# ---- design 1 ----
[src/rtl/bin_a_bcd.sv]
// Sequential binary-to-BCD converter (shift-add-3) feeding the 3-digit 7-segment driver.
// Optional build macro LEADING_ZERO_BLANK_EN: blank leading zero digits on the result write.
module bin_a_bcd #(
  parameter int unsigned N_BITS  = 10,
  parameter int unsigned MAX_VAL = 999
) (
  input  logic              clk,
  input  logic              rst,
  input  logic              start,
  input  logic [N_BITS-1:0] dato,
  output logic              busy,
  output logic              listo,
  output logic              ovf,
  output logic [4:0]        u,
  output logic [4:0]        d,
  output logic [4:0]        c
);

  localparam int unsigned W  = N_BITS + 12;
  localparam int unsigned CW = $clog2(N_BITS + 1);
  localparam logic [4:0] BLANK = 5'h10;
  localparam logic [4:0] ERR   = 5'h0E;
`ifdef LEADING_ZERO_BLANK_EN
  localparam logic [4:0] RST_DC = BLANK;
`else
  localparam logic [4:0] RST_DC = 5'h00;
`endif

  typedef enum logic [1:0] {IDLE, SHIFT, DONE} state_t;

  state_t         state, state_nx;
  logic [W-1:0]   sh, sh_adj, sh_step;
  logic [CW-1:0]  cnt;
  logic           ovf_pend;
  logic           over;
  logic [4:0]     dig_c, dig_d, dig_u;

  assign over = 32'(dato) > 32'(MAX_VAL);

  always_comb begin
    sh_adj = sh;
    for (int unsigned i = 0; i < 3; i++) begin
      if (sh_adj[N_BITS + 4*i +: 4] >= 4'd5)
        sh_adj[N_BITS + 4*i +: 4] = sh_adj[N_BITS + 4*i +: 4] + 4'd3;
    end
    sh_step = {sh_adj[W-2:0], 1'b0};
  end

  always_comb begin
    state_nx = state;
    case (state)
      IDLE:    if (start) state_nx = over ? DONE : SHIFT;
      SHIFT:   if (cnt == CW'(N_BITS - 1)) state_nx = DONE;
      DONE:    state_nx = IDLE;
      default: state_nx = IDLE;
    endcase
  end

  always_comb begin
    dig_c = {1'b0, sh[W-1 -: 4]};
    dig_d = {1'b0, sh[W-5 -: 4]};
    dig_u = {1'b0, sh[W-9 -: 4]};
`ifdef LEADING_ZERO_BLANK_EN
    // d is only blanked when the hundreds digit is also zero
    if (sh[W-1 -: 4] == 4'd0) begin
      dig_c = BLANK;
      if (sh[W-5 -: 4] == 4'd0) dig_d = BLANK;
    end
`endif
  end

  // listo is registered out of DONE, so the result appears one edge after DONE is entered
  always_ff @(posedge clk) begin
    if (rst) begin
      state    <= IDLE;
      sh       <= '0;
      cnt      <= '0;
      ovf_pend <= 1'b0;
      busy     <= 1'b0;
      listo    <= 1'b0;
      ovf      <= 1'b0;
      u        <= 5'h00;
      d        <= RST_DC;
      c        <= RST_DC;
    end else begin
      state <= state_nx;
      busy  <= (state_nx == SHIFT);
      listo <= (state == DONE);
      case (state)
        IDLE: begin
          if (start) begin
            ovf_pend <= over;
            sh       <= W'(dato);
            cnt      <= '0;
          end
        end
        SHIFT: begin
          sh  <= sh_step;
          cnt <= cnt + 1'b1;
        end
        DONE: begin
          if (ovf_pend) begin
            ovf <= 1'b1;
            c   <= ERR;
            d   <= BLANK;
            u   <= BLANK;
          end else begin
            ovf <= 1'b0;
            c   <= dig_c;
            d   <= dig_d;
            u   <= dig_u;
          end
        end
        default: ;
      endcase
    end
  end

endmodule
[config.mk]
export PLATFORM = sky130hd
export DESIGN_NAME = bin_a_bcd
export DESIGN_NICKNAME = d
export VERILOG_FILES = /design/src/rtl/bin_a_bcd.sv
export SDC_FILE = /design/constraint.sdc
export NUM_CORES = 1
export LEC_CHECK = 0
export CORE_ASPECT_RATIO = 0.6
export CORE_MARGIN = 5
export CORE_UTILIZATION = 50
export CTS_BUF_LIST = sky130_fd_sc_hd__clkbuf_2
export DETAILED_ROUTE_END_ITERATION = 10
export DONT_BUFFER_PORTS = 1
export PLACE_DENSITY_LB_ADDON = 0.12
export SYNTH_ARGS = -nofsm -noshare
export SYNTH_HDL_FRONTEND = slang
export SYNTH_SLANG_ARGS = --single-unit
[constraint.sdc]
create_clock -name clk -period 2.3 [get_ports clk]
set_clock_uncertainty 0.15 [all_clocks]
set_input_delay 0.46 -clock clk [delete_from_list [all_inputs] [get_ports clk]]
set_output_delay 0.46 -clock clk [all_outputs]
set_load 0.01 [all_outputs]
==> design_1/clock_nets.png <==
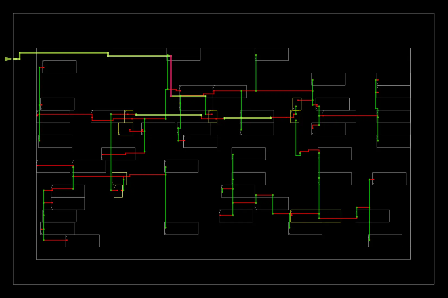
Flops: 44
layout clock buffer count: 5
CTS Buf Count: 5
clock network power consumption: 445 uW
insertion delay at the late pin of the worst-skew pair: 400 ps

==> design_1/clock_wires.png <==
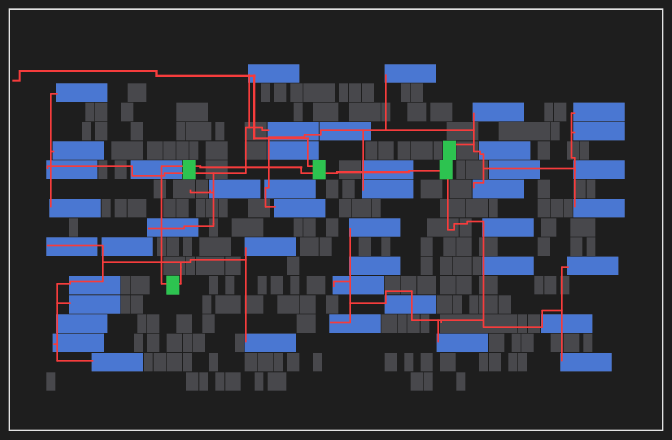
- blue: flip-flops (count 44)
- red: clock wires (length 487 um)
- green: clock-net drivers (count 5)
- routed clock nets: 6

==> results_tabular.tex <==
% Generated from flow reports
\begin{tabular}{lr}
\hline
Metric & Value \\
\hline
\multicolumn{2}{l}{\textbf{GRT}} \\
First-pass GRT wire length & roughly 7200 um \\
Met3 Track Usage GR & about 5.8\% \\
Pin count of the biggest net entering global routing & 37 \\
Busiest layer in global routing & met1 \\
\multicolumn{2}{l}{\textbf{Synth}} \\
Adder-cell share of the synthesized area & 4.94\% \\
Simple-Gate Fraction of Synth Area & 27.1\% \\
Proportion of synthesized area in mux cells & 2.04\% \\
Yosys cell count & $\sim$250 \\
\#FFs+latches synth & $\sim$44 \\
Yosys-reported design area after synthesis & 2020 um\^{}2 \\
Flip-flops with a built-in enable & 0 \\
Post-synth top cells & 50 x sky130\_fd\_sc\_hd\_\_nor2\_1, 44 x sky130\_fd\_sc\_hd\_\_dfxtp\_1, 30 x sky130\_fd\_sc\_hd\_\_a21oi\_1, 23 x sky130\_fd\_sc\_hd\_\_nor3\_1, 10 x sky130\_fd\_sc\_hd\_\_nor2b\_1 \\
Largest family of logic cells by area & simple AND/OR/NAND/NOR gates \\
Complex-gate fraction of the synthesized area & 14.7\% \\
Mapped Avg Cell Area & 8.07 um\^{}2 \\
\multicolumn{2}{l}{\textbf{Power}} \\
Int Power & between 1 and 1.5 mW \\
Static leakage & 0.826 nW \\
\multicolumn{2}{l}{\textbf{Clock network}} \\
Number of buffers added for setup after CTS & 0 \\
Total clock sinks & 44 \\
Cells resized by post-CTS repair & 0 \\
\multicolumn{2}{l}{\textbf{Detailed routing}} \\
Metal2 WL & 1670 um \\
Met1 Wirelength & 2360 um \\
Routed WL per cell & 14.5 um \\
Met3 routed WL & roughly 210 um \\
Detailed-route via count & between 1.5k and 2k \\
\multicolumn{2}{l}{\textbf{Worst setup path}} \\
Critical Path End & state[1]\$\_SDFF\_PP0\_ \\
Crit path from & state[1]\$\_SDFF\_PP0\_ \\
CP Data Required Time & 2470 ps \\
Cell-by-cell trace of the critical path & or3b\_1, or3\_1, a21boi\_1, nor3\_2 \\
Reg2reg start & state[1]\$\_SDFF\_PP0\_ \\
Register-to-register path setup slack & 390 ps \\
\multicolumn{2}{l}{\textbf{Final timing}} \\
Slew margin rel. & 57.6\% \\
Final setup vio count & 0 \\
Min Clock Period, post-route & 1910 ps \\
\multicolumn{2}{l}{\textbf{Finish}} \\
Reg with most FFs & sh \\
Top cell excl fill/tap & sky130\_fd\_sc\_hd\_\_nor2\_1 \\
Clock buf/inv share & 3.41\% \\
Largest area class, layout & multi-input combinational cells \\
\multicolumn{2}{l}{\textbf{Hold path}} \\
Kind of path behind the tightest hold check & in -> reg \\
\multicolumn{2}{l}{\textbf{Placed design}} \\
Half-perimeter wire length of the detailed placement result & 2920 um \\
Post-detailed-placement cell area & about 2000 um\^{}2 \\
Number of placed instances with taps included & about 280 \\
\multicolumn{2}{l}{\textbf{Status}} \\
Result of the run & complete, no violations \\
\hline
\end{tabular}

# ---- design 2 ----
==> design_2/sizing.png <==
Bar = 50 um.
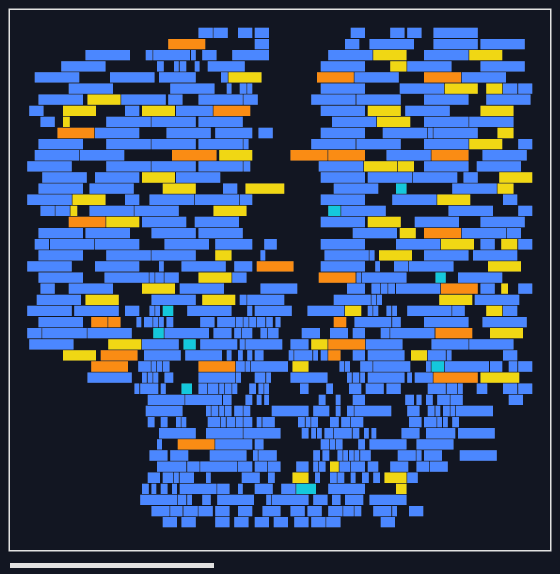
==> design_2/pinout.png <==
Pins as bars across the die edge, other pins in grey.
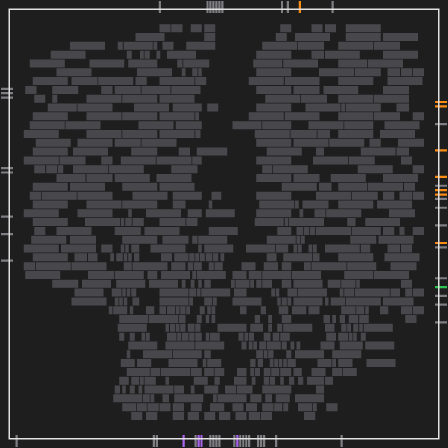
`config.mk`:
```
export PLATFORM = sky130hd
export DESIGN_NAME = spi_burst_sequencer
export DESIGN_NICKNAME = d
export VERILOG_FILES = /design/src/rtl/spi_burst_sequencer.sv
export SDC_FILE = /design/constraint.sdc
export NUM_CORES = 1
export LEC_CHECK = 0
export CAP_MARGIN = 20
export CORE_MARGIN = 4
export CORE_UTILIZATION = 50
export DETAILED_ROUTE_END_ITERATION = 6
export GPL_ROUTABILITY_DRIVEN = 0
export HOLD_SLACK_MARGIN = 0.03
export MAX_ROUTING_LAYER = met4
export PLACE_DENSITY = 0.76
export SLEW_MARGIN = 20
export SYNTH_ARGS = -nofsm -noshare
export SYNTH_HDL_FRONTEND = slang
export SYNTH_SLANG_ARGS = --single-unit
export TNS_END_PERCENT = 100
```
`constraint.sdc`:
```
create_clock -name clk -period 7.4 [get_ports clk]
set_clock_uncertainty 0.05 [all_clocks]
set_input_delay 1.48 -clock clk [delete_from_list [all_inputs] [get_ports clk]]
set_output_delay 1.48 -clock clk [all_outputs]
set_load 0.03 [all_outputs]
```
`src/rtl/spi_burst_sequencer.sv`:
```
// Burst front end for an SPI host: queues TX bytes, issues them one transfer at a time,
// collects replies into an RX FIFO and aborts a burst if the host never answers.
module spi_burst_sequencer #(
    parameter int DATA_WIDTH     = 8,
    parameter int FIFO_DEPTH     = 8,
    parameter int GAP_CYCLES     = 2,
    parameter int TIMEOUT_CYCLES = 1023
) (
    input  logic                          clk,
    input  logic                          rst,
    input  logic [DATA_WIDTH-1:0]         wr_data,
    input  logic                          wr_en,
    output logic                          tx_full,
    output logic [$clog2(FIFO_DEPTH):0]   tx_count,
    input  logic [$clog2(FIFO_DEPTH):0]   burst_len,
    input  logic                          burst_go,
    output logic                          burst_reject,
    output logic                          busy,
    output logic                          burst_done,
    output logic                          err_timeout,
    input  logic                          err_clr,
    input  logic                          rd_en,
    output logic [DATA_WIDTH-1:0]         rd_data,
    output logic                          rx_empty,
    output logic [$clog2(FIFO_DEPTH):0]   rx_count,
    output logic [DATA_WIDTH-1:0]         spi_tx_data,
    output logic                          spi_tx_start,
    input  logic                          spi_tx_done,
    input  logic [DATA_WIDTH-1:0]         spi_rx_data,
    input  logic                          spi_rx_valid
);
    localparam int AW  = $clog2(FIFO_DEPTH);
    localparam int CW  = AW + 1;
    localparam int WDW = $clog2(TIMEOUT_CYCLES + 1);
    localparam int GW  = $clog2(GAP_CYCLES + 1);

    typedef enum logic [1:0] {IDLE, ISSUE, WAIT, GAP} state_t;

    state_t                state;
    logic [DATA_WIDTH-1:0] tx_mem [FIFO_DEPTH];
    logic [DATA_WIDTH-1:0] rx_mem [FIFO_DEPTH];
    logic [AW-1:0]         tx_wr_ptr, tx_rd_ptr, rx_wr_ptr, rx_rd_ptr;
    logic [CW-1:0]         tx_cnt, rx_cnt;
    logic [CW-1:0]         remaining;
    logic [WDW-1:0]        wd_cnt;
    logic [GW-1:0]         gap_cnt;
    logic                  tx_push, tx_pop, rx_push, rx_pop;
    logic                  go_ok;

    // Transfer completion is keyed off spi_rx_valid; spi_tx_done is informational only.
    logic unused_tx_done;
    assign unused_tx_done = spi_tx_done;

    assign tx_full  = (tx_cnt == CW'(FIFO_DEPTH));
    assign tx_count = tx_cnt;
    assign rx_empty = (rx_cnt == '0);
    assign rx_count = rx_cnt;
    assign rd_data  = rx_mem[rx_rd_ptr];
    assign busy     = (state != IDLE);

    assign tx_push = wr_en && !tx_full;
    assign tx_pop  = (state == ISSUE);
    assign rx_push = (state == WAIT) && spi_rx_valid && (rx_cnt != CW'(FIFO_DEPTH));
    assign rx_pop  = rd_en && !rx_empty;

    // A burst must have bytes to send and guaranteed room for every reply.
    assign go_ok = (burst_len != '0) && (burst_len <= tx_cnt) &&
                   (burst_len <= CW'(FIFO_DEPTH) - rx_cnt);

    always_ff @(posedge clk) begin
        if (tx_push) tx_mem[tx_wr_ptr] <= wr_data;
        if (rx_push) rx_mem[rx_wr_ptr] <= spi_rx_data;
    end

    always_ff @(posedge clk or posedge rst) begin
        if (rst) begin
            tx_wr_ptr <= '0;
            tx_rd_ptr <= '0;
            tx_cnt    <= '0;
            rx_wr_ptr <= '0;
            rx_rd_ptr <= '0;
            rx_cnt    <= '0;
        end else begin
            if (tx_push) tx_wr_ptr <= tx_wr_ptr + AW'(1);
            if (tx_pop)  tx_rd_ptr <= tx_rd_ptr + AW'(1);
            if (rx_push) rx_wr_ptr <= rx_wr_ptr + AW'(1);
            if (rx_pop)  rx_rd_ptr <= rx_rd_ptr + AW'(1);
            case ({tx_push, tx_pop})
                2'b10:   tx_cnt <= tx_cnt + CW'(1);
                2'b01:   tx_cnt <= tx_cnt - CW'(1);
                default: tx_cnt <= tx_cnt;
            endcase
            case ({rx_push, rx_pop})
                2'b10:   rx_cnt <= rx_cnt + CW'(1);
                2'b01:   rx_cnt <= rx_cnt - CW'(1);
                default: rx_cnt <= rx_cnt;
            endcase
        end
    end

    always_ff @(posedge clk or posedge rst) begin
        if (rst) begin
            state        <= IDLE;
            remaining    <= '0;
            wd_cnt       <= '0;
            gap_cnt      <= '0;
            spi_tx_data  <= '0;
            spi_tx_start <= 1'b0;
            burst_done   <= 1'b0;
            burst_reject <= 1'b0;
            err_timeout  <= 1'b0;
        end else begin
            spi_tx_start <= 1'b0;
            burst_done   <= 1'b0;
            burst_reject <= 1'b0;
            // A timeout raised below in the same cycle overrides this clear.
            if (err_clr) err_timeout <= 1'b0;
            case (state)
                IDLE: begin
                    if (burst_go) begin
                        if (go_ok) begin
                            remaining <= burst_len;
                            state     <= ISSUE;
                        end else begin
                            burst_reject <= 1'b1;
                        end
                    end
                end
                ISSUE: begin
                    spi_tx_data  <= tx_mem[tx_rd_ptr];
                    spi_tx_start <= 1'b1;
                    wd_cnt       <= '0;
                    state        <= WAIT;
                end
                WAIT: begin
                    wd_cnt <= wd_cnt + WDW'(1);
                    if (spi_rx_valid) begin
                        remaining <= remaining - CW'(1);
                        if (remaining == CW'(1)) begin
                            burst_done <= 1'b1;
                            state      <= IDLE;
                        end else begin
                            gap_cnt <= GW'(GAP_CYCLES);
                            state   <= GAP;
                        end
                    end else if (wd_cnt == WDW'(TIMEOUT_CYCLES - 1)) begin
                        err_timeout <= 1'b1;
                        state       <= IDLE;
                    end
                end
                GAP: begin
                    gap_cnt <= gap_cnt - GW'(1);
                    if (gap_cnt <= GW'(1)) state <= ISSUE;
                end
                default: state <= IDLE;
            endcase
        end
    end
endmodule

```
==> results_tabular.tex <==
% Generated from flow reports
\begin{tabular}{lr}
\hline
Metric & Value \\
\hline
\multicolumn{2}{l}{\textbf{Status}} \\
Result of the run & complete, no violations \\
\multicolumn{2}{l}{\textbf{Power}} \\
Power in combinational cells & 1.32 mW \\
Switching power & 1.28 mW \\
Proportion of power drawn by combinational gates & 35.4\% \\
\multicolumn{2}{l}{\textbf{Placed design}} \\
Port Buf Inserts & $\sim$57 \\
\multicolumn{2}{l}{\textbf{Final timing}} \\
Min Clock Period, post-route & 4180 ps \\
Final Max Slew Viols & 0 \\
Min setup slack post-route & approximately 3200 ps \\
\multicolumn{2}{l}{\textbf{Worst setup path}} \\
Cell family with most CP delay & multiplexers \\
Destination of the worst register-to-register timing path & rx\_mem[0][6]\$\_DFFE\_PP\_ \\
Logic depth of the worst setup path including buffers & 3 \\
Category of the worst setup path launch point & register \\
Crit path DAT & between 2000 and 3000 ps \\
Critical Path End & rd\_data[3] \\
\multicolumn{2}{l}{\textbf{GRT}} \\
GRT met1 Usage & 21.6\% \\
Met3 Track Usage GR & 4.35\% \\
Total gr overflow & 0 \\
Via count of the first global-routing pass & 4,371 \\
\multicolumn{2}{l}{\textbf{Finish}} \\
Sequential cell area & approximately 5000 um\^{}2 \\
Non-clock inverter total of the final layout & 28 \\
Post-layout net count & 617 \\
Layout buffering overhead excluding clock cells & 6.61\% \\
Register share of the cell area & 56.1\% \\
Final standard cell count with taps included and fillers excluded & 760 \\
\multicolumn{2}{l}{\textbf{Synth}} \\
Post-synthesis cell area & 7700 um\^{}2 \\
Top cells by area & sky130\_fd\_sc\_hd\_\_edfxtp\_1 50\%, sky130\_fd\_sc\_hd\_\_dfrtp\_1 16\%, sky130\_fd\_sc\_hd\_\_mux4\_2 9.4\%, sky130\_fd\_sc\_hd\_\_ha\_1 4.5\%, sky130\_fd\_sc\_hd\_\_mux2\_2 1.9\% \\
XOR/XNOR share of the synthesized area & 2.05\% \\
Yosys warns & 0 \\
Cell accounting for the most synthesized area & sky130\_fd\_sc\_hd\_\_edfxtp\_1 \\
Proportion of synthesized area in mux cells & 12.8\% \\
\multicolumn{2}{l}{\textbf{Detailed routing}} \\
Number of iterations in the first detailed-routing pass & 4 \\
Routed WL per cell & 18.3 um \\
Met1 Wirelength & 6010 um \\
\multicolumn{2}{l}{\textbf{Clock network}} \\
CTS Buf Count & 17 \\
Root Buffer Master & sky130\_fd\_sc\_hd\_\_clkbuf\_16 \\
Maximum root-to-sink buffer count & 2 \\
\multicolumn{2}{l}{\textbf{Run}} \\
Number of warnings in the stage logs & 32 \\
\multicolumn{2}{l}{\textbf{Hold path}} \\
Hold path depth & 1 \\
\multicolumn{2}{l}{\textbf{Floorplan}} \\
Die Outline Area & roughly 17,000 um\^{}2 \\
Chip Height & 132 um \\
\hline
\end{tabular}
## Picture notes: design_2/sizing.png
- blue: x1 and smaller (cells 484; most used edfxtp_1)
- cyan: x3 and x4 (cells 9; most used buf_4)
- orange: x6 and larger (cells 25; most used clkbuf_16)
- yellow: x2 (cells 54; most used mux4_2)

## Picture notes: design_2/pinout.png
- purple: tx_count (pins 4; direction output; edge bottom)
- green: rx_empty (pins 1; direction output; edge right)
- orange: rd_data (pins 8; direction output; edge 7 right, 1 top)


# ---- design 3 ----
==> design_3/clock_nets.png <==
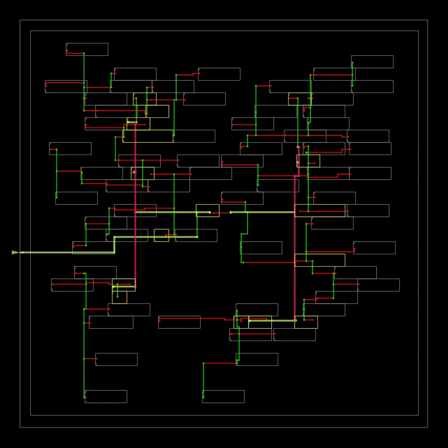
==> design_3/clock_wires.png <==
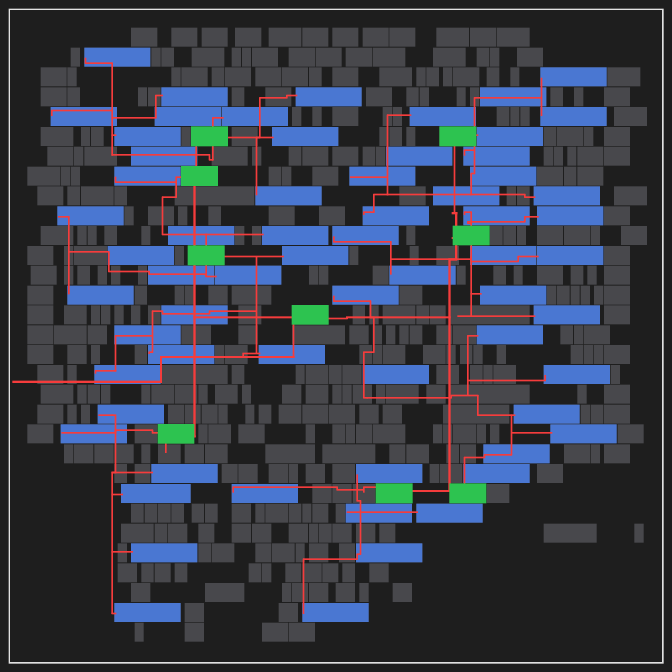
==> design_3/pinout.png <==
Pins as bars across the die edge, other pins in grey.
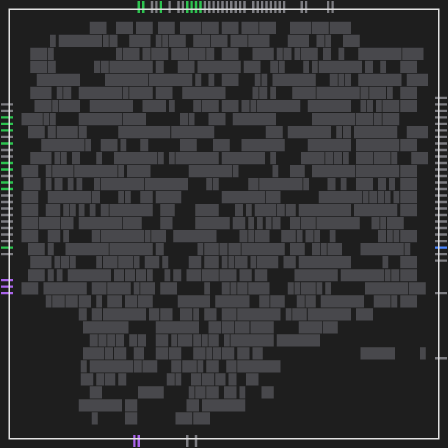
### src/rtl/bc_rx_transfer.sv
// rtl/bc_rx_transfer.sv - bus-controller side of an MKIO BC->RT receive transfer
//
// Sends a command word and N buffered data words through the Manchester
// encoder, then waits (bounded by TIMEOUT) for the RT status word from the
// decoder and reports it with error flags.
//
// Ports:
//   clk, reset_n          clock, asynchronous active-low reset
//   start                 one-cycle request, ignored while busy
//   subaddr, word_count   transfer parameters, sampled on start (count 0 = 32)
//   tx_data/tx_cd/tx_ready  word, sync type and load strobe to the encoder
//   tx_busy               encoder transmitting
//   rx_done/rx_data/p_error decoded word strobe, word and parity error
//   addr_rd, rd_data      data buffer read port (1-clock read latency)
//   busy, done            transfer in progress, one-cycle completion pulse
//   stat_word, err_*      captured status word and error flags
module bc_rx_transfer #(
  parameter logic [4:0] RT_ADDR = 5'd1,
  parameter logic [9:0] TIMEOUT = 10'd200
) (
  input  logic        clk,
  input  logic        reset_n,
  input  logic        start,
  input  logic [4:0]  subaddr,
  input  logic [4:0]  word_count,
  output logic [15:0] tx_data,
  output logic        tx_cd,
  output logic        tx_ready,
  input  logic        tx_busy,
  input  logic        rx_done,
  input  logic [15:0] rx_data,
  input  logic        p_error,
  output logic [4:0]  addr_rd,
  input  logic [15:0] rd_data,
  output logic        busy,
  output logic        done,
  output logic [15:0] stat_word,
  output logic        err_timeout,
  output logic        err_addr,
  output logic        err_parity,
  output logic        err_msg
);

  typedef enum logic [3:0] {
    S_IDLE,
    S_CMD_LOAD,
    S_CMD_GAP,
    S_CMD_WAIT,
    S_RD_ADDR,
    S_RD_DATA,
    S_DAT_LOAD,
    S_DAT_GAP,
    S_DAT_WAIT,
    S_RESP_WAIT,
    S_DONE
  } state_t;

  state_t      state;
  logic [5:0]  n_words;   // 1..32
  logic [9:0]  resp_cnt;

  always_ff @(posedge clk or negedge reset_n) begin
    if (!reset_n) begin
      state       <= S_IDLE;
      n_words     <= 6'd0;
      resp_cnt    <= 10'd0;
      tx_data     <= 16'd0;
      tx_cd       <= 1'b0;
      tx_ready    <= 1'b0;
      addr_rd     <= 5'd0;
      busy        <= 1'b0;
      done        <= 1'b0;
      stat_word   <= 16'd0;
      err_timeout <= 1'b0;
      err_addr    <= 1'b0;
      err_parity  <= 1'b0;
      err_msg     <= 1'b0;
    end else begin
      // Strobes default low; each is raised for exactly one cycle below.
      tx_ready <= 1'b0;
      done     <= 1'b0;

      case (state)
        S_IDLE: begin
          if (start) begin
            n_words     <= (word_count == 5'd0) ? 6'd32 : {1'b0, word_count};
            tx_data     <= {RT_ADDR, 1'b0, subaddr, word_count};
            tx_cd       <= 1'b1;
            tx_ready    <= 1'b1;
            addr_rd     <= 5'd0;
            busy        <= 1'b1;
            stat_word   <= 16'd0;
            err_timeout <= 1'b0;
            err_addr    <= 1'b0;
            err_parity  <= 1'b0;
            err_msg     <= 1'b0;
            state       <= S_CMD_LOAD;
          end
        end

        S_CMD_LOAD: state <= S_CMD_GAP;

        // The encoder may not have raised tx_busy yet, so it is not looked at here.
        S_CMD_GAP:  state <= S_CMD_WAIT;

        S_CMD_WAIT: begin
          if (!tx_busy) state <= S_RD_ADDR;
        end

        // addr_rd is already stable; this cycle covers the buffer read latency.
        S_RD_ADDR:  state <= S_RD_DATA;

        S_RD_DATA: begin
          tx_data  <= rd_data;
          tx_cd    <= 1'b0;
          tx_ready <= 1'b1;
          state    <= S_DAT_LOAD;
        end

        S_DAT_LOAD: state <= S_DAT_GAP;

        S_DAT_GAP:  state <= S_DAT_WAIT;

        S_DAT_WAIT: begin
          if (!tx_busy) begin
            if ({1'b0, addr_rd} == n_words - 6'd1) begin
              resp_cnt <= 10'd0;
              state    <= S_RESP_WAIT;
            end else begin
              addr_rd <= addr_rd + 5'd1;
              state   <= S_RD_ADDR;
            end
          end
        end

        // A status word arriving on the timeout cycle still counts as a reply.
        S_RESP_WAIT: begin
          if (rx_done) begin
            stat_word  <= rx_data;
            err_parity <= p_error;
            err_addr   <= (rx_data[15:11] != RT_ADDR);
            err_msg    <= rx_data[10];
            done       <= 1'b1;
            busy       <= 1'b0;
            state      <= S_DONE;
          end else if (resp_cnt == TIMEOUT) begin
            err_timeout <= 1'b1;
            done        <= 1'b1;
            busy        <= 1'b0;
            state       <= S_DONE;
          end else begin
            resp_cnt <= resp_cnt + 10'd1;
          end
        end

        S_DONE:  state <= S_IDLE;

        default: state <= S_IDLE;
      endcase
    end
  end

endmodule

### config.mk
export PLATFORM = sky130hd
export DESIGN_NAME = bc_rx_transfer
export DESIGN_NICKNAME = d
export VERILOG_FILES = /design/src/rtl/bc_rx_transfer.sv
export SDC_FILE = /design/constraint.sdc
export NUM_CORES = 1
export LEC_CHECK = 0
export CORE_MARGIN = 2
export CORE_UTILIZATION = 42
export CTS_CLUSTER_DIAMETER = 100
export DETAILED_ROUTE_END_ITERATION = 10
export PLACE_DENSITY = 0.86
export RECOVER_POWER = 50
export SYNTH_ARGS = -nofsm -noshare
export SYNTH_HDL_FRONTEND = slang
export SYNTH_SLANG_ARGS = --single-unit
export TNS_END_PERCENT = 100
### constraint.sdc
create_clock -name clk -period 2.2 [get_ports clk]
set_input_delay 0.66 -clock clk [delete_from_list [all_inputs] [get_ports clk]]
set_output_delay 0.66 -clock clk [all_outputs]
set_load 0.05 [all_outputs]
==> results_tabular.tex <==
% Generated from flow reports
\begin{tabular}{lr}
\hline
Metric & Value \\
\hline
\multicolumn{2}{l}{\textbf{Status}} \\
Result of the run & complete, no violations \\
\multicolumn{2}{l}{\textbf{Power}} \\
Switching Fraction & 42.8\% \\
Overall power & 5.87 mW \\
Proportion of power drawn by combinational gates & 48.0\% \\
\multicolumn{2}{l}{\textbf{Finish}} \\
Layout multi-input combinational cell count & 247 \\
Clock buf/inv share & 5.56\% \\
Layout buffering overhead excluding clock cells & 25.5\% \\
Flip-flop count of the largest register after layout & 16 \\
Most used cells in the layout excluding fill and tap cells & 86 x sky130\_fd\_sc\_hd\_\_nand2\_1, 64 x sky130\_fd\_sc\_hd\_\_clkdlybuf4s50\_1, 63 x sky130\_fd\_sc\_hd\_\_dfrtp\_1 \\
Multi-input gate share of total cell area & 30.5\% \\
Sequential cell area & about 1600 um\^{}2 \\
Layout overhead on the synthesized area & 49.2\% \\
Largest area class, layout & registers \\
Final standard cell count with taps included and fillers excluded & 553 \\
\multicolumn{2}{l}{\textbf{Synth}} \\
Yosys cell count & 336 \\
Number of nets in the synthesized netlist & 388 \\
Post-synth top cells & 86 x sky130\_fd\_sc\_hd\_\_nand2\_1, 64 x sky130\_fd\_sc\_hd\_\_dfrtp\_1, 36 x sky130\_fd\_sc\_hd\_\_o21ai\_0, 22 x sky130\_fd\_sc\_hd\_\_nor2\_1, 13 x sky130\_fd\_sc\_hd\_\_nand3\_1 \\
Cell accounting for the most synthesized area & sky130\_fd\_sc\_hd\_\_dfrtp\_1 \\
\multicolumn{2}{l}{\textbf{Final timing}} \\
Worst slew pin tran & between 600 and 700 ps \\
\multicolumn{2}{l}{\textbf{Worst setup path}} \\
Path depth of the worst reg2reg path & 8 \\
Crit path from & n\_words[0]\$\_DFFE\_PN0P\_ \\
Logic depth of the worst setup path including buffers & 8 \\
CP Data Required Time & 2430 ps \\
\multicolumn{2}{l}{\textbf{Run}} \\
\# Max-Cap Violations & 0 \\
\multicolumn{2}{l}{\textbf{Detailed routing}} \\
Via count normalized by instance count & 5.24 \\
Antenna viol nets, final & 0 \\
Final Routed Wirelength & 8290 um \\
Met3 routed WL & 424 um \\
Residual DRC count & 0 \\
\multicolumn{2}{l}{\textbf{Clock network}} \\
CTS hold repair buffers & 0 \\
\hline
\end{tabular}
About design_3/clock_nets.png:
CTS Buf Count: 9
insertion delay at the late pin of the worst-skew pair: 340 ps
total clock sinks: 64
Flops: 64
layout clock buffer count: 10

About design_3/clock_wires.png:
- blue: flip-flops (count 64)
- red: clock wires (length 781 um)
- green: clock-net drivers (count 9)
- routed clock nets: 10

About design_3/pinout.png:
- blue: err_timeout (pins 1; direction output; edge right)
- purple: addr_rd (pins 5; direction output; edge 3 left, 2 bottom)
- green: rd_data (pins 16; direction input; edge 9 left, 7 top)
- all pins by edge: 34 top, 28 right, 27 left, 4 bottom


# ---- design 4 ----
==> design_4/clock_nets.png <==
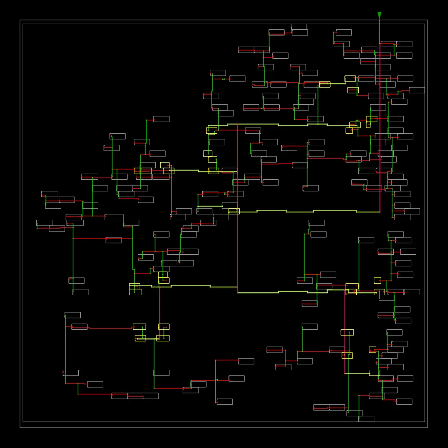
==> design_4/clock_wires.png <==
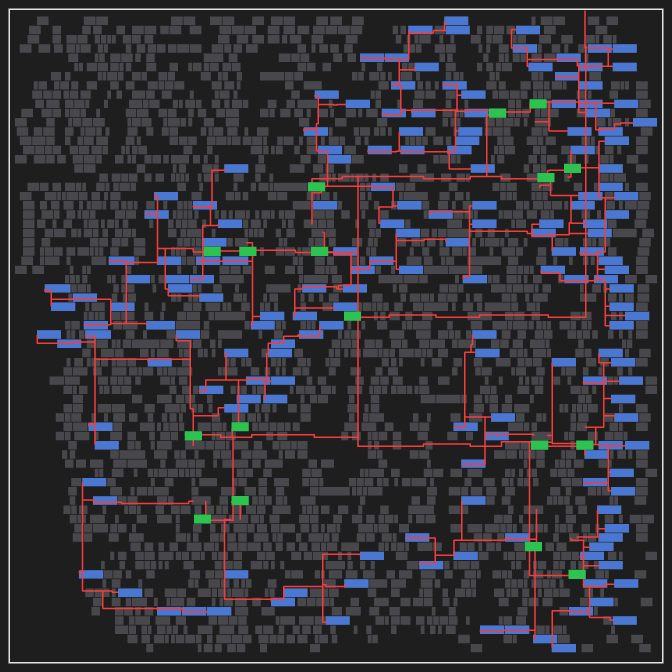
File: config.mk
export PLATFORM = sky130hd
export DESIGN_NAME = mult_div_unit_flat
export DESIGN_NICKNAME = d
export VERILOG_FILES = /design/src/rtl/mult_div_unit_if.sv /design/src/rtl/mult_div_unit.sv /design/src/flat_wrapper.sv
export SDC_FILE = /design/constraint.sdc
export NUM_CORES = 1
export LEC_CHECK = 0
export CORE_UTILIZATION = 40
export CTS_BUF_LIST = sky130_fd_sc_hd__clkbuf_8
export DETAILED_ROUTE_END_ITERATION = 7
export PLACE_DENSITY = 0.58
export SLEW_MARGIN = 40
export SYNTH_ARGS = -nofsm -noshare
export SYNTH_HDL_FRONTEND = slang
export SYNTH_SLANG_ARGS = --single-unit
File: constraint.sdc
create_clock -name clk -period 3.9 [get_ports clk]
set_input_delay 1.17 -clock clk [delete_from_list [all_inputs] [get_ports clk]]
set_output_delay 1.17 -clock clk [all_outputs]
set_load 0.02 [all_outputs]
File: src/rtl/mult_div_unit_if.sv
// Operand/result bundle between the control decoder, datapath and the multiply/divide engine.
// The master drives the strobes and operands; the slave is the engine, which owns HI/LO and the status.
interface mult_div_unit_if #(
    parameter int WIDTH = 32
);
    logic             multOp;
    logic             divOp;
    logic [WIDTH-1:0] opA;
    logic [WIDTH-1:0] opB;
    logic [WIDTH-1:0] hi;
    logic [WIDTH-1:0] lo;
    logic             busy;
    logic             done;
    logic             divZero;

    modport master (
        output multOp, divOp, opA, opB,
        input  hi, lo, busy, done, divZero
    );

    modport slave (
        input  multOp, divOp, opA, opB,
        output hi, lo, busy, done, divZero
    );
endinterface

File: src/rtl/mult_div_unit.sv
// Multi-cycle signed multiply (radix-2 Booth) / divide (restoring, on magnitudes) engine owning HI/LO.
// States: IDLE wait for strobe | MULT Booth step | DIV quotient-bit step | FINISH write hi/lo | DZERO flag div-by-zero
module mult_div_unit #(
    parameter int WIDTH = 32
) (
    input  logic           clk,
    input  logic           reset,
    mult_div_unit_if.slave bus
);
    localparam int                CNT_W    = $clog2(WIDTH + 1);
    localparam logic [CNT_W-1:0]  CNT_LAST = CNT_W'(WIDTH - 1);

    typedef enum logic [2:0] {
        IDLE   = 3'd0,
        MULT   = 3'd1,
        DIV    = 3'd2,
        FINISH = 3'd3,
        DZERO  = 3'd4
    } state_t;

    state_t           state_q, state_d;
    logic [CNT_W-1:0] cnt_q, cnt_d;
    logic [WIDTH-1:0] acc_q, acc_d;
    logic [WIDTH-1:0] work_q, work_d;
    logic [WIDTH-1:0] mcand_q, mcand_d;
    logic             qm1_q, qm1_d;
    logic             op_div_q, op_div_d;
    logic             neg_quo_q, neg_quo_d;
    logic             neg_rem_q, neg_rem_d;
    logic [WIDTH-1:0] hi_q, hi_d;
    logic [WIDTH-1:0] lo_q, lo_d;
    logic             done_q, done_d;
    logic             div_zero_q, div_zero_d;

    logic [WIDTH:0]   acc_ext;
    logic [WIDTH:0]   mcand_ext;
    logic [WIDTH:0]   booth_sum;
    logic [WIDTH:0]   div_shift;
    logic [WIDTH:0]   div_trial;
    logic [WIDTH-1:0] abs_a;
    logic [WIDTH-1:0] abs_b;

    // One guard bit keeps the Booth add/subtract exact even for the most negative multiplicand.
    assign acc_ext   = {acc_q[WIDTH-1], acc_q};
    assign mcand_ext = {mcand_q[WIDTH-1], mcand_q};
    assign div_shift = {acc_q, work_q[WIDTH-1]};
    assign div_trial = div_shift - {1'b0, mcand_q};
    assign abs_a     = bus.opA[WIDTH-1] ? (-bus.opA) : bus.opA;
    assign abs_b     = bus.opB[WIDTH-1] ? (-bus.opB) : bus.opB;

    always_comb begin
        booth_sum = acc_ext;
        case ({work_q[0], qm1_q})
            2'b01:   booth_sum = acc_ext + mcand_ext;
            2'b10:   booth_sum = acc_ext - mcand_ext;
            default: booth_sum = acc_ext;
        endcase
    end

    always_comb begin
        state_d    = state_q;
        cnt_d      = cnt_q;
        acc_d      = acc_q;
        work_d     = work_q;
        mcand_d    = mcand_q;
        qm1_d      = qm1_q;
        op_div_d   = op_div_q;
        neg_quo_d  = neg_quo_q;
        neg_rem_d  = neg_rem_q;
        hi_d       = hi_q;
        lo_d       = lo_q;
        done_d     = 1'b0;
        div_zero_d = 1'b0;

        case (state_q)
            IDLE: begin
                if (bus.multOp) begin
                    state_d  = MULT;
                    cnt_d    = '0;
                    acc_d    = '0;
                    work_d   = bus.opB;
                    mcand_d  = bus.opA;
                    qm1_d    = 1'b0;
                    op_div_d = 1'b0;
                end else if (bus.divOp) begin
                    if (bus.opB == '0) begin
                        state_d = DZERO;
                    end else begin
                        state_d   = DIV;
                        cnt_d     = '0;
                        acc_d     = '0;
                        work_d    = abs_a;
                        mcand_d   = abs_b;
                        op_div_d  = 1'b1;
                        neg_quo_d = bus.opA[WIDTH-1] ^ bus.opB[WIDTH-1];
                        neg_rem_d = bus.opA[WIDTH-1];
                    end
                end
            end
            MULT: begin
                acc_d  = booth_sum[WIDTH:1];
                work_d = {booth_sum[0], work_q[WIDTH-1:1]};
                qm1_d  = work_q[0];
                cnt_d  = cnt_q + 1'b1;
                if (cnt_q == CNT_LAST) state_d = FINISH;
            end
            DIV: begin
                if (!div_trial[WIDTH]) begin
                    acc_d  = div_trial[WIDTH-1:0];
                    work_d = {work_q[WIDTH-2:0], 1'b1};
                end else begin
                    acc_d  = div_shift[WIDTH-1:0];
                    work_d = {work_q[WIDTH-2:0], 1'b0};
                end
                cnt_d = cnt_q + 1'b1;
                if (cnt_q == CNT_LAST) state_d = FINISH;
            end
            FINISH: begin
                state_d = IDLE;
                cnt_d   = '0;
                done_d  = 1'b1;
                if (op_div_q) begin
                    lo_d = neg_quo_q ? (-work_q) : work_q;
                    hi_d = neg_rem_q ? (-acc_q) : acc_q;
                end else begin
                    hi_d = acc_q;
                    lo_d = work_q;
                end
            end
            DZERO: begin
                state_d    = IDLE;
                done_d     = 1'b1;
                div_zero_d = 1'b1;
            end
            default: state_d = IDLE;
        endcase
    end

    always_ff @(posedge clk) begin
        if (reset) begin
            state_q    <= IDLE;
            cnt_q      <= '0;
            acc_q      <= '0;
            work_q     <= '0;
            mcand_q    <= '0;
            qm1_q      <= 1'b0;
            op_div_q   <= 1'b0;
            neg_quo_q  <= 1'b0;
            neg_rem_q  <= 1'b0;
            hi_q       <= '0;
            lo_q       <= '0;
            done_q     <= 1'b0;
            div_zero_q <= 1'b0;
        end else begin
            state_q    <= state_d;
            cnt_q      <= cnt_d;
            acc_q      <= acc_d;
            work_q     <= work_d;
            mcand_q    <= mcand_d;
            qm1_q      <= qm1_d;
            op_div_q   <= op_div_d;
            neg_quo_q  <= neg_quo_d;
            neg_rem_q  <= neg_rem_d;
            hi_q       <= hi_d;
            lo_q       <= lo_d;
            done_q     <= done_d;
            div_zero_q <= div_zero_d;
        end
    end

    assign bus.hi      = hi_q;
    assign bus.lo      = lo_q;
    assign bus.busy    = (state_q != IDLE);
    assign bus.done    = done_q;
    assign bus.divZero = div_zero_q;
endmodule
File: src/flat_wrapper.sv
// flat-port wrapper written by rule: the top's interface ports become plain ports
module mult_div_unit_flat 
#(
    parameter int WIDTH = 32
)
  (clk, reset, bus_multOp, bus_divOp, bus_opA, bus_opB, bus_hi, bus_lo, bus_busy, bus_done, bus_divZero);
  mult_div_unit_if #(.WIDTH(WIDTH)) bus_i ();
  input  logic clk;
  input  logic reset;
  input wire logic [$bits(bus_i.multOp)-1:0] bus_multOp;
  input wire logic [$bits(bus_i.divOp)-1:0] bus_divOp;
  input wire logic [$bits(bus_i.opA)-1:0] bus_opA;
  input wire logic [$bits(bus_i.opB)-1:0] bus_opB;
  output wire logic [$bits(bus_i.hi)-1:0] bus_hi;
  output wire logic [$bits(bus_i.lo)-1:0] bus_lo;
  output wire logic [$bits(bus_i.busy)-1:0] bus_busy;
  output wire logic [$bits(bus_i.done)-1:0] bus_done;
  output wire logic [$bits(bus_i.divZero)-1:0] bus_divZero;
  assign bus_i.multOp = bus_multOp;
  assign bus_i.divOp = bus_divOp;
  assign bus_i.opA = bus_opA;
  assign bus_i.opB = bus_opB;
  assign bus_hi = bus_i.hi;
  assign bus_lo = bus_i.lo;
  assign bus_busy = bus_i.busy;
  assign bus_done = bus_i.done;
  assign bus_divZero = bus_i.divZero;
  mult_div_unit #(.WIDTH(WIDTH)) u_core (.clk(clk), .reset(reset), .bus(bus_i));
endmodule
==> results_tabular.tex <==
% Generated from flow reports
\begin{tabular}{lr}
\hline
Metric & Value \\
\hline
\multicolumn{2}{l}{\textbf{Synth}} \\
Simple-Gate Fraction of Synth Area & 20.3\% \\
Yosys-reported design area after synthesis & between 10,000 and 15,000 um\^{}2 \\
\multicolumn{2}{l}{\textbf{Final timing}} \\
Final Max Slew Viols & 0 \\
Final setup vio count & 5 \\
Min setup slack post-route & -103 ps \\
\multicolumn{2}{l}{\textbf{Power}} \\
Peak supply drop & just under 0.5 mV \\
Clock power frac & 7.1\% \\
Proportion of power drawn by combinational gates & 77.6\% \\
Seq pwr share & 15.2\% \\
\multicolumn{2}{l}{\textbf{GRT}} \\
GRT met1 Usage & 40.9\% \\
Total gr overflow & 0 \\
\multicolumn{2}{l}{\textbf{Hold path}} \\
Min-Delay Startpoint & u\_core.bus.hi[27]\$\_SDFFE\_PP0P\_ \\
\multicolumn{2}{l}{\textbf{Status}} \\
Failing checks & negative setup slack \\
Result of the run & finished, violations left \\
\multicolumn{2}{l}{\textbf{Run}} \\
\# Max-Cap Violations & 0 \\
\multicolumn{2}{l}{\textbf{Worst setup path}} \\
Cell family with most CP delay & AND-OR/OR-AND gates \\
\multicolumn{2}{l}{\textbf{Finish}} \\
Final core utilization & 53.6\% \\
\hline
\end{tabular}
## Picture notes: design_4/clock_nets.png
clock network power consumption: 1.34 mW
Final Skew: 19.9 ps
CTS Buf Count: 17

## Picture notes: design_4/clock_wires.png
- blue: flip-flops (count 175)
- red: clock wires (length 2,510 um)
- green: clock-net drivers (count 17)
- routed clock nets: 18
- flops lie: all over the die


# ---- design 5 ----
==> design_5/m4.png <==
Bar = 50 um.
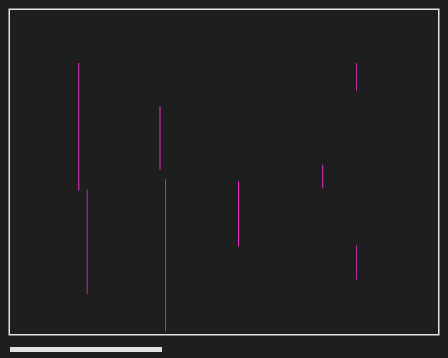
==> design_5/sizing.png <==
Bar = 50 um.
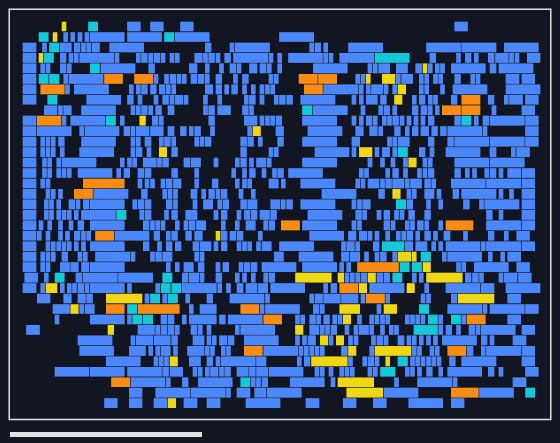
==> src/rtl/float_struct.sv <==
// Shared types and constants for the FPU normalize/pack back end.
package float_struct;

  typedef enum logic [1:0] {
    ST_OK  = 2'b00,
    ST_NAN = 2'b01,
    ST_INF = 2'b10,
    ST_NUL = 2'b11
  } float_state_t;

  typedef struct packed {
    logic        sign;
    logic [7:0]  exp;
    logic [27:0] mant;
  } float_raw_t;

  localparam logic [31:0] QNAN    = 32'h7FC0_0000;
  localparam int          EXP_MAX = 255;
  localparam int          BIAS    = 127;

endpackage

==> src/rtl/lzc28.sv <==
// 28-bit leading-zero counter; an all-zero input reports a count of 28.
module lzc28 (
  input  logic [27:0] value,
  output logic [4:0]  count,
  output logic        all_zero
);

  // Scan from the LSB up so the highest set bit writes the count last.
  always_comb begin
    count    = 5'd28;
    all_zero = (value == 28'd0);
    for (int i = 0; i <= 27; i++) begin
      if (value[i]) count = 5'(27 - i);
    end
  end

endmodule

==> src/rtl/float_normalize_pack.sv <==
// Normalize, round-to-nearest-even and pack the raw adder sum into an
// IEEE-754 single, three register stages, one sample per cycle.
module float_normalize_pack
  import float_struct::*;
#(
  parameter int EXP_W  = 8,
  parameter int MANT_W = 28,
  parameter int STAGES = 3
) (
  input  logic              clk,
  input  logic              rst_n,
  input  logic              arg_vld,
  input  logic              in_sign,
  input  logic [EXP_W-1:0]  in_exp,
  input  logic [MANT_W-1:0] in_mant,
  input  logic [1:0]        in_state,
  output logic [31:0]       result,
  output logic [1:0]        state,
  output logic              res_vld
);

  logic [STAGES-1:0] vld_sr;

  // Stage 1 registers
  float_raw_t  s1_raw;
  logic [1:0]  s1_state;
  logic [4:0]  s1_lz;
  logic        s1_zero;

  // Stage 2 registers: bit 26 of s2_mant is the hidden one after normalize
  logic              s2_sign;
  logic signed [9:0] s2_exp;
  logic [26:0]       s2_mant;
  logic [1:0]        s2_state;
  logic              s2_zero;

  // Output registers
  logic [31:0]  result_q;
  float_state_t state_q;

  // Leading zeros below the carry bit: count over the full word, then drop
  // the carry position; an all-zero mantissa yields 27.
  logic [4:0] lz_full;
  logic       mant_zero;
  logic [4:0] lz_in;

  lzc28 u_lzc (
    .value    (in_mant),
    .count    (lz_full),
    .all_zero (mant_zero)
  );

  assign lz_in = in_mant[27] ? 5'd0 : (lz_full - 5'd1);

  // Valid bits travel alongside the data; reset empties the pipe.
  always_ff @(posedge clk or negedge rst_n) begin
    if (!rst_n) vld_sr <= '0;
    else        vld_sr <= {vld_sr[STAGES-2:0], arg_vld};
  end

  // Stage 1 captures the raw sample plus its leading-zero count.
  always_ff @(posedge clk or negedge rst_n) begin
    if (!rst_n) begin
      s1_raw   <= '0;
      s1_state <= ST_NUL;
      s1_lz    <= '0;
      s1_zero  <= 1'b1;
    end else begin
      s1_raw   <= '{sign: in_sign, exp: in_exp, mant: in_mant};
      s1_state <= in_state;
      s1_lz    <= lz_in;
      s1_zero  <= mant_zero;
    end
  end

  // Normalize: a carry shifts right once folding the lost bit into sticky,
  // otherwise shift left until the hidden bit is set.
  logic [27:0]       norm_mant;
  logic signed [9:0] norm_exp;

  always_comb begin
    norm_mant = s1_raw.mant << s1_lz;
    norm_exp  = $signed({2'b00, s1_raw.exp}) - $signed({5'd0, s1_lz});
    if (s1_raw.mant[27]) begin
      norm_mant = {1'b0, s1_raw.mant[27:2], s1_raw.mant[1] | s1_raw.mant[0]};
      norm_exp  = $signed({2'b00, s1_raw.exp}) + 10'sd1;
    end
  end

  // Stage 2 holds the normalized mantissa and signed exponent.
  always_ff @(posedge clk or negedge rst_n) begin
    if (!rst_n) begin
      s2_sign  <= 1'b0;
      s2_exp   <= '0;
      s2_mant  <= '0;
      s2_state <= ST_NUL;
      s2_zero  <= 1'b1;
    end else begin
      s2_sign  <= s1_raw.sign;
      s2_exp   <= norm_exp;
      s2_mant  <= norm_mant[26:0];
      s2_state <= s1_state;
      s2_zero  <= s1_zero;
    end
  end

  // Round to nearest even on G/R/S, renormalize a rounding carry, classify.
  logic              round_up;
  logic [24:0]       sum25;
  logic [22:0]       frac;
  logic signed [9:0] exp3;
  logic [31:0]       result_d;
  float_state_t      state_d;

  always_comb begin
    round_up = s2_mant[2] & (s2_mant[1] | s2_mant[0] | s2_mant[3]);
    sum25    = {1'b0, s2_mant[26:3]} + {24'd0, round_up};
    frac     = sum25[24] ? sum25[23:1] : sum25[22:0];
    exp3     = s2_exp + $signed({9'd0, sum25[24]});
    result_d = {s2_sign, exp3[7:0], frac};
    state_d  = ST_OK;
    if (s2_state == ST_NAN) begin
      result_d = QNAN;
      state_d  = ST_NAN;
    end else if (s2_state == ST_INF) begin
      result_d = {s2_sign, 8'hFF, 23'd0};
      state_d  = ST_INF;
    end else if (s2_zero || exp3 <= 10'sd0) begin
      result_d = 32'd0;
      state_d  = ST_NUL;
    end else if (exp3 >= 10'(EXP_MAX)) begin
      result_d = {s2_sign, 8'hFF, 23'd0};
      state_d  = ST_INF;
    end
  end

  // Outputs change only when a valid sample leaves the last stage.
  always_ff @(posedge clk or negedge rst_n) begin
    if (!rst_n) begin
      result_q <= 32'd0;
      state_q  <= ST_NUL;
    end else if (vld_sr[STAGES-2]) begin
      result_q <= result_d;
      state_q  <= state_d;
    end
  end

  assign result  = result_q;
  assign state   = state_q;
  assign res_vld = vld_sr[STAGES-1];

endmodule
==> config.mk <==
export PLATFORM = sky130hd
export DESIGN_NAME = float_normalize_pack
export DESIGN_NICKNAME = d
export VERILOG_FILES = /design/src/rtl/float_struct.sv /design/src/rtl/lzc28.sv /design/src/rtl/float_normalize_pack.sv
export SDC_FILE = /design/constraint.sdc
export NUM_CORES = 1
export LEC_CHECK = 0
export ABC_AREA = 1
export ABC_CLOCK_PERIOD_IN_PS = 3500
export CAP_MARGIN = 10
export CORE_ASPECT_RATIO = 0.75
export CORE_MARGIN = 2
export CORE_UTILIZATION = 50
export CTS_BUF_LIST = sky130_fd_sc_hd__clkbuf_4 sky130_fd_sc_hd__clkbuf_8
export DETAILED_ROUTE_END_ITERATION = 7
export PLACE_DENSITY = 0.72
export SYNTH_ARGS = -nofsm -noshare
export SYNTH_HDL_FRONTEND = slang
export SYNTH_HIERARCHICAL = 1
export SYNTH_SLANG_ARGS = --single-unit
==> constraint.sdc <==
create_clock -name clk -period 3.5 [get_ports clk]
set_input_delay 1.05 -clock clk [delete_from_list [all_inputs] [get_ports clk]]
set_output_delay 1.05 -clock clk [all_outputs]
set_load 0.01 [all_outputs]
==> results_tabular.tex <==
% Generated from flow reports
\begin{tabular}{lr}
\hline
Metric & Value \\
\hline
\multicolumn{2}{l}{\textbf{Status}} \\
Result of the run & complete, no violations \\
\multicolumn{2}{l}{\textbf{Worst setup path}} \\
Stage delay of the slowest cell on the critical path & between 400 and 500 ps \\
Worst path bufs/invs & 3 \\
\multicolumn{2}{l}{\textbf{Finish}} \\
Reg with most FFs & s1\_raw \\
Flops & 123 \\
Total area of multi-input combinational cells & 3330 um\^{}2 \\
Most used cells in the layout excluding fill and tap cells & 297 x sky130\_fd\_sc\_hd\_\_nand2\_1, 115 x sky130\_fd\_sc\_hd\_\_dfrtp\_1, 102 x sky130\_fd\_sc\_hd\_\_inv\_1 \\
\multicolumn{2}{l}{\textbf{Synth}} \\
Adder-cell share of the synthesized area & 2.26\% \\
Cell accounting for the most synthesized area & sky130\_fd\_sc\_hd\_\_dfrtp\_1 \\
Post-synthesis cell area & 6980 um\^{}2 \\
\multicolumn{2}{l}{\textbf{Hold path}} \\
Min-Delay Startpoint & vld\_sr[0]\$\_DFF\_PN0\_ \\
Hold path depth & 0 \\
\multicolumn{2}{l}{\textbf{Clock network}} \\
Cells resized by post-CTS repair & 0 \\
Total clock sinks & 123 \\
\multicolumn{2}{l}{\textbf{Placed design}} \\
Post-detailed-placement cell area & 8050 um\^{}2 \\
\multicolumn{2}{l}{\textbf{Floorplan}} \\
Core footprint & 13,700 um\^{}2 \\
Chip Height & 106 um \\
Boundary pin count & 77 \\
\multicolumn{2}{l}{\textbf{Power}} \\
Static leakage & 4.08 nW \\
Peak supply drop & 0.288 mV \\
\multicolumn{2}{l}{\textbf{GRT}} \\
Via count of the first global-routing pass & 5,772 \\
Total gr overflow & 0 \\
Met3 Track Usage GR & 5.59\% \\
Routing usage on met2 & a little over a third \\
\multicolumn{2}{l}{\textbf{Detailed routing}} \\
Routed WL per cell & 13.5 um \\
\multicolumn{2}{l}{\textbf{Final timing}} \\
Worst slack on hold paths & 345 ps \\
Min Clock Period, post-route & approximately 3300 ps \\
Sum of negative setup slack & 0 ps \\
\hline
\end{tabular}
Notes on design_5/m4.png above:
- wire length on this layer: 194 um
- nets with wire on the layer: 4
- main direction: vertical
- share of all routed wire: 1.2%
- longest straight run: 49.6 um

Notes on design_5/sizing.png above:
- yellow: x2 (cells 43; most used or2_2)
- orange: x6 and larger (cells 27; most used clkbuf_8)
- blue: x1 and smaller (cells 947; most used nand2_1)
- cyan: x3 and x4 (cells 38; most used buf_4)


# ---- design 6 ----
## src/rtl/mdu_seq.sv

```systemverilog
// -----------------------------------------------------------------------------
// mdu_seq -- iterative multiply/divide unit that owns the HI/LO registers.
//
// This unit runs mult, multu, div and divu as 32 shift-and-add or
// shift-and-subtract steps. All four operations share one adder/subtractor.
// Signed operations work on operand magnitudes. A single FIX cycle then
// applies the result signs and writes HI/LO in one step, so a partially
// computed result never reaches hi/lo.
//
// Ports
//   clk     : system clock; all state changes on the rising edge
//   reset   : synchronous, active-high reset; aborts any operation in flight
//   start   : launch op with operands A/B (sampled only while idle)
//   op      : 00 multu, 01 mult, 10 divu, 11 div
//   A, B    : multiplicand/multiplier or dividend/divisor
//   hi_wr   : mthi strobe (idle only; dropped if start is also high)
//   lo_wr   : mtlo strobe (idle only; dropped if start is also high)
//   wdata   : data for mthi/mtlo
//   busy    : operation in flight
//   done    : one-cycle pulse in the cycle where new HI/LO are first visible
//   hi, lo  : architectural HI/LO registers
// -----------------------------------------------------------------------------
module mdu_seq #(
    parameter int WIDTH = 32,
    parameter int CNT_W = 5
) (
    input  logic             clk,
    input  logic             reset,
    input  logic             start,
    input  logic [1:0]       op,
    input  logic [WIDTH-1:0] A,
    input  logic [WIDTH-1:0] B,
    input  logic             hi_wr,
    input  logic             lo_wr,
    input  logic [WIDTH-1:0] wdata,
    output logic             busy,
    output logic             done,
    output logic [WIDTH-1:0] hi,
    output logic [WIDTH-1:0] lo
);

    // Two guard bits: one for the multiply carry-out, one for the divide borrow.
    localparam int DW = WIDTH + 2;

    typedef enum logic [1:0] {
        IDLE = 2'd0,
        CALC = 2'd1,
        FIX  = 2'd2
    } state_t;

    state_t             state_q, state_d;
    logic [CNT_W-1:0]   cnt_q, cnt_d;
    // m holds the adder operand that stays fixed during CALC:
    // the multiplicand for a multiply, the divisor for a divide.
    logic [WIDTH-1:0]   m_q, m_d;
    // p_hi is the product high half or the partial remainder.
    // p_lo is the multiplier being shifted out, or the dividend being
    // shifted out while quotient bits are shifted in.
    logic [WIDTH-1:0]   p_hi_q, p_hi_d;
    logic [WIDTH-1:0]   p_lo_q, p_lo_d;
    logic               is_div_q, is_div_d;
    logic               neg_q, neg_d;        // operand signs differ
    logic               sign_a_q, sign_a_d;  // dividend sign, used for the remainder
    logic               busy_q, busy_d;
    logic               done_q, done_d;
    logic [WIDTH-1:0]   hi_q, hi_d;
    logic [WIDTH-1:0]   lo_q, lo_d;

    logic               a_neg, b_neg;
    logic [WIDTH-1:0]   a_abs, b_abs;
    logic [DW-1:0]      add_x, add_y, add_sum;
    logic               add_sub;
    logic [2*WIDTH-1:0] prod_neg;

    // Signs count only for signed ops. Negating 0x80000000 gives back
    // 0x80000000, which is the correct magnitude when read as unsigned.
    assign a_neg = op[0] & A[WIDTH-1];
    assign b_neg = op[0] & B[WIDTH-1];
    assign a_abs = a_neg ? -A : A;
    assign b_abs = b_neg ? -B : B;

    assign prod_neg = -{p_hi_q, p_lo_q};

    // Shared adder/subtractor.
    // Divide: trial subtraction of the divisor from {rem, next dividend bit}.
    //   Bit DW-1 of the result is the borrow, so 0 means trial >= 0.
    // Multiply: add the multiplicand when the current multiplier bit is 1.
    always_comb begin
        if (is_div_q) begin
            add_x   = {1'b0, p_hi_q, p_lo_q[WIDTH-1]};
            add_y   = {2'b00, m_q};
            add_sub = 1'b1;
        end else begin
            add_x   = {2'b00, p_hi_q};
            add_y   = p_lo_q[0] ? {2'b00, m_q} : '0;
            add_sub = 1'b0;
        end
        add_sum = add_x + (add_sub ? ~add_y : add_y) + {{(DW-1){1'b0}}, add_sub};
    end

    always_comb begin
        state_d  = state_q;
        cnt_d    = cnt_q;
        m_d      = m_q;
        p_hi_d   = p_hi_q;
        p_lo_d   = p_lo_q;
        is_div_d = is_div_q;
        neg_d    = neg_q;
        sign_a_d = sign_a_q;
        busy_d   = busy_q;
        done_d   = 1'b0;
        hi_d     = hi_q;
        lo_d     = lo_q;

        case (state_q)
            IDLE: begin
                if (start) begin
                    is_div_d = op[1];
                    neg_d    = a_neg ^ b_neg;
                    sign_a_d = a_neg;
                    m_d      = op[1] ? b_abs : a_abs;
                    p_lo_d   = op[1] ? a_abs : b_abs;
                    p_hi_d   = '0;
                    cnt_d    = '0;
                    busy_d   = 1'b1;
                    state_d  = CALC;
                end else begin
                    if (hi_wr) hi_d = wdata;
                    if (lo_wr) lo_d = wdata;
                end
            end

            CALC: begin
                if (is_div_q) begin
                    // Restoring division: keep the shifted remainder on a borrow.
                    p_hi_d = add_sum[DW-1] ? {p_hi_q[WIDTH-2:0], p_lo_q[WIDTH-1]}
                                           : add_sum[WIDTH-1:0];
                    p_lo_d = {p_lo_q[WIDTH-2:0], ~add_sum[DW-1]};
                end else begin
                    // Shift the 65-bit {carry, P_hi, P_lo} right by one.
                    p_hi_d = add_sum[WIDTH:1];
                    p_lo_d = {add_sum[0], p_lo_q[WIDTH-1:1]};
                end
                cnt_d = cnt_q + CNT_W'(1);
                if (cnt_q == CNT_W'(WIDTH - 1)) begin
                    state_d = FIX;
                end
            end

            FIX: begin
                if (is_div_q) begin
                    lo_d = neg_q    ? -p_lo_q : p_lo_q;
                    hi_d = sign_a_q ? -p_hi_q : p_hi_q;
                end else begin
                    {hi_d, lo_d} = neg_q ? prod_neg : {p_hi_q, p_lo_q};
                end
                busy_d  = 1'b0;
                done_d  = 1'b1;
                state_d = IDLE;
            end

            default: begin
                busy_d  = 1'b0;
                state_d = IDLE;
            end
        endcase
    end

    always_ff @(posedge clk) begin
        if (reset) begin
            state_q  <= IDLE;
            cnt_q    <= '0;
            m_q      <= '0;
            p_hi_q   <= '0;
            p_lo_q   <= '0;
            is_div_q <= 1'b0;
            neg_q    <= 1'b0;
            sign_a_q <= 1'b0;
            busy_q   <= 1'b0;
            done_q   <= 1'b0;
            hi_q     <= '0;
            lo_q     <= '0;
        end else begin
            state_q  <= state_d;
            cnt_q    <= cnt_d;
            m_q      <= m_d;
            p_hi_q   <= p_hi_d;
            p_lo_q   <= p_lo_d;
            is_div_q <= is_div_d;
            neg_q    <= neg_d;
            sign_a_q <= sign_a_d;
            busy_q   <= busy_d;
            done_q   <= done_d;
            hi_q     <= hi_d;
            lo_q     <= lo_d;
        end
    end

    assign busy = busy_q;
    assign done = done_q;
    assign hi   = hi_q;
    assign lo   = lo_q;

endmodule

```

## config.mk

```make
export PLATFORM = sky130hd
export DESIGN_NAME = mdu_seq
export DESIGN_NICKNAME = d
export VERILOG_FILES = /design/src/rtl/mdu_seq.sv
export SDC_FILE = /design/constraint.sdc
export NUM_CORES = 1
export LEC_CHECK = 0
export ABC_AREA = 1
export CELL_PAD_IN_SITES_DETAIL_PLACEMENT = 1
export CELL_PAD_IN_SITES_GLOBAL_PLACEMENT = 1
export CORE_ASPECT_RATIO = 1.75
export CORE_MARGIN = 2
export CORE_UTILIZATION = 35
export CTS_BUF_LIST = sky130_fd_sc_hd__clkbuf_2 sky130_fd_sc_hd__clkbuf_4 sky130_fd_sc_hd__clkbuf_8
export DETAILED_ROUTE_END_ITERATION = 6
export GPL_TIMING_DRIVEN = 1
export PLACE_DENSITY = 0.75
export SETUP_SLACK_MARGIN = 0.4
export SYNTH_ARGS = -nofsm -noshare
export SYNTH_HDL_FRONTEND = slang
export SYNTH_SLANG_ARGS = --single-unit
```

## constraint.sdc

```tcl
create_clock -name clk -period 4.15 [get_ports clk]
set_input_delay 0.415 -clock clk [delete_from_list [all_inputs] [get_ports clk]]
set_output_delay 0.415 -clock clk [all_outputs]
set_load 0.1 [all_outputs]
```

==> design_6/pinout.png <==
Pins as bars across the die edge, other pins in grey.
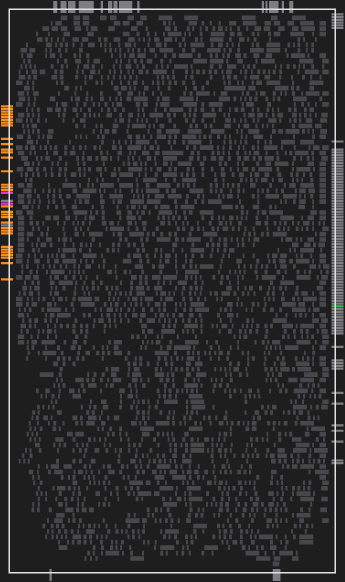
- orange: B (pins 32; direction input; edge left)
- magenta: op (pins 2; direction input; edge left)
- green: start (pins 1; direction input; edge right)
- all pins by edge: 88 right, 40 top, 36 left, 5 bottom

==> design_6/sizing.png <==
Bar = 50 um.
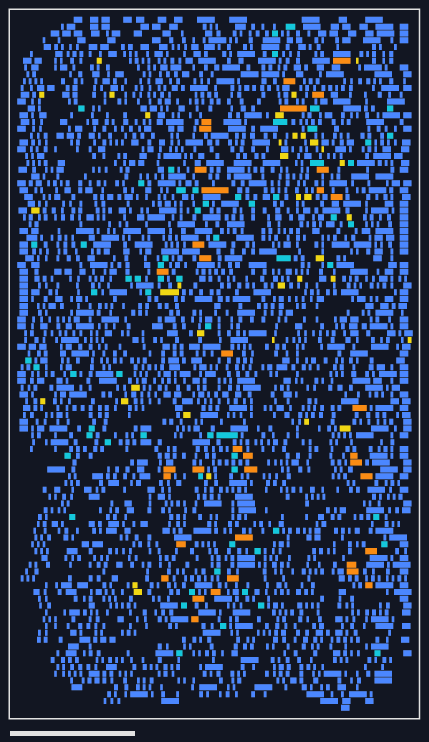
- blue: x1 and smaller (cells 2,707; most used nand2_1)
- orange: x6 and larger (cells 36; most used clkbuf_8)
- yellow: x2 (cells 36; most used or2_2)
- cyan: x3 and x4 (cells 65; most used buf_4)

==> results_tabular.tex <==
% Generated from flow reports
\begin{tabular}{lr}
\hline
Metric & Value \\
\hline
\multicolumn{2}{l}{\textbf{Power}} \\
Static leakage & slightly below 8 nW \\
Peak supply drop & between 0.15 and 0.2 mV \\
Switching Fraction & a little under half \\
Power in combinational cells & 2.42 mW \\
\multicolumn{2}{l}{\textbf{Clock network}} \\
Maximum root-to-sink buffer count & 2 \\
Root Buffer Master & sky130\_fd\_sc\_hd\_\_clkbuf\_8 \\
\multicolumn{2}{l}{\textbf{Synth}} \\
Cell variety after synth & 55 \\
Most frequent cell after synthesis & sky130\_fd\_sc\_hd\_\_nand2\_1 \\
Proportion of synthesized area in mux cells & less than 1\% \\
Share of flip-flops with an asynchronous set or reset & 0\% \\
Most instantiated flip-flop cell in the synthesis netlist & sky130\_fd\_sc\_hd\_\_dfxtp\_1 \\
Post-synth top cells & 793 x sky130\_fd\_sc\_hd\_\_nand2\_1, 317 x sky130\_fd\_sc\_hd\_\_o21ai\_0, 270 x sky130\_fd\_sc\_hd\_\_inv\_1, 230 x sky130\_fd\_sc\_hd\_\_nor2\_1, 220 x sky130\_fd\_sc\_hd\_\_a21oi\_1 \\
XOR/XNOR share of the synthesized area & 5.19\% \\
Complex-gate fraction of the synthesized area & 23.1\% \\
Largest family of logic cells by area & simple AND/OR/NAND/NOR gates \\
Yosys warns & 0 \\
\multicolumn{2}{l}{\textbf{Worst setup path}} \\
Category of the worst setup path launch point & register \\
Destination of the worst register-to-register timing path & p\_hi\_q[1]\$\_SDFFE\_PP0P\_ \\
Critical Path End & p\_hi\_q[1]\$\_SDFFE\_PP0P\_ \\
\multicolumn{2}{l}{\textbf{Finish}} \\
Layout clock buffer count & 19 \\
Total area of multi-input combinational cells & roughly 10,000 um\^{}2 \\
Sequential cell area & 3450 um\^{}2 \\
Largest area class, layout & multi-input combinational cells \\
Top cell excl fill/tap & sky130\_fd\_sc\_hd\_\_nand2\_1 \\
\multicolumn{2}{l}{\textbf{Status}} \\
Result of the run & complete, no violations \\
\multicolumn{2}{l}{\textbf{Detailed routing}} \\
Metal2 WL & between 30,000 and 40,000 um \\
Routed WL per cell & approximately 23 um \\
\multicolumn{2}{l}{\textbf{Placed design}} \\
Weighted congestion reported at the end of routability-driven placement & 0.982 \\
Half-perimeter wire length of the detailed placement result & 64,000 um \\
\multicolumn{2}{l}{\textbf{Hold path}} \\
Min-Delay Startpoint & reset \\
Hold path depth & 2 \\
Kind of path behind the tightest hold check & in -> reg \\
\multicolumn{2}{l}{\textbf{Floorplan}} \\
Starting Density & 35.3\% \\
\multicolumn{2}{l}{\textbf{Final timing}} \\
Unrepaired setup endpoints after global routing & no \\
Min setup slack post-route & 633 ps \\
\multicolumn{2}{l}{\textbf{GRT}} \\
Pin count of the biggest net entering global routing & 73 \\
Via count of the first global-routing pass & approximately 19k \\
\hline
\end{tabular}

# ---- design 7 ----
**config.mk**
```make
export PLATFORM = sky130hd
export DESIGN_NAME = fetch_queue_flat
export DESIGN_NICKNAME = d
export VERILOG_FILES = /design/src/rtl/fetch_pkg.sv /design/src/rtl/fetch_if.sv /design/src/rtl/fetch_fifo.sv /design/src/rtl/fetch_queue.sv /design/src/flat_wrapper.sv
export SDC_FILE = /design/constraint.sdc
export NUM_CORES = 1
export LEC_CHECK = 0
export ABC_AREA = 0
export CAP_MARGIN = 20
export CORE_ASPECT_RATIO = 0.75
export CORE_MARGIN = 4
export CORE_UTILIZATION = 54
export CTS_CLUSTER_SIZE = 16
export DETAILED_ROUTE_END_ITERATION = 12
export PLACE_DENSITY = 0.81
export SYNTH_ARGS = -nofsm -noshare
export SYNTH_HDL_FRONTEND = slang
export SYNTH_SLANG_ARGS = --single-unit
```
**constraint.sdc**
```tcl
create_clock -name clk -period 3.3 [get_ports clk]
set_input_delay 0.66 -clock clk [delete_from_list [all_inputs] [get_ports clk]]
set_output_delay 0.66 -clock clk [all_outputs]
set_load 0.01 [all_outputs]
```
**src/rtl/fetch_pkg.sv**
```systemverilog
// Shared types and constants for the instruction-fetch front end.
//   state_t : fetch FSM states
//   OP_HLT  : opcode of the halt instruction, located at instr[OP_MSB:OP_LSB]
package fetch_pkg;

  typedef enum logic [1:0] {
    FETCH = 2'd0,
    DRAIN = 2'd1,
    HALT  = 2'd2
  } state_t;

  localparam logic [3:0]  OP_HLT = 4'hF;
  localparam int unsigned OP_MSB = 15;
  localparam int unsigned OP_LSB = 12;

  // True when the opcode field decodes as a halt.
  function automatic logic is_hlt(input logic [3:0] opcode);
    return opcode == OP_HLT;
  endfunction

endpackage

```
**src/rtl/fetch_if.sv**
```systemverilog
// Bus bundle between the fetch queue, instruction memory, branch unit and IF/ID.
//   master : fetch_queue side (drives imem request and the instruction stream)
//   slave  : environment side (memory data, redirect, IF/ID ready)
interface fetch_if #(
  parameter int unsigned INSTR_W = 16,
  parameter int unsigned ADDR_W  = 16,
  parameter int unsigned DEPTH   = 4
) ();
  localparam int unsigned CNT_W = $clog2(DEPTH) + 1;

  logic               imem_rd;
  logic [ADDR_W-1:0]  imem_addr;
  logic [INSTR_W-1:0] imem_data;
  logic               br_taken;
  logic [ADDR_W-1:0]  br_target;
  logic               instr_vld;
  logic               instr_rdy;
  logic [INSTR_W-1:0] instr_out;
  logic [ADDR_W-1:0]  pc_out;
  logic [ADDR_W-1:0]  pc_plus_out;
  logic [CNT_W-1:0]   q_count;
  logic               hlt;

  modport master (
    output imem_rd, imem_addr, instr_vld, instr_out, pc_out, pc_plus_out, q_count, hlt,
    input  imem_data, br_taken, br_target, instr_rdy
  );

  modport slave (
    input  imem_rd, imem_addr, instr_vld, instr_out, pc_out, pc_plus_out, q_count, hlt,
    output imem_data, br_taken, br_target, instr_rdy
  );
endinterface

```
**src/rtl/fetch_fifo.sv**
```systemverilog
// Synchronous FIFO for {instruction, pc} entries; head is visible combinationally.
//   clk, rst : clock, synchronous active-high reset
//   push/din : write an entry
//   pop      : drop the head entry
//   clr      : empty the FIFO (wins over push/pop)
//   head     : oldest entry, count : occupancy
module fetch_fifo #(
  parameter  int unsigned WIDTH = 32,
  parameter  int unsigned DEPTH = 4,
  localparam int unsigned PTR_W = $clog2(DEPTH),
  localparam int unsigned CNT_W = PTR_W + 1
) (
  input  logic             clk,
  input  logic             rst,
  input  logic             push,
  input  logic             pop,
  input  logic             clr,
  input  logic [WIDTH-1:0] din,
  output logic [WIDTH-1:0] head,
  output logic [CNT_W-1:0] count
);

  logic [WIDTH-1:0] mem [DEPTH];
  logic [PTR_W-1:0] wr_ptr;
  logic [PTR_W-1:0] rd_ptr;
  logic             full;

  assign full = (count == CNT_W'(DEPTH));
  assign head = mem[rd_ptr];

  // Storage needs no reset; validity is tracked by count.
  always_ff @(posedge clk) begin
    if (push) mem[wr_ptr] <= din;
  end

  // Pointers wrap naturally because DEPTH is a power of two.
  always_ff @(posedge clk) begin
    if (rst || clr) begin
      wr_ptr <= '0;
      rd_ptr <= '0;
      count  <= '0;
    end else begin
      if (push) wr_ptr <= wr_ptr + PTR_W'(1);
      if (pop)  rd_ptr <= rd_ptr + PTR_W'(1);
      count <= count + CNT_W'(push) - CNT_W'(pop);
    end
  end

  // The fetch credit scheme must never overfill the queue.
  assert property (@(posedge clk) disable iff (rst || clr) !(push && !pop && full));

endmodule

```
**src/rtl/fetch_queue.sv**
```systemverilog
// Instruction-fetch front end: owns the PC, issues instruction-memory reads, buffers
// returned instructions with their PCs and presents them to IF/ID by valid/ready.
// Handles branch redirect (flushes queued and in-flight fetches) and HLT drain.
//   clk, rst : clock, synchronous active-high reset
//   bus      : fetch_if master (imem request/data, redirect, IF/ID stream, status)
module fetch_queue
  import fetch_pkg::*;
#(
  parameter int unsigned       INSTR_W  = 16,
  parameter int unsigned       ADDR_W   = 16,
  parameter int unsigned       DEPTH    = 4,
  parameter int unsigned       PC_INC   = 2,
  parameter logic [ADDR_W-1:0] RESET_PC = '0
) (
  input logic      clk,
  input logic      rst,
  fetch_if.master  bus
);

  localparam int unsigned CNT_W   = $clog2(DEPTH) + 1;
  localparam int unsigned SUM_W   = CNT_W + 1;
  localparam int unsigned ENTRY_W = INSTR_W + ADDR_W;

  state_t             state, state_nxt;
  logic [ADDR_W-1:0]  pc, pc_nxt;
  logic [ADDR_W-1:0]  tag_pc;
  logic               inflight;

  logic               issue, push, pop, clr, head_vld;
  logic [ENTRY_W-1:0] head;
  logic [INSTR_W-1:0] head_instr;
  logic [ADDR_W-1:0]  head_pc;
  logic [CNT_W-1:0]   count;

  fetch_fifo #(.WIDTH(ENTRY_W), .DEPTH(DEPTH)) u_fifo (
    .clk   (clk),
    .rst   (rst),
    .push  (push),
    .pop   (pop),
    .clr   (clr),
    .din   ({bus.imem_data, tag_pc}),
    .head  (head),
    .count (count)
  );

  assign head_instr = head[ENTRY_W-1:ADDR_W];
  assign head_pc    = head[ADDR_W-1:0];
  assign head_vld   = (count != '0);

  // Credit: queued plus in-flight entries may never exceed DEPTH.
  assign issue = !rst && (state == FETCH) && !bus.br_taken &&
                 ((SUM_W'(count) + SUM_W'(inflight)) < SUM_W'(DEPTH));
  assign pop   = bus.instr_vld && bus.instr_rdy;

  // State, PC, and the one-deep in-flight tag.
  always_ff @(posedge clk) begin
    if (rst) begin
      state    <= FETCH;
      pc       <= RESET_PC;
      tag_pc   <= '0;
      inflight <= 1'b0;
    end else begin
      state    <= state_nxt;
      pc       <= pc_nxt;
      inflight <= issue;
      if (issue) tag_pc <= pc;
    end
  end

  // Next-state logic; redirect squashes the arriving return and flushes the queue.
  always_comb begin
    state_nxt = state;
    pc_nxt    = pc;
    push      = 1'b0;
    clr       = 1'b0;
    if (bus.br_taken && state != HALT) begin
      clr       = 1'b1;
      pc_nxt    = bus.br_target;
      state_nxt = FETCH;
    end else begin
      if (issue) pc_nxt = pc + ADDR_W'(PC_INC);
      push = inflight && (state != HALT);
      case (state)
        FETCH: if (push && is_hlt(bus.imem_data[OP_MSB:OP_LSB])) state_nxt = DRAIN;
        DRAIN: begin
          // Entries ahead of the HLT are older and cannot be HLTs, so the first HLT head is it.
          if (pop && is_hlt(head_instr[OP_MSB:OP_LSB])) begin
            state_nxt = HALT;
            clr       = 1'b1;
          end
        end
        HALT:    state_nxt = HALT;
        default: state_nxt = FETCH;
      endcase
    end
  end

  assign bus.imem_rd     = issue;
  assign bus.imem_addr   = pc;
  assign bus.instr_vld   = head_vld && !bus.br_taken;
  assign bus.instr_out   = head_vld ? head_instr : '0;
  assign bus.pc_out      = head_vld ? head_pc : '0;
  assign bus.pc_plus_out = bus.pc_out + ADDR_W'(PC_INC);
  assign bus.q_count     = count;
  assign bus.hlt         = (state == HALT);

endmodule

```
**src/flat_wrapper.sv**
```systemverilog
// flat-port wrapper written by rule: the top's interface ports become plain ports
module fetch_queue_flat import fetch_pkg::*;
#(
  parameter int unsigned       INSTR_W  = 16,
  parameter int unsigned       ADDR_W   = 16,
  parameter int unsigned       DEPTH    = 4,
  parameter int unsigned       PC_INC   = 2,
  parameter logic [ADDR_W-1:0] RESET_PC = '0
)
  (clk, rst, bus_imem_rd, bus_imem_addr, bus_instr_vld, bus_instr_out, bus_pc_out, bus_pc_plus_out, bus_q_count, bus_hlt, bus_imem_data, bus_br_taken, bus_br_target, bus_instr_rdy);
  fetch_if #(.INSTR_W(INSTR_W), .ADDR_W(ADDR_W), .DEPTH(DEPTH)) bus_i ();
  input logic clk;
  input logic rst;
  output wire logic [$bits(bus_i.imem_rd)-1:0] bus_imem_rd;
  output wire logic [$bits(bus_i.imem_addr)-1:0] bus_imem_addr;
  output wire logic [$bits(bus_i.instr_vld)-1:0] bus_instr_vld;
  output wire logic [$bits(bus_i.instr_out)-1:0] bus_instr_out;
  output wire logic [$bits(bus_i.pc_out)-1:0] bus_pc_out;
  output wire logic [$bits(bus_i.pc_plus_out)-1:0] bus_pc_plus_out;
  output wire logic [$bits(bus_i.q_count)-1:0] bus_q_count;
  output wire logic [$bits(bus_i.hlt)-1:0] bus_hlt;
  input wire logic [$bits(bus_i.imem_data)-1:0] bus_imem_data;
  input wire logic [$bits(bus_i.br_taken)-1:0] bus_br_taken;
  input wire logic [$bits(bus_i.br_target)-1:0] bus_br_target;
  input wire logic [$bits(bus_i.instr_rdy)-1:0] bus_instr_rdy;
  assign bus_imem_rd = bus_i.imem_rd;
  assign bus_imem_addr = bus_i.imem_addr;
  assign bus_instr_vld = bus_i.instr_vld;
  assign bus_instr_out = bus_i.instr_out;
  assign bus_pc_out = bus_i.pc_out;
  assign bus_pc_plus_out = bus_i.pc_plus_out;
  assign bus_q_count = bus_i.q_count;
  assign bus_hlt = bus_i.hlt;
  assign bus_i.imem_data = bus_imem_data;
  assign bus_i.br_taken = bus_br_taken;
  assign bus_i.br_target = bus_br_target;
  assign bus_i.instr_rdy = bus_instr_rdy;
  fetch_queue #(.INSTR_W(INSTR_W), .ADDR_W(ADDR_W), .DEPTH(DEPTH), .PC_INC(PC_INC), .RESET_PC(RESET_PC)) u_core (.clk(clk), .rst(rst), .bus(bus_i));
endmodule
```
==> design_7/clock_wires.png <==
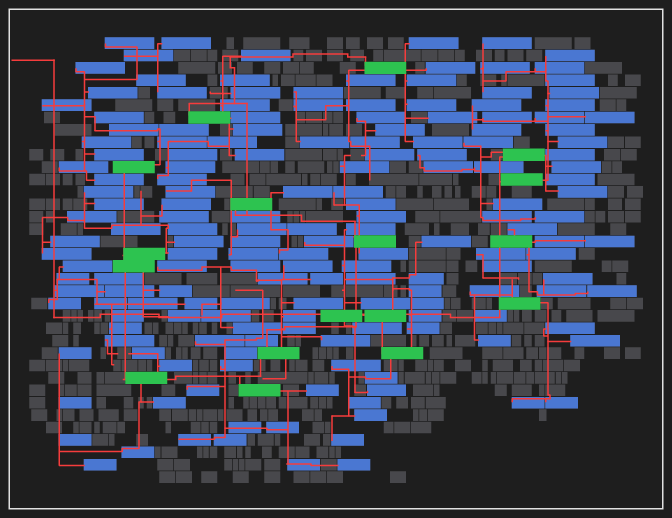
- green: clock-net drivers (count 17)
- red: clock wires (length 1,790 um)
- blue: flip-flops (count 172)
- routed clock nets: 18

==> results_tabular.tex <==
% Generated from flow reports
\begin{tabular}{lr}
\hline
Metric & Value \\
\hline
\multicolumn{2}{l}{\textbf{Detailed routing}} \\
Routed WL per cell & a little over 20 um \\
Metal2 WL & 8340 um \\
\multicolumn{2}{l}{\textbf{Worst setup path}} \\
Stage delay of the slowest cell on the critical path & 600 ps \\
CP Data Required Time & roughly 2600 ps \\
Category of the worst setup path launch point & register \\
Logic depth of the worst setup path including buffers & 6 \\
Slowest stage cell on the critical path & sky130\_fd\_sc\_hd\_\_mux4\_2 \\
\multicolumn{2}{l}{\textbf{Hold path}} \\
Kind of path behind the tightest hold check & reg -> reg \\
\multicolumn{2}{l}{\textbf{Power}} \\
Overall power & 4.70 mW \\
Clock power frac & 43.5\% \\
Power Sequential & roughly 2.4 mW \\
\multicolumn{2}{l}{\textbf{Finish}} \\
Sequential cell area & roughly 4700 um\^{}2 \\
Final core utilization & 71.5\% \\
Reg with most FFs & u\_core.u\_fifo.mem \\
Total area of multi-input combinational cells & 2510 um\^{}2 \\
Non-clock inverter total of the final layout & 18 \\
\multicolumn{2}{l}{\textbf{Final timing}} \\
Final setup vio count & 1 \\
Sum of negative setup slack & -27.1 ps \\
Min setup slack post-route & -27.1 ps \\
\multicolumn{2}{l}{\textbf{Status}} \\
Result of the run & finished, violations left \\
Failing checks & negative setup slack \\
\multicolumn{2}{l}{\textbf{GRT}} \\
Pin count of the biggest net entering global routing & 34 \\
First-pass GRT wire length & 26,000 um \\
\multicolumn{2}{l}{\textbf{Clock network}} \\
Total clock sinks & 172 \\
\multicolumn{2}{l}{\textbf{Floorplan}} \\
Standard-cell row count & 36 \\
\hline
\end{tabular}
==> design_7/clock_nets.png <==
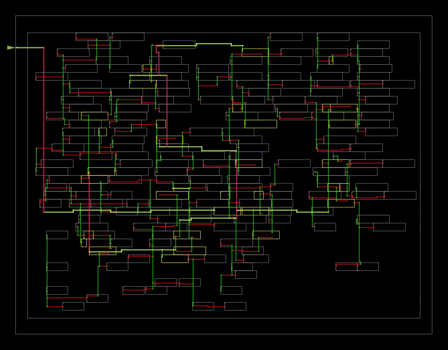
insertion delay at the late pin of the worst-skew pair: 420 ps
clock network power consumption: 2.04 mW
Flops: 172
CTS Buf Count: 17


# ---- design 8 ----
==> design_8/sizing.png <==
Bar = 20 um.
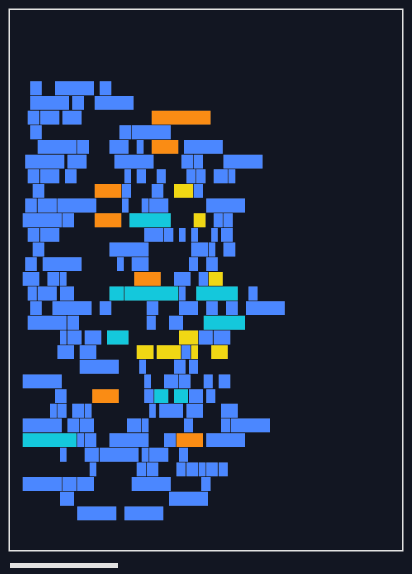
<file path="config.mk">
export PLATFORM = sky130hd
export DESIGN_NAME = branch_ctrl
export DESIGN_NICKNAME = d
export VERILOG_FILES = /design/src/rtl/branch_ctrl.sv
export SDC_FILE = /design/constraint.sdc
export NUM_CORES = 1
export LEC_CHECK = 0
export CAP_MARGIN = 25
export CORE_ASPECT_RATIO = 1.4
export CORE_MARGIN = 2
export CORE_UTILIZATION = 25
export CTS_CLUSTER_SIZE = 12
export DETAILED_ROUTE_END_ITERATION = 12
export DONT_BUFFER_PORTS = 1
export GPL_TIMING_DRIVEN = 1
export PLACE_DENSITY_LB_ADDON = 0.3
export SETUP_SLACK_MARGIN = 0.3
export SKIP_CTS_REPAIR_TIMING = 1
export SYNTH_ARGS = -nofsm -noshare
export SYNTH_HDL_FRONTEND = slang
export SYNTH_SLANG_ARGS = --single-unit
</file>
<file path="constraint.sdc">
create_clock -name clock -period 4.78 [get_ports clock]
set_clock_uncertainty 0.2 [all_clocks]
set_input_delay 0.956 -clock clock [delete_from_list [all_inputs] [get_ports clock]]
set_output_delay 0.956 -clock clock [all_outputs]
set_load 0.01 [all_outputs]
</file>
<file path="src/rtl/branch_ctrl.sv">
// Program-run sequencer and branch resolver driving the PC's start/jumpFlag/target inputs.
// Optional per-run taken-branch counter (taken_cnt) is built when BRANCH_STATS_EN is defined.
module branch_ctrl #(
  parameter int TGT_BITS = 8,
  parameter int TIMEOUT  = 4095
) (
  input  logic                clock,
  input  logic                reset,
  input  logic                req,
  input  logic                instr_valid,
  input  logic                is_branch,
  input  logic                is_jump,
  input  logic                is_halt,
  input  logic                cond_zero,
  input  logic                br_on_zero,
  input  logic [TGT_BITS-1:0] label,
  output logic                start,
  output logic                jumpFlag,
  output logic [TGT_BITS-1:0] target,
  output logic                instr_kill,
  output logic                busy,
  output logic                done,
`ifdef BRANCH_STATS_EN
  output logic [15:0]         taken_cnt,
`endif
  output logic                timed_out
);

  localparam int WD_BITS = $clog2(TIMEOUT + 1);
  localparam logic [WD_BITS-1:0] WD_LIMIT = WD_BITS'(TIMEOUT);
  localparam logic [WD_BITS-1:0] WD_MAX   = {WD_BITS{1'b1}};

  typedef enum logic [2:0] {
    S_IDLE,
    S_START,
    S_RUN,
    S_FLUSH,
    S_DONE
  } state_t;

  state_t              state_reg;
  logic                start_reg;
  logic                jump_reg;
  logic [TGT_BITS-1:0] target_reg;
  logic                kill_reg;
  logic                busy_reg;
  logic                done_reg;
  logic                timed_out_reg;
  logic [WD_BITS-1:0]  wd_reg;
  logic [WD_BITS-1:0]  wd_next;
  logic                wd_expire;
  logic                taken;
`ifdef BRANCH_STATS_EN
  logic [15:0]         cnt_reg;
`endif

  // Watchdog value including the current RUN/FLUSH cycle; saturates instead of wrapping.
  assign wd_next   = (wd_reg == WD_MAX) ? wd_reg : wd_reg + 1'b1;
  assign wd_expire = (wd_next >= WD_LIMIT);
  assign taken     = is_jump | (is_branch & (cond_zero == br_on_zero));

  always_ff @(posedge clock) begin
    if (reset) begin
      state_reg     <= S_IDLE;
      start_reg     <= 1'b0;
      jump_reg      <= 1'b0;
      target_reg    <= '0;
      kill_reg      <= 1'b0;
      busy_reg      <= 1'b0;
      done_reg      <= 1'b0;
      timed_out_reg <= 1'b0;
      wd_reg        <= '0;
`ifdef BRANCH_STATS_EN
      cnt_reg       <= '0;
`endif
    end else begin
      start_reg <= 1'b0;
      jump_reg  <= 1'b0;
      kill_reg  <= 1'b0;
      done_reg  <= 1'b0;
      case (state_reg)
        S_IDLE: begin
          if (req) begin
            state_reg     <= S_START;
            start_reg     <= 1'b1;
            busy_reg      <= 1'b1;
            timed_out_reg <= 1'b0;
            wd_reg        <= '0;
`ifdef BRANCH_STATS_EN
            cnt_reg       <= '0;
`endif
          end
        end
        S_START: begin
          state_reg <= S_RUN;
          wd_reg    <= '0;
        end
        S_RUN: begin
          wd_reg <= wd_next;
          // Watchdog expiry outranks halt and any jump decided this cycle.
          if (wd_expire) begin
            state_reg     <= S_DONE;
            done_reg      <= 1'b1;
            busy_reg      <= 1'b0;
            timed_out_reg <= 1'b1;
          end else if (instr_valid && is_halt) begin
            state_reg <= S_DONE;
            done_reg  <= 1'b1;
            busy_reg  <= 1'b0;
          end else if (instr_valid && taken) begin
            state_reg  <= S_FLUSH;
            jump_reg   <= 1'b1;
            target_reg <= label;
`ifdef BRANCH_STATS_EN
            if (cnt_reg != 16'hFFFF) begin
              cnt_reg <= cnt_reg + 16'd1;
            end
`endif
          end
        end
        S_FLUSH: begin
          // The instruction presented now was fetched down the wrong path.
          wd_reg <= wd_next;
          if (wd_expire) begin
            state_reg     <= S_DONE;
            done_reg      <= 1'b1;
            busy_reg      <= 1'b0;
            timed_out_reg <= 1'b1;
          end else begin
            state_reg <= S_RUN;
            kill_reg  <= 1'b1;
          end
        end
        S_DONE: begin
          state_reg <= S_IDLE;
        end
        default: begin
          state_reg <= S_IDLE;
          busy_reg  <= 1'b0;
        end
      endcase
    end
  end

  assign start      = start_reg;
  assign jumpFlag   = jump_reg;
  assign target     = target_reg;
  assign instr_kill = kill_reg;
  assign busy       = busy_reg;
  assign done       = done_reg;
  assign timed_out  = timed_out_reg;
`ifdef BRANCH_STATS_EN
  assign taken_cnt  = cnt_reg;
`endif

endmodule
</file>
==> results_tabular.tex <==
% Generated from flow reports
\begin{tabular}{lr}
\hline
Metric & Value \\
\hline
\multicolumn{2}{l}{\textbf{Worst setup path}} \\
Worst path bufs/invs & 1 \\
Stage delay of the slowest cell on the critical path & about 460 ps \\
Crit path DAT & 2640 ps \\
\multicolumn{2}{l}{\textbf{GRT}} \\
Routing usage on met2 & approximately a fifth \\
Via count of the first global-routing pass & 1,373 \\
\multicolumn{2}{l}{\textbf{Detailed routing}} \\
Final Routed Wirelength & 3710 um \\
\multicolumn{2}{l}{\textbf{Finish}} \\
Largest area class, layout & multi-input combinational cells \\
Share of cells above drive strength 1 & a little over an eighth \\
Post-layout net count & 196 \\
Non-clock inverter total of the final layout & 2 \\
Layout clock buffer count & 6 \\
Multi-input gate share of total cell area & 54.5\% \\
Total non-filler cell area in the finished layout & roughly 1800 um\^{}2 \\
Final standard cell count with taps included and fillers excluded & 253 \\
Layout buffering overhead excluding clock cells & 0.837\% \\
\multicolumn{2}{l}{\textbf{Placed design}} \\
Half-perimeter wire length of the detailed placement result & 2720 um \\
Port Buf Inserts & 0 \\
\multicolumn{2}{l}{\textbf{Floorplan}} \\
Die width & 72.7 um \\
Standard-cell row count & 35 \\
Starting Density & $\sim$26\% \\
\multicolumn{2}{l}{\textbf{Synth}} \\
Yosys cell count & 181 \\
Largest family of logic cells by area & simple AND/OR/NAND/NOR gates \\
Yosys warns & 0 \\
Proportion of synthesized area in mux cells & under 10\% \\
Mapped Avg Cell Area & 9.13 um\^{}2 \\
Complex-gate fraction of the synthesized area & 20.4\% \\
Yosys-reported design area after synthesis & 1650 um\^{}2 \\
\multicolumn{2}{l}{\textbf{Status}} \\
Result of the run & complete, no violations \\
\multicolumn{2}{l}{\textbf{Run}} \\
\# Max-Cap Violations & 0 \\
\multicolumn{2}{l}{\textbf{Power}} \\
Peak supply drop & 0.156 mV \\
Power Sequential & 260 uW \\
\multicolumn{2}{l}{\textbf{Final timing}} \\
Min Clock Period, post-route & 2660 ps \\
\multicolumn{2}{l}{\textbf{Clock network}} \\
Clock tree from TritonCTS & built \\
\hline
\end{tabular}
## Picture notes: design_8/sizing.png
- cyan: x3 and x4 (cells 9)
- orange: x6 and larger (cells 7; most used clkbuf_8)
- yellow: x2 (cells 8)
- blue: x1 and smaller (cells 155; most used dfxtp_1)


# ---- design 9 ----
==> design_9/class_map.png <==
Bar = 10 um.
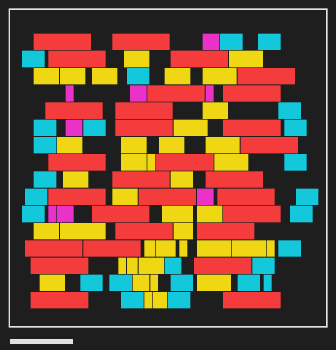
==> design_9/sizing.png <==
Bar = 10 um.
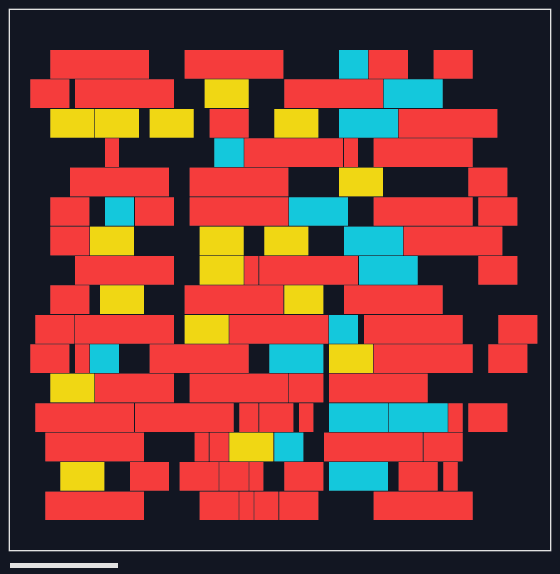
===== src/rtl/pipe_reg_chain_if.sv =====
`default_nettype none
// +----------------------------------------------------------------------------+
// | pipe_reg_chain_if                                                          |
// | Producer/consumer handshake bundle for the flow-controlled register chain. |
// | Revision: 1.0                                                              |
// +----------------------------------------------------------------------------+
interface pipe_reg_chain_if #(
  parameter int WIDTH = 8,
  parameter int DEPTH = 3
);
  localparam int CNT_W = $clog2(DEPTH + 1);

  logic             flush;
  logic             in_valid;
  logic [WIDTH-1:0] in_data;
  logic             in_ready;
  logic             out_valid;
  logic [WIDTH-1:0] out_data;
  logic             out_ready;
  logic [CNT_W-1:0] count;

  modport master (
    output flush, in_valid, in_data, out_ready,
    input  in_ready, out_valid, out_data, count
  );

  modport slave (
    input  flush, in_valid, in_data, out_ready,
    output in_ready, out_valid, out_data, count
  );
endinterface
`default_nettype wire


===== src/rtl/pipe_reg_chain.sv =====
`default_nettype none
// +----------------------------------------------------------------------------+
// | pipe_reg_chain                                                             |
// | DEPTH-stage valid/ready register pipeline with bubble collapsing, flush    |
// | and a registered occupancy count.                                          |
// | Revision: 1.0                                                              |
// +----------------------------------------------------------------------------+
module pipe_reg_chain #(
  parameter int               WIDTH     = 8,
  parameter int               DEPTH     = 3,
  parameter logic [WIDTH-1:0] RESET_VAL = '0
) (
  input  wire logic        CLK,
  input  wire logic        RST,
  pipe_reg_chain_if.slave  bus
);
  localparam int CNT_W = $clog2(DEPTH + 1);

  logic [DEPTH-1:0] v_q;
  logic [DEPTH-1:0] v_d;
  logic [WIDTH-1:0] d_q [DEPTH];
  logic [WIDTH-1:0] d_d [DEPTH];
  logic [CNT_W-1:0] count_q;
  logic [CNT_W-1:0] count_d;

  logic [DEPTH-1:0] acc;
  logic             ripple;
  logic [DEPTH-1:0] up_v;
  logic [WIDTH-1:0] up_d [DEPTH];

  // A stage accepts when it is empty or its downstream neighbour takes from it;
  // the ripple walks from the output side back toward the input.
  always_comb begin
    acc    = '0;
    ripple = bus.out_ready;
    for (int k = DEPTH - 1; k >= 0; k--) begin
      acc[k] = !v_q[k] || ripple;
      ripple = acc[k];
    end
  end

  always_comb begin
    up_v[0] = bus.in_valid;
    up_d[0] = bus.in_data;
    for (int k = 1; k < DEPTH; k++) begin
      up_v[k] = v_q[k-1];
      up_d[k] = d_q[k-1];
    end
  end

  always_comb begin
    v_d     = v_q;
    count_d = '0;
    for (int k = 0; k < DEPTH; k++) begin
      d_d[k] = d_q[k];
      if (bus.flush) begin
        v_d[k] = 1'b0;
      end else if (acc[k]) begin
        v_d[k] = up_v[k];
        // Bubbles leave the stale data in place.
        if (up_v[k]) begin
          d_d[k] = up_d[k];
        end
      end
      count_d = count_d + CNT_W'(v_d[k]);
    end
  end

  always_ff @(posedge CLK or posedge RST) begin
    if (RST) begin
      v_q     <= '0;
      count_q <= '0;
      for (int k = 0; k < DEPTH; k++) begin
        d_q[k] <= RESET_VAL;
      end
    end else begin
      v_q     <= v_d;
      count_q <= count_d;
      for (int k = 0; k < DEPTH; k++) begin
        d_q[k] <= d_d[k];
      end
    end
  end

  assign bus.in_ready  = acc[0] && !bus.flush;
  assign bus.out_valid = v_q[DEPTH-1];
  assign bus.out_data  = d_q[DEPTH-1];
  assign bus.count     = count_q;
endmodule
`default_nettype wire


===== src/flat_wrapper.sv =====
// flat-port wrapper written by rule: the top's interface ports become plain ports
module pipe_reg_chain_flat 
#(
  parameter int               WIDTH     = 8,
  parameter int               DEPTH     = 3,
  parameter logic [WIDTH-1:0] RESET_VAL = '0
)
  (CLK, RST, bus_flush, bus_in_valid, bus_in_data, bus_out_ready, bus_in_ready, bus_out_valid, bus_out_data, bus_count);
  pipe_reg_chain_if #(.WIDTH(WIDTH), .DEPTH(DEPTH)) bus_i ();
  input  wire logic CLK;
  input  wire logic RST;
  input wire logic [$bits(bus_i.flush)-1:0] bus_flush;
  input wire logic [$bits(bus_i.in_valid)-1:0] bus_in_valid;
  input wire logic [$bits(bus_i.in_data)-1:0] bus_in_data;
  input wire logic [$bits(bus_i.out_ready)-1:0] bus_out_ready;
  output wire logic [$bits(bus_i.in_ready)-1:0] bus_in_ready;
  output wire logic [$bits(bus_i.out_valid)-1:0] bus_out_valid;
  output wire logic [$bits(bus_i.out_data)-1:0] bus_out_data;
  output wire logic [$bits(bus_i.count)-1:0] bus_count;
  assign bus_i.flush = bus_flush;
  assign bus_i.in_valid = bus_in_valid;
  assign bus_i.in_data = bus_in_data;
  assign bus_i.out_ready = bus_out_ready;
  assign bus_in_ready = bus_i.in_ready;
  assign bus_out_valid = bus_i.out_valid;
  assign bus_out_data = bus_i.out_data;
  assign bus_count = bus_i.count;
  pipe_reg_chain #(.WIDTH(WIDTH), .DEPTH(DEPTH), .RESET_VAL(RESET_VAL)) u_core (.CLK(CLK), .RST(RST), .bus(bus_i));
endmodule

===== config.mk =====
export PLATFORM = sky130hd
export DESIGN_NAME = pipe_reg_chain_flat
export DESIGN_NICKNAME = d
export VERILOG_FILES = /design/src/rtl/pipe_reg_chain_if.sv /design/src/rtl/pipe_reg_chain.sv /design/src/flat_wrapper.sv
export SDC_FILE = /design/constraint.sdc
export NUM_CORES = 1
export LEC_CHECK = 0
export CAP_MARGIN = 15
export CORE_UTILIZATION = 53
export CTS_CLUSTER_SIZE = 12
export DETAILED_ROUTE_END_ITERATION = 7
export PLACE_DENSITY = 0.82
export RECOVER_POWER = 25
export REMOVE_ABC_BUFFERS = 1
export SLEW_MARGIN = 20
export SYNTH_ARGS = -nofsm -noshare
export SYNTH_HDL_FRONTEND = slang
export SYNTH_SLANG_ARGS = --single-unit

===== constraint.sdc =====
create_clock -name CLK -period 2.9 [get_ports CLK]
set_input_delay 0.725 -clock CLK [delete_from_list [all_inputs] [get_ports CLK]]
set_output_delay 0.725 -clock CLK [all_outputs]
set_load 0.03 [all_outputs]

==> results_tabular.tex <==
% Generated from flow reports
\begin{tabular}{lr}
\hline
Metric & Value \\
\hline
\multicolumn{2}{l}{\textbf{Clock network}} \\
Maximum root-to-sink buffer count & 2 \\
\multicolumn{2}{l}{\textbf{Detailed routing}} \\
Number of iterations in the first detailed-routing pass & 2 \\
\multicolumn{2}{l}{\textbf{Synth}} \\
Simple-Gate Fraction of Synth Area & 4.63\% \\
Share of flip-flops with an asynchronous set or reset & 100\% \\
Top cells by area & sky130\_fd\_sc\_hd\_\_dfrtp\_1 60\%, sky130\_fd\_sc\_hd\_\_mux2\_2 15\%, sky130\_fd\_sc\_hd\_\_mux2\_4 9.9\%, sky130\_fd\_sc\_hd\_\_buf\_4 4.9\%, sky130\_fd\_sc\_hd\_\_buf\_6 1.9\% \\
Number of cells produced by synthesis & approximately 80 \\
\multicolumn{2}{l}{\textbf{Power}} \\
Clock network power consumption & 216 uW \\
Power in combinational cells & between 300 and 400 uW \\
\multicolumn{2}{l}{\textbf{Placed design}} \\
Post-detailed-placement cell area & around 1400 um\^{}2 \\
\multicolumn{2}{l}{\textbf{Floorplan}} \\
Starting Density & 59.0\% \\
Standard-cell row count & 16 \\
\multicolumn{2}{l}{\textbf{Worst setup path}} \\
Crit path max fanout & 3 \\
\multicolumn{2}{l}{\textbf{Status}} \\
Result of the run & complete, no violations \\
\multicolumn{2}{l}{\textbf{GRT}} \\
Via count of the first global-routing pass & 659 \\
GRT met1 Usage & 21.8\% \\
Met3 Track Usage GR & roughly 7.4\% \\
\multicolumn{2}{l}{\textbf{Final timing}} \\
Final setup vio count & 0 \\
\hline
\end{tabular}
## Picture notes: design_9/class_map.png
- cyan: remaining buffers and delay cells (cells 25; share of their area 17%)
- red: registers (cells 29; share of their area 51%)
- yellow: remaining logic cells (cells 39; share of their area 29%)
- magenta: clock drivers and dummy loads (cells 8; share of their area 3.4%)

## Picture notes: design_9/sizing.png
- cyan: x3 and x4 (cells 15; most used mux2_4)
- yellow: x2 (cells 17; most used mux2_2)
- red: x1 and smaller (cells 69; most used dfrtp_1)


# ---- design 10 ----
==> design_10/clock_wires.png <==
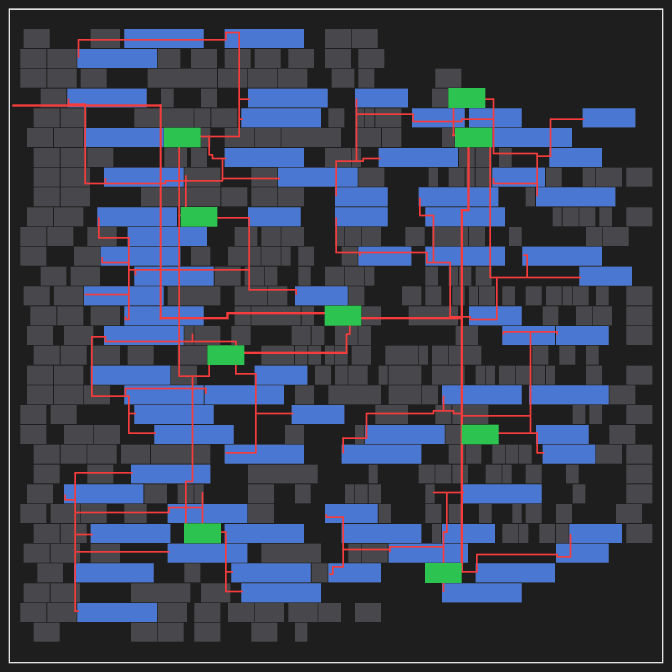
==> design_10/class_map.png <==
Bar = 20 um.
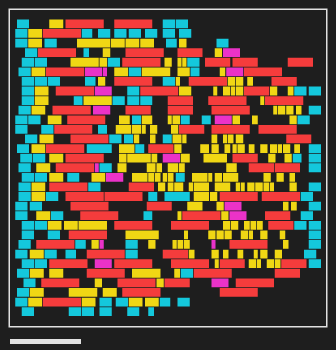
**config.mk**
```make
export PLATFORM = sky130hd
export DESIGN_NAME = nibble_add_sched
export DESIGN_NICKNAME = d
export VERILOG_FILES = /design/src/rtl/nibble_add_pkg.sv /design/src/rtl/rr_arb2.sv /design/src/rtl/nibble_add_sched.sv
export SDC_FILE = /design/constraint.sdc
export NUM_CORES = 1
export LEC_CHECK = 0
export ABC_CLOCK_PERIOD_IN_PS = 2210
export CORE_UTILIZATION = 45
export DETAILED_ROUTE_END_ITERATION = 6
export PLACE_DENSITY = 0.77
export SYNTH_ARGS = -nofsm -noshare
export SYNTH_HDL_FRONTEND = slang
export SYNTH_HIERARCHICAL = 1
export SYNTH_SLANG_ARGS = --single-unit
export TNS_END_PERCENT = 1
```
**constraint.sdc**
```tcl
create_clock -name clk -period 2.21 [get_ports clk]
set_input_delay 0.221 -clock clk [delete_from_list [all_inputs] [get_ports clk]]
set_output_delay 0.221 -clock clk [all_outputs]
set_load 0.03 [all_outputs]
```
**src/rtl/nibble_add_pkg.sv**
```systemverilog
// nibble_add_pkg: shared definitions for the nibble-serial adder sequencer.
//   NIB_W   - width of one nibble slice handed to the external adder
//   state_e - sequencer states
//   nnib()  - number of nibble slices in an operand of the given width
package nibble_add_pkg;

  localparam int NIB_W = 4;

  typedef enum logic [1:0] {
    IDLE,
    RUN,
    DONE
  } state_e;

  function automatic int nnib(input int width);
    return width / NIB_W;
  endfunction

endpackage

```
**src/rtl/rr_arb2.sv**
```systemverilog
// rr_arb2: two-request round-robin arbiter.
//   clk, rst_n - clock and synchronous active-low reset
//   req[1:0]   - request lines
//   adv        - the current grant was taken; remember it for fairness
//   gnt[1:0]   - one-hot grant (all zero when nothing is requested)
// last_grant resets to 1 so requester 0 wins the first tie.
module rr_arb2
  import nibble_add_pkg::*;
(
  input  logic       clk,
  input  logic       rst_n,
  input  logic [1:0] req,
  input  logic       adv,
  output logic [1:0] gnt
);

  logic last_grant_q;
  logic last_grant_d;

  always_comb begin
    // NOTE: every output of a combinational block gets a default first, so
    // no path through the case leaves it unassigned (which would infer a latch).
    gnt          = 2'b00;
    last_grant_d = last_grant_q;
    case (req)
      2'b01:   gnt = 2'b01;
      2'b10:   gnt = 2'b10;
      2'b11:   gnt = last_grant_q ? 2'b01 : 2'b10;
      default: gnt = 2'b00;
    endcase
    if (adv) begin
      last_grant_d = gnt[1];
    end
  end

  // NOTE: state registers use non-blocking assignments so every flop samples
  // the pre-edge values regardless of block evaluation order.
  always_ff @(posedge clk) begin
    if (!rst_n) begin
      last_grant_q <= 1'b1;
    end else begin
      last_grant_q <= last_grant_d;
    end
  end

endmodule

```
**src/rtl/nibble_add_sched.sv**
```systemverilog
// nibble_add_sched: shares one external 4-bit ripple adder between two
// requesters. Each accepted WIDTH-bit add is fed to the adder one nibble per
// cycle, LSB first, with the carry chained through carry_q; the assembled sum
// is returned on a valid/ready response port tagged with the requester id.
//   req0_*/req1_*  - request ports (valid/ready, operands a/b, carry-in ci)
//   rsp_*          - response port (valid/ready, sum, carry-out co, id)
//   add_a/add_b/add_ci -> external adder inputs (zero outside RUN)
//   add_sum/add_co     <- external adder outputs
module nibble_add_sched
  import nibble_add_pkg::*;
#(
  parameter int WIDTH = 16
) (
  input  logic             clk,
  input  logic             rst_n,
  input  logic             req0_valid,
  output logic             req0_ready,
  input  logic [WIDTH-1:0] req0_a,
  input  logic [WIDTH-1:0] req0_b,
  input  logic             req0_ci,
  input  logic             req1_valid,
  output logic             req1_ready,
  input  logic [WIDTH-1:0] req1_a,
  input  logic [WIDTH-1:0] req1_b,
  input  logic             req1_ci,
  output logic             rsp_valid,
  input  logic             rsp_ready,
  output logic [WIDTH-1:0] rsp_sum,
  output logic             rsp_co,
  output logic             rsp_id,
  output logic [NIB_W-1:0] add_a,
  output logic [NIB_W-1:0] add_b,
  output logic             add_ci,
  input  logic [NIB_W-1:0] add_sum,
  input  logic             add_co
);

  localparam int NNIB  = nnib(WIDTH);
  localparam int IDX_W = (NNIB > 1) ? $clog2(NNIB) : 1;
  localparam logic [IDX_W-1:0] LAST_IDX = IDX_W'(NNIB - 1);

  if (((WIDTH % NIB_W) != 0) || (WIDTH < NIB_W)) begin : g_bad_width
    $error("nibble_add_sched: WIDTH must be a multiple of 4 and at least 4");
  end

  state_e           state_q, state_d;
  logic [IDX_W-1:0] idx_q, idx_d;
  logic             carry_q, carry_d;
  logic [WIDTH-1:0] opa_q, opa_d;
  logic [WIDTH-1:0] opb_q, opb_d;
  logic [WIDTH-1:0] res_q, res_d;
  logic             id_q, id_d;
  logic [WIDTH-1:0] rsp_sum_q, rsp_sum_d;
  logic             rsp_co_q, rsp_co_d;
  logic             rsp_id_q, rsp_id_d;

  logic [1:0] gnt;
  logic       accept;

  // Arbiter only advances on a real accept, so a grant offered while the
  // requester drops valid does not disturb the round-robin order.
  assign accept = (state_q == IDLE) && (gnt != 2'b00);

  rr_arb2 u_arb (
    .clk  (clk),
    .rst_n(rst_n),
    .req  ({req1_valid, req0_valid}),
    .adv  (accept),
    .gnt  (gnt)
  );

  assign req0_ready = (state_q == IDLE) && gnt[0];
  assign req1_ready = (state_q == IDLE) && gnt[1];

  assign rsp_valid = (state_q == DONE);
  assign rsp_sum   = rsp_sum_q;
  assign rsp_co    = rsp_co_q;
  assign rsp_id    = rsp_id_q;

  // Adder inputs are forced to zero outside RUN to keep the shared adder quiet.
  always_comb begin
    add_a  = '0;
    add_b  = '0;
    add_ci = 1'b0;
    if (state_q == RUN) begin
      add_a  = opa_q[NIB_W*idx_q +: NIB_W];
      add_b  = opb_q[NIB_W*idx_q +: NIB_W];
      add_ci = carry_q;
    end
  end

  always_comb begin
    state_d   = state_q;
    idx_d     = idx_q;
    carry_d   = carry_q;
    opa_d     = opa_q;
    opb_d     = opb_q;
    res_d     = res_q;
    id_d      = id_q;
    rsp_sum_d = rsp_sum_q;
    rsp_co_d  = rsp_co_q;
    rsp_id_d  = rsp_id_q;
    case (state_q)
      IDLE: begin
        if (accept) begin
          opa_d   = gnt[1] ? req1_a  : req0_a;
          opb_d   = gnt[1] ? req1_b  : req0_b;
          carry_d = gnt[1] ? req1_ci : req0_ci;
          id_d    = gnt[1];
          idx_d   = '0;
          state_d = RUN;
        end
      end
      RUN: begin
        res_d[NIB_W*idx_q +: NIB_W] = add_sum;
        carry_d = add_co;
        if (idx_q == LAST_IDX) begin
          // Response registers load only here, so they hold the previous
          // result while the next operation is being assembled in res_q.
          rsp_sum_d = res_d;
          rsp_co_d  = add_co;
          rsp_id_d  = id_q;
          state_d   = DONE;
        end else begin
          idx_d = idx_q + IDX_W'(1);
        end
      end
      DONE: begin
        if (rsp_ready) begin
          state_d = IDLE;
        end
      end
      default: state_d = IDLE;
    endcase
  end

  always_ff @(posedge clk) begin
    if (!rst_n) begin
      state_q   <= IDLE;
      idx_q     <= '0;
      carry_q   <= 1'b0;
      rsp_sum_q <= '0;
      rsp_co_q  <= 1'b0;
      rsp_id_q  <= 1'b0;
    end else begin
      state_q   <= state_d;
      idx_q     <= idx_d;
      carry_q   <= carry_d;
      rsp_sum_q <= rsp_sum_d;
      rsp_co_q  <= rsp_co_d;
      rsp_id_q  <= rsp_id_d;
    end
  end

  // NOTE: operand/result/id registers carry no reset: they are always written
  // (handshake or RUN) before anything downstream reads them.
  always_ff @(posedge clk) begin
    opa_q <= opa_d;
    opb_q <= opb_d;
    res_q <= res_d;
    id_q  <= id_d;
  end

endmodule

```
==> results_tabular.tex <==
% Generated from flow reports
\begin{tabular}{lr}
\hline
Metric & Value \\
\hline
\multicolumn{2}{l}{\textbf{GRT}} \\
Met3 Track Usage GR & between 6 and 7\% \\
Number of antenna violations at the first check in global routing & 0 \\
Via count of the first global-routing pass & approximately 2.6k \\
\multicolumn{2}{l}{\textbf{Detailed routing}} \\
Antenna viol nets, final & 0 \\
Detailed-route via count & roughly 2.5k \\
Residual DRC count & 0 \\
Highest routed metal layer & met4 \\
Final Routed Wirelength & around 7500 um \\
Number of iterations in the first detailed-routing pass & 4 \\
\multicolumn{2}{l}{\textbf{Hold path}} \\
Min-Delay Startpoint & carry\_q\$\_SDFFE\_PN0P\_ \\
Hold path depth & 2 \\
\multicolumn{2}{l}{\textbf{Power}} \\
Static leakage & 1.81 nW \\
Peak supply drop & 0.320 mV \\
Proportion of power drawn by combinational gates & 18.6\% \\
Switching power & 760 uW \\
Power density normalized to cell area & $\sim$660 nW/um\^{}2 \\
Power Sequential & 1.63 mW \\
Clock network power consumption & $\sim$960 uW \\
Top contributor to total power & registers \\
\multicolumn{2}{l}{\textbf{Synth}} \\
Flip-flops with a built-in enable & 49 \\
Cell accounting for the most synthesized area & sky130\_fd\_sc\_hd\_\_edfxtp\_1 \\
Yosys warns & 6 \\
Number of nets in the synthesized netlist & 351 \\
\multicolumn{2}{l}{\textbf{Clock network}} \\
Number of buffers added for setup after CTS & 0 \\
Root Buffer Master & sky130\_fd\_sc\_hd\_\_clkbuf\_8 \\
Clock transition at the registers of the reported paths & 70 ps \\
\multicolumn{2}{l}{\textbf{Finish}} \\
Sequential cell area & 1950 um\^{}2 \\
Final core utilization & 65.7\% \\
Layout multi-input combinational cell count & 169 \\
\multicolumn{2}{l}{\textbf{Placed design}} \\
Port Buf Inserts & 105 \\
Half-perimeter wire length of the detailed placement result & 5490 um \\
\multicolumn{2}{l}{\textbf{Final timing}} \\
Final Max Slew Viols & 0 \\
Highest attainable clock frequency & approximately 470 MHz \\
\multicolumn{2}{l}{\textbf{Worst setup path}} \\
Destination of the worst register-to-register timing path & res\_q[14]\$\_DFFE\_PP\_ \\
Critical Path End & add\_b[0] \\
Reg2reg start & idx\_q[0]\$\_SDFFE\_PN0P\_ \\
\multicolumn{2}{l}{\textbf{Status}} \\
Result of the run & complete, no violations \\
\hline
\end{tabular}
About design_10/clock_wires.png:
- blue: flip-flops (count 73)
- green: clock-net drivers (count 9)
- red: clock wires (length 903 um)
- flops lie: all over the die
- routed clock nets: 10

About design_10/class_map.png:
- magenta: clock drivers and dummy loads (cells 16; share of their area 3.8%)
- yellow: remaining logic cells (cells 179; share of their area 30%)
- red: registers (cells 73; share of their area 42%)
- cyan: remaining buffers and delay cells (cells 117; share of their area 24%)


# ---- design 11 ----
==> design_11/clock_nets.png <==
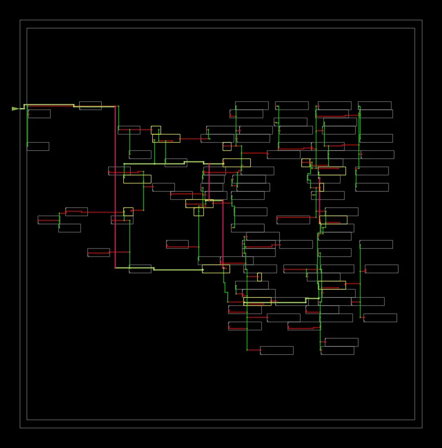
==> design_11/class_map.png <==
Bar = 50 um.
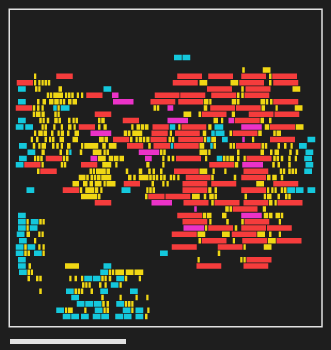
==> design_11/clock_wires.png <==
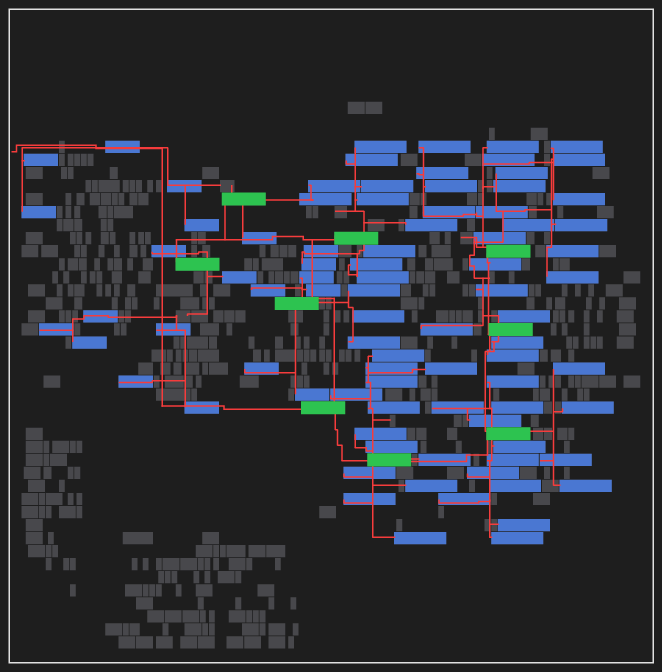
### config.mk
export PLATFORM = sky130hd
export DESIGN_NAME = io_event_fifo
export DESIGN_NICKNAME = d
export VERILOG_FILES = /design/src/rtl/io_event_fifo_pkg.sv /design/src/rtl/io_event_fifo_sync_fifo.sv /design/src/rtl/io_event_fifo.sv
export SDC_FILE = /design/constraint.sdc
export NUM_CORES = 1
export LEC_CHECK = 0
export ABC_AREA = 1
export CAP_MARGIN = 25
export CORE_AREA = 2 2 132 134
export DETAILED_ROUTE_END_ITERATION = 12
export DIE_AREA = 0 0 134 136
export GPL_TIMING_DRIVEN = 0
export SYNTH_ARGS = -nofsm -noshare
export SYNTH_HDL_FRONTEND = slang
export SYNTH_HIERARCHICAL = 1
export SYNTH_SLANG_ARGS = --single-unit
export TNS_END_PERCENT = 1
### constraint.sdc
create_clock -name clk -period 8.57 [get_ports clk]
set_clock_uncertainty 0.1 [all_clocks]
set_input_delay 1.2855 -clock clk [delete_from_list [all_inputs] [get_ports clk]]
set_output_delay 1.2855 -clock clk [all_outputs]
set_load 0.01 [all_outputs]
### src/rtl/io_event_fifo_pkg.sv
`default_nettype none
// ============================================================================
// io_event_fifo_pkg : opcode, funct3 and IO map constants shared with the core
// Revision: 1.0
// ============================================================================
package io_event_fifo_pkg;

   localparam logic [6:0] OPC_LOAD  = 7'b0000011;
   localparam logic [6:0] OPC_STORE = 7'b0100011;

   localparam logic [2:0] F3_LB  = 3'b000;
   localparam logic [2:0] F3_LH  = 3'b001;
   localparam logic [2:0] F3_LW  = 3'b010;
   localparam logic [2:0] F3_LBU = 3'b100;
   localparam logic [2:0] F3_LHU = 3'b101;

   localparam logic [31:0] IO_FIFO_EMPTY_ADDR = 32'h8000_0020;
   localparam logic [31:0] IO_FIFO_DATA_ADDR  = 32'h8000_0024;

   function automatic logic is_load(input logic [31:0] instr);
      return instr[6:0] == OPC_LOAD;
   endfunction

endpackage
`default_nettype wire

### src/rtl/io_event_fifo_sync_fifo.sv
`default_nettype none
// ============================================================================
// sync_fifo : first-word-fall-through synchronous FIFO, sync active-high reset
// Revision: 1.0
// ============================================================================
module sync_fifo #(
   parameter int WIDTH = 8,
   parameter int DEPTH = 8
) (
   input  logic             clk,
   input  logic             rst,
   input  logic             wr_en,
   input  logic [WIDTH-1:0] din,
   input  logic             rd_en,
   output logic [WIDTH-1:0] dout,
   output logic             empty,
   output logic             full
);

   localparam int AW = (DEPTH > 1) ? $clog2(DEPTH) : 1;

   logic [WIDTH-1:0] r_mem [DEPTH];
   logic [AW-1:0]    r_wr_ptr;
   logic [AW-1:0]    r_rd_ptr;
   logic [AW:0]      r_count;
   logic             w_wr;
   logic             w_rd;

   // A write into a full FIFO is only allowed when a read frees a slot this cycle.
   assign w_rd = rd_en && !empty;
   assign w_wr = wr_en && (!full || w_rd);

   always_ff @(posedge clk) begin
      if (rst) begin
         r_wr_ptr <= '0;
         r_rd_ptr <= '0;
         r_count  <= '0;
      end else begin
         if (w_wr) r_wr_ptr <= r_wr_ptr + 1'b1;
         if (w_rd) r_rd_ptr <= r_rd_ptr + 1'b1;
         case ({w_wr, w_rd})
            2'b10:   r_count <= r_count + 1'b1;
            2'b01:   r_count <= r_count - 1'b1;
            default: r_count <= r_count;
         endcase
      end
   end

   always_ff @(posedge clk) begin
      if (w_wr) r_mem[r_wr_ptr] <= din;
   end

   assign dout  = r_mem[r_rd_ptr];
   assign empty = (r_count == '0);
   assign full  = (r_count == DEPTH[AW:0]);

endmodule
`default_nettype wire

### src/rtl/io_event_fifo.sv
`default_nettype none
// ============================================================================
// io_event_fifo : button-event FIFO on the IO load path, pops on data loads
// Revision: 1.0
// ============================================================================
module io_event_fifo
   import io_event_fifo_pkg::*;
#(
   parameter int          DEPTH     = 8,
   parameter int          N_BUTTONS = 4,
   parameter logic [31:0] DATA_ADDR = IO_FIFO_DATA_ADDR
) (
   input  logic                 clk,
   input  logic                 rst,
   input  logic [N_BUTTONS-1:0] button_pulses,
   input  logic [31:0]          instruction,
   input  logic [31:0]          mem_addr,
   input  logic                 stall,
   output logic                 io_fifo_empty,
   output logic [7:0]           io_fifo_dout,
   output logic                 io_fifo_full,
   output logic [7:0]           dropped_count
);

   logic       w_push_req;
   logic       w_pop_req;
   logic       w_push;
   logic       w_pop;
   logic       w_drop;
   logic       w_empty;
   logic       w_full;
   logic [7:0] w_din;
   logic [7:0] w_head;
   logic [7:0] r_dropped;
   logic       w_unused;

   // funct3 and the upper instruction bits do not qualify the pop.
   assign w_unused = ^instruction[31:7];

   always_comb begin
      w_din                = '0;
      w_din[N_BUTTONS-1:0] = button_pulses;
   end

   assign w_push_req = |button_pulses;
   assign w_pop_req  = is_load(instruction) && (mem_addr == DATA_ADDR) && !stall;
   assign w_pop      = w_pop_req && !w_empty;
   assign w_push     = w_push_req && (!w_full || w_pop);
   assign w_drop     = w_push_req && w_full && !w_pop;

   sync_fifo #(
      .WIDTH (8),
      .DEPTH (DEPTH)
   ) u_fifo (
      .clk   (clk),
      .rst   (rst),
      .wr_en (w_push),
      .din   (w_din),
      .rd_en (w_pop),
      .dout  (w_head),
      .empty (w_empty),
      .full  (w_full)
   );

   always_ff @(posedge clk) begin
      if (rst) begin
         r_dropped <= '0;
      end else if (w_drop && (r_dropped != 8'hFF)) begin
         r_dropped <= r_dropped + 8'd1;
      end
   end

   assign io_fifo_empty = w_empty;
   assign io_fifo_full  = w_full;
   assign io_fifo_dout  = w_empty ? 8'h00 : w_head;
   assign dropped_count = r_dropped;

endmodule
`default_nettype wire

==> results_tabular.tex <==
% Generated from flow reports
\begin{tabular}{lr}
\hline
Metric & Value \\
\hline
\multicolumn{2}{l}{\textbf{Status}} \\
Result of the run & complete, no violations \\
\multicolumn{2}{l}{\textbf{Worst setup path}} \\
Path depth of the worst reg2reg path & 14 \\
Register-to-register path setup slack & about 5200 ps \\
Reg2reg start & u\_fifo/r\_count[3]\$\_SDFFE\_PP0P\_ \\
\multicolumn{2}{l}{\textbf{Finish}} \\
Final antenna diode count & 0 \\
Non-clock inverter total of the final layout & 75 \\
Layout clock buffer count & 9 \\
Post-layout net count & 619 \\
Final core utilization & 32.1\% \\
\multicolumn{2}{l}{\textbf{Synth}} \\
Most instantiated flip-flop cell in the synthesis netlist & sky130\_fd\_sc\_hd\_\_edfxtp\_1 \\
Yosys cell count & 437 \\
Largest family of logic cells by area & simple AND/OR/NAND/NOR gates \\
XOR/XNOR share of the synthesized area & 0.213\% \\
Post-synthesis cell area & 4110 um\^{}2 \\
Yosys-reported design area after synthesis & $\sim$4000 um\^{}2 \\
Proportion of synthesized area in mux cells & 3.90\% \\
\multicolumn{2}{l}{\textbf{GRT}} \\
Number of antenna violations at the first check in global routing & 0 \\
Total gr overflow & 0 \\
Total track usage & 9.71\% \\
Pin count of the biggest net entering global routing & 16 \\
\multicolumn{2}{l}{\textbf{Clock network}} \\
Cells resized by post-CTS repair & 0 \\
\multicolumn{2}{l}{\textbf{Power}} \\
Seq pwr share & between 50\% and 60\% \\
Peak supply drop & 0.0932 mV \\
Static leakage & 2.15 nW \\
\multicolumn{2}{l}{\textbf{Final timing}} \\
Highest attainable clock frequency & 247 MHz \\
\multicolumn{2}{l}{\textbf{Floorplan}} \\
Standard-cell row count & between 40 and 50 \\
\multicolumn{2}{l}{\textbf{Placed design}} \\
Number of placed instances with taps included & 756 \\
\multicolumn{2}{l}{\textbf{Hold path}} \\
Hold EP & u\_fifo/r\_rd\_ptr[2]\$\_SDFFE\_PP0N\_ \\
\hline
\end{tabular}
About design_11/clock_nets.png:
insertion delay at the late pin of the worst-skew pair: 330 ps
Flops: 85

About design_11/class_map.png:
- yellow: remaining logic cells (cells 370; share of their area 35%)
- magenta: clock drivers and dummy loads (cells 16; share of their area 5.3%)
- cyan: remaining buffers and delay cells (cells 76; share of their area 14%)
- red: registers (cells 85; share of their area 46%)

About design_11/clock_wires.png:
- blue: flip-flops (count 85)
- green: clock-net drivers (count 9)
- red: clock wires (length 1,080 um)
- routed clock nets: 10



==> notes/layouts.md <==
Pictures saved along the way, in no particular order.

Metal 4.
picture 1
Bar = 50 um.
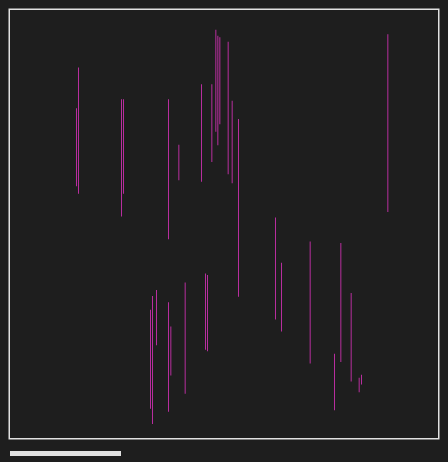
picture 2
Bar = 20 um.
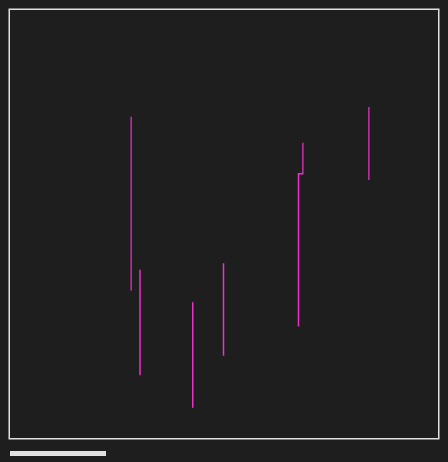
picture 3
Bar = 50 um.
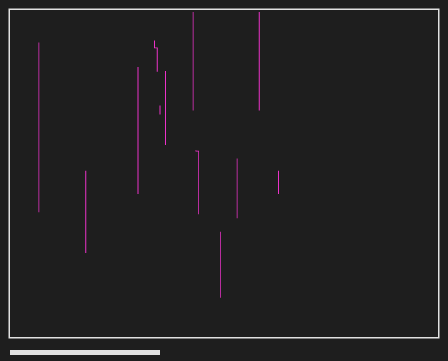
picture 4
Bar = 50 um.
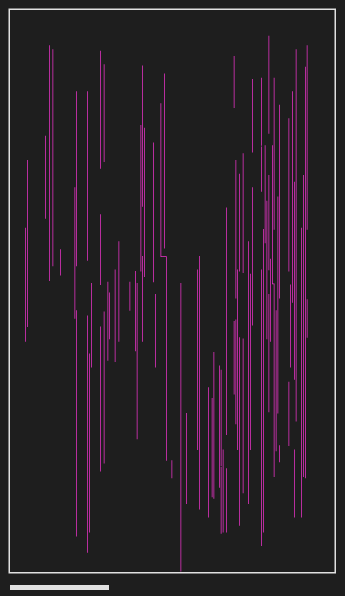
Design 3 is picture 2.
Design 7 is picture 3.
Design 6 is picture 4.
Design 4 is picture 1.
Of these, largest die: picture 4
Of these, smallest die: picture 2

Key to picture 3:
- wire length on this layer: 300 um
- main direction: vertical
- share of all routed wire: 1.8%
- nets with wire on the layer: 9
- longest straight run: 56.4 um


==> notes/layouts.md <==
Pictures saved along the way, in no particular order.

Pin placement.
Pins as bars across the die edge, other pins in grey.
image #1
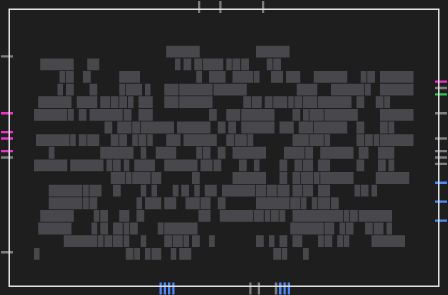
image #2
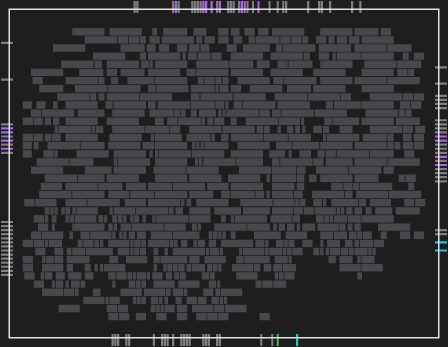
image #3
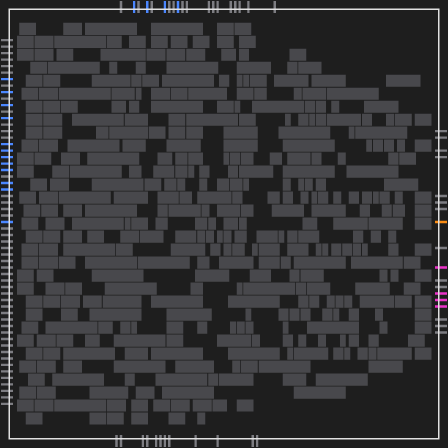
image #4
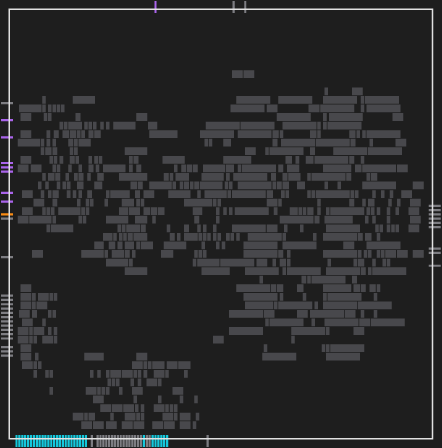
image #5
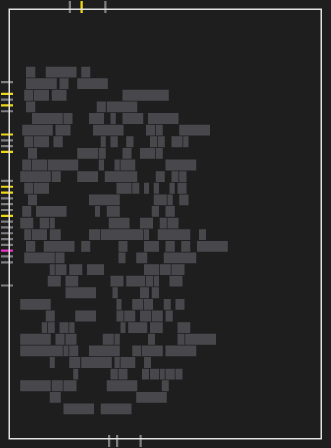
image #6
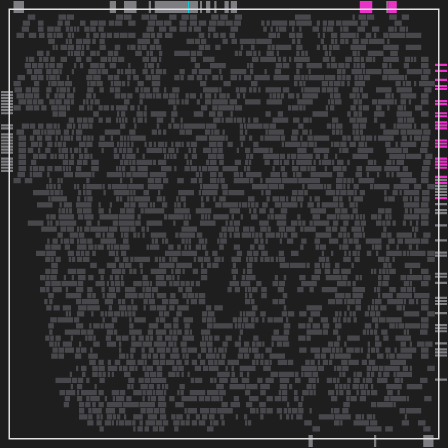
- most pins: image #6
design 1: image #1
design 8: image #5
design 4: image #6
design 11: image #4
design 10: image #3
design 7: image #2

Power figures rest on the tool's default switching activity, not on a simulated workload.
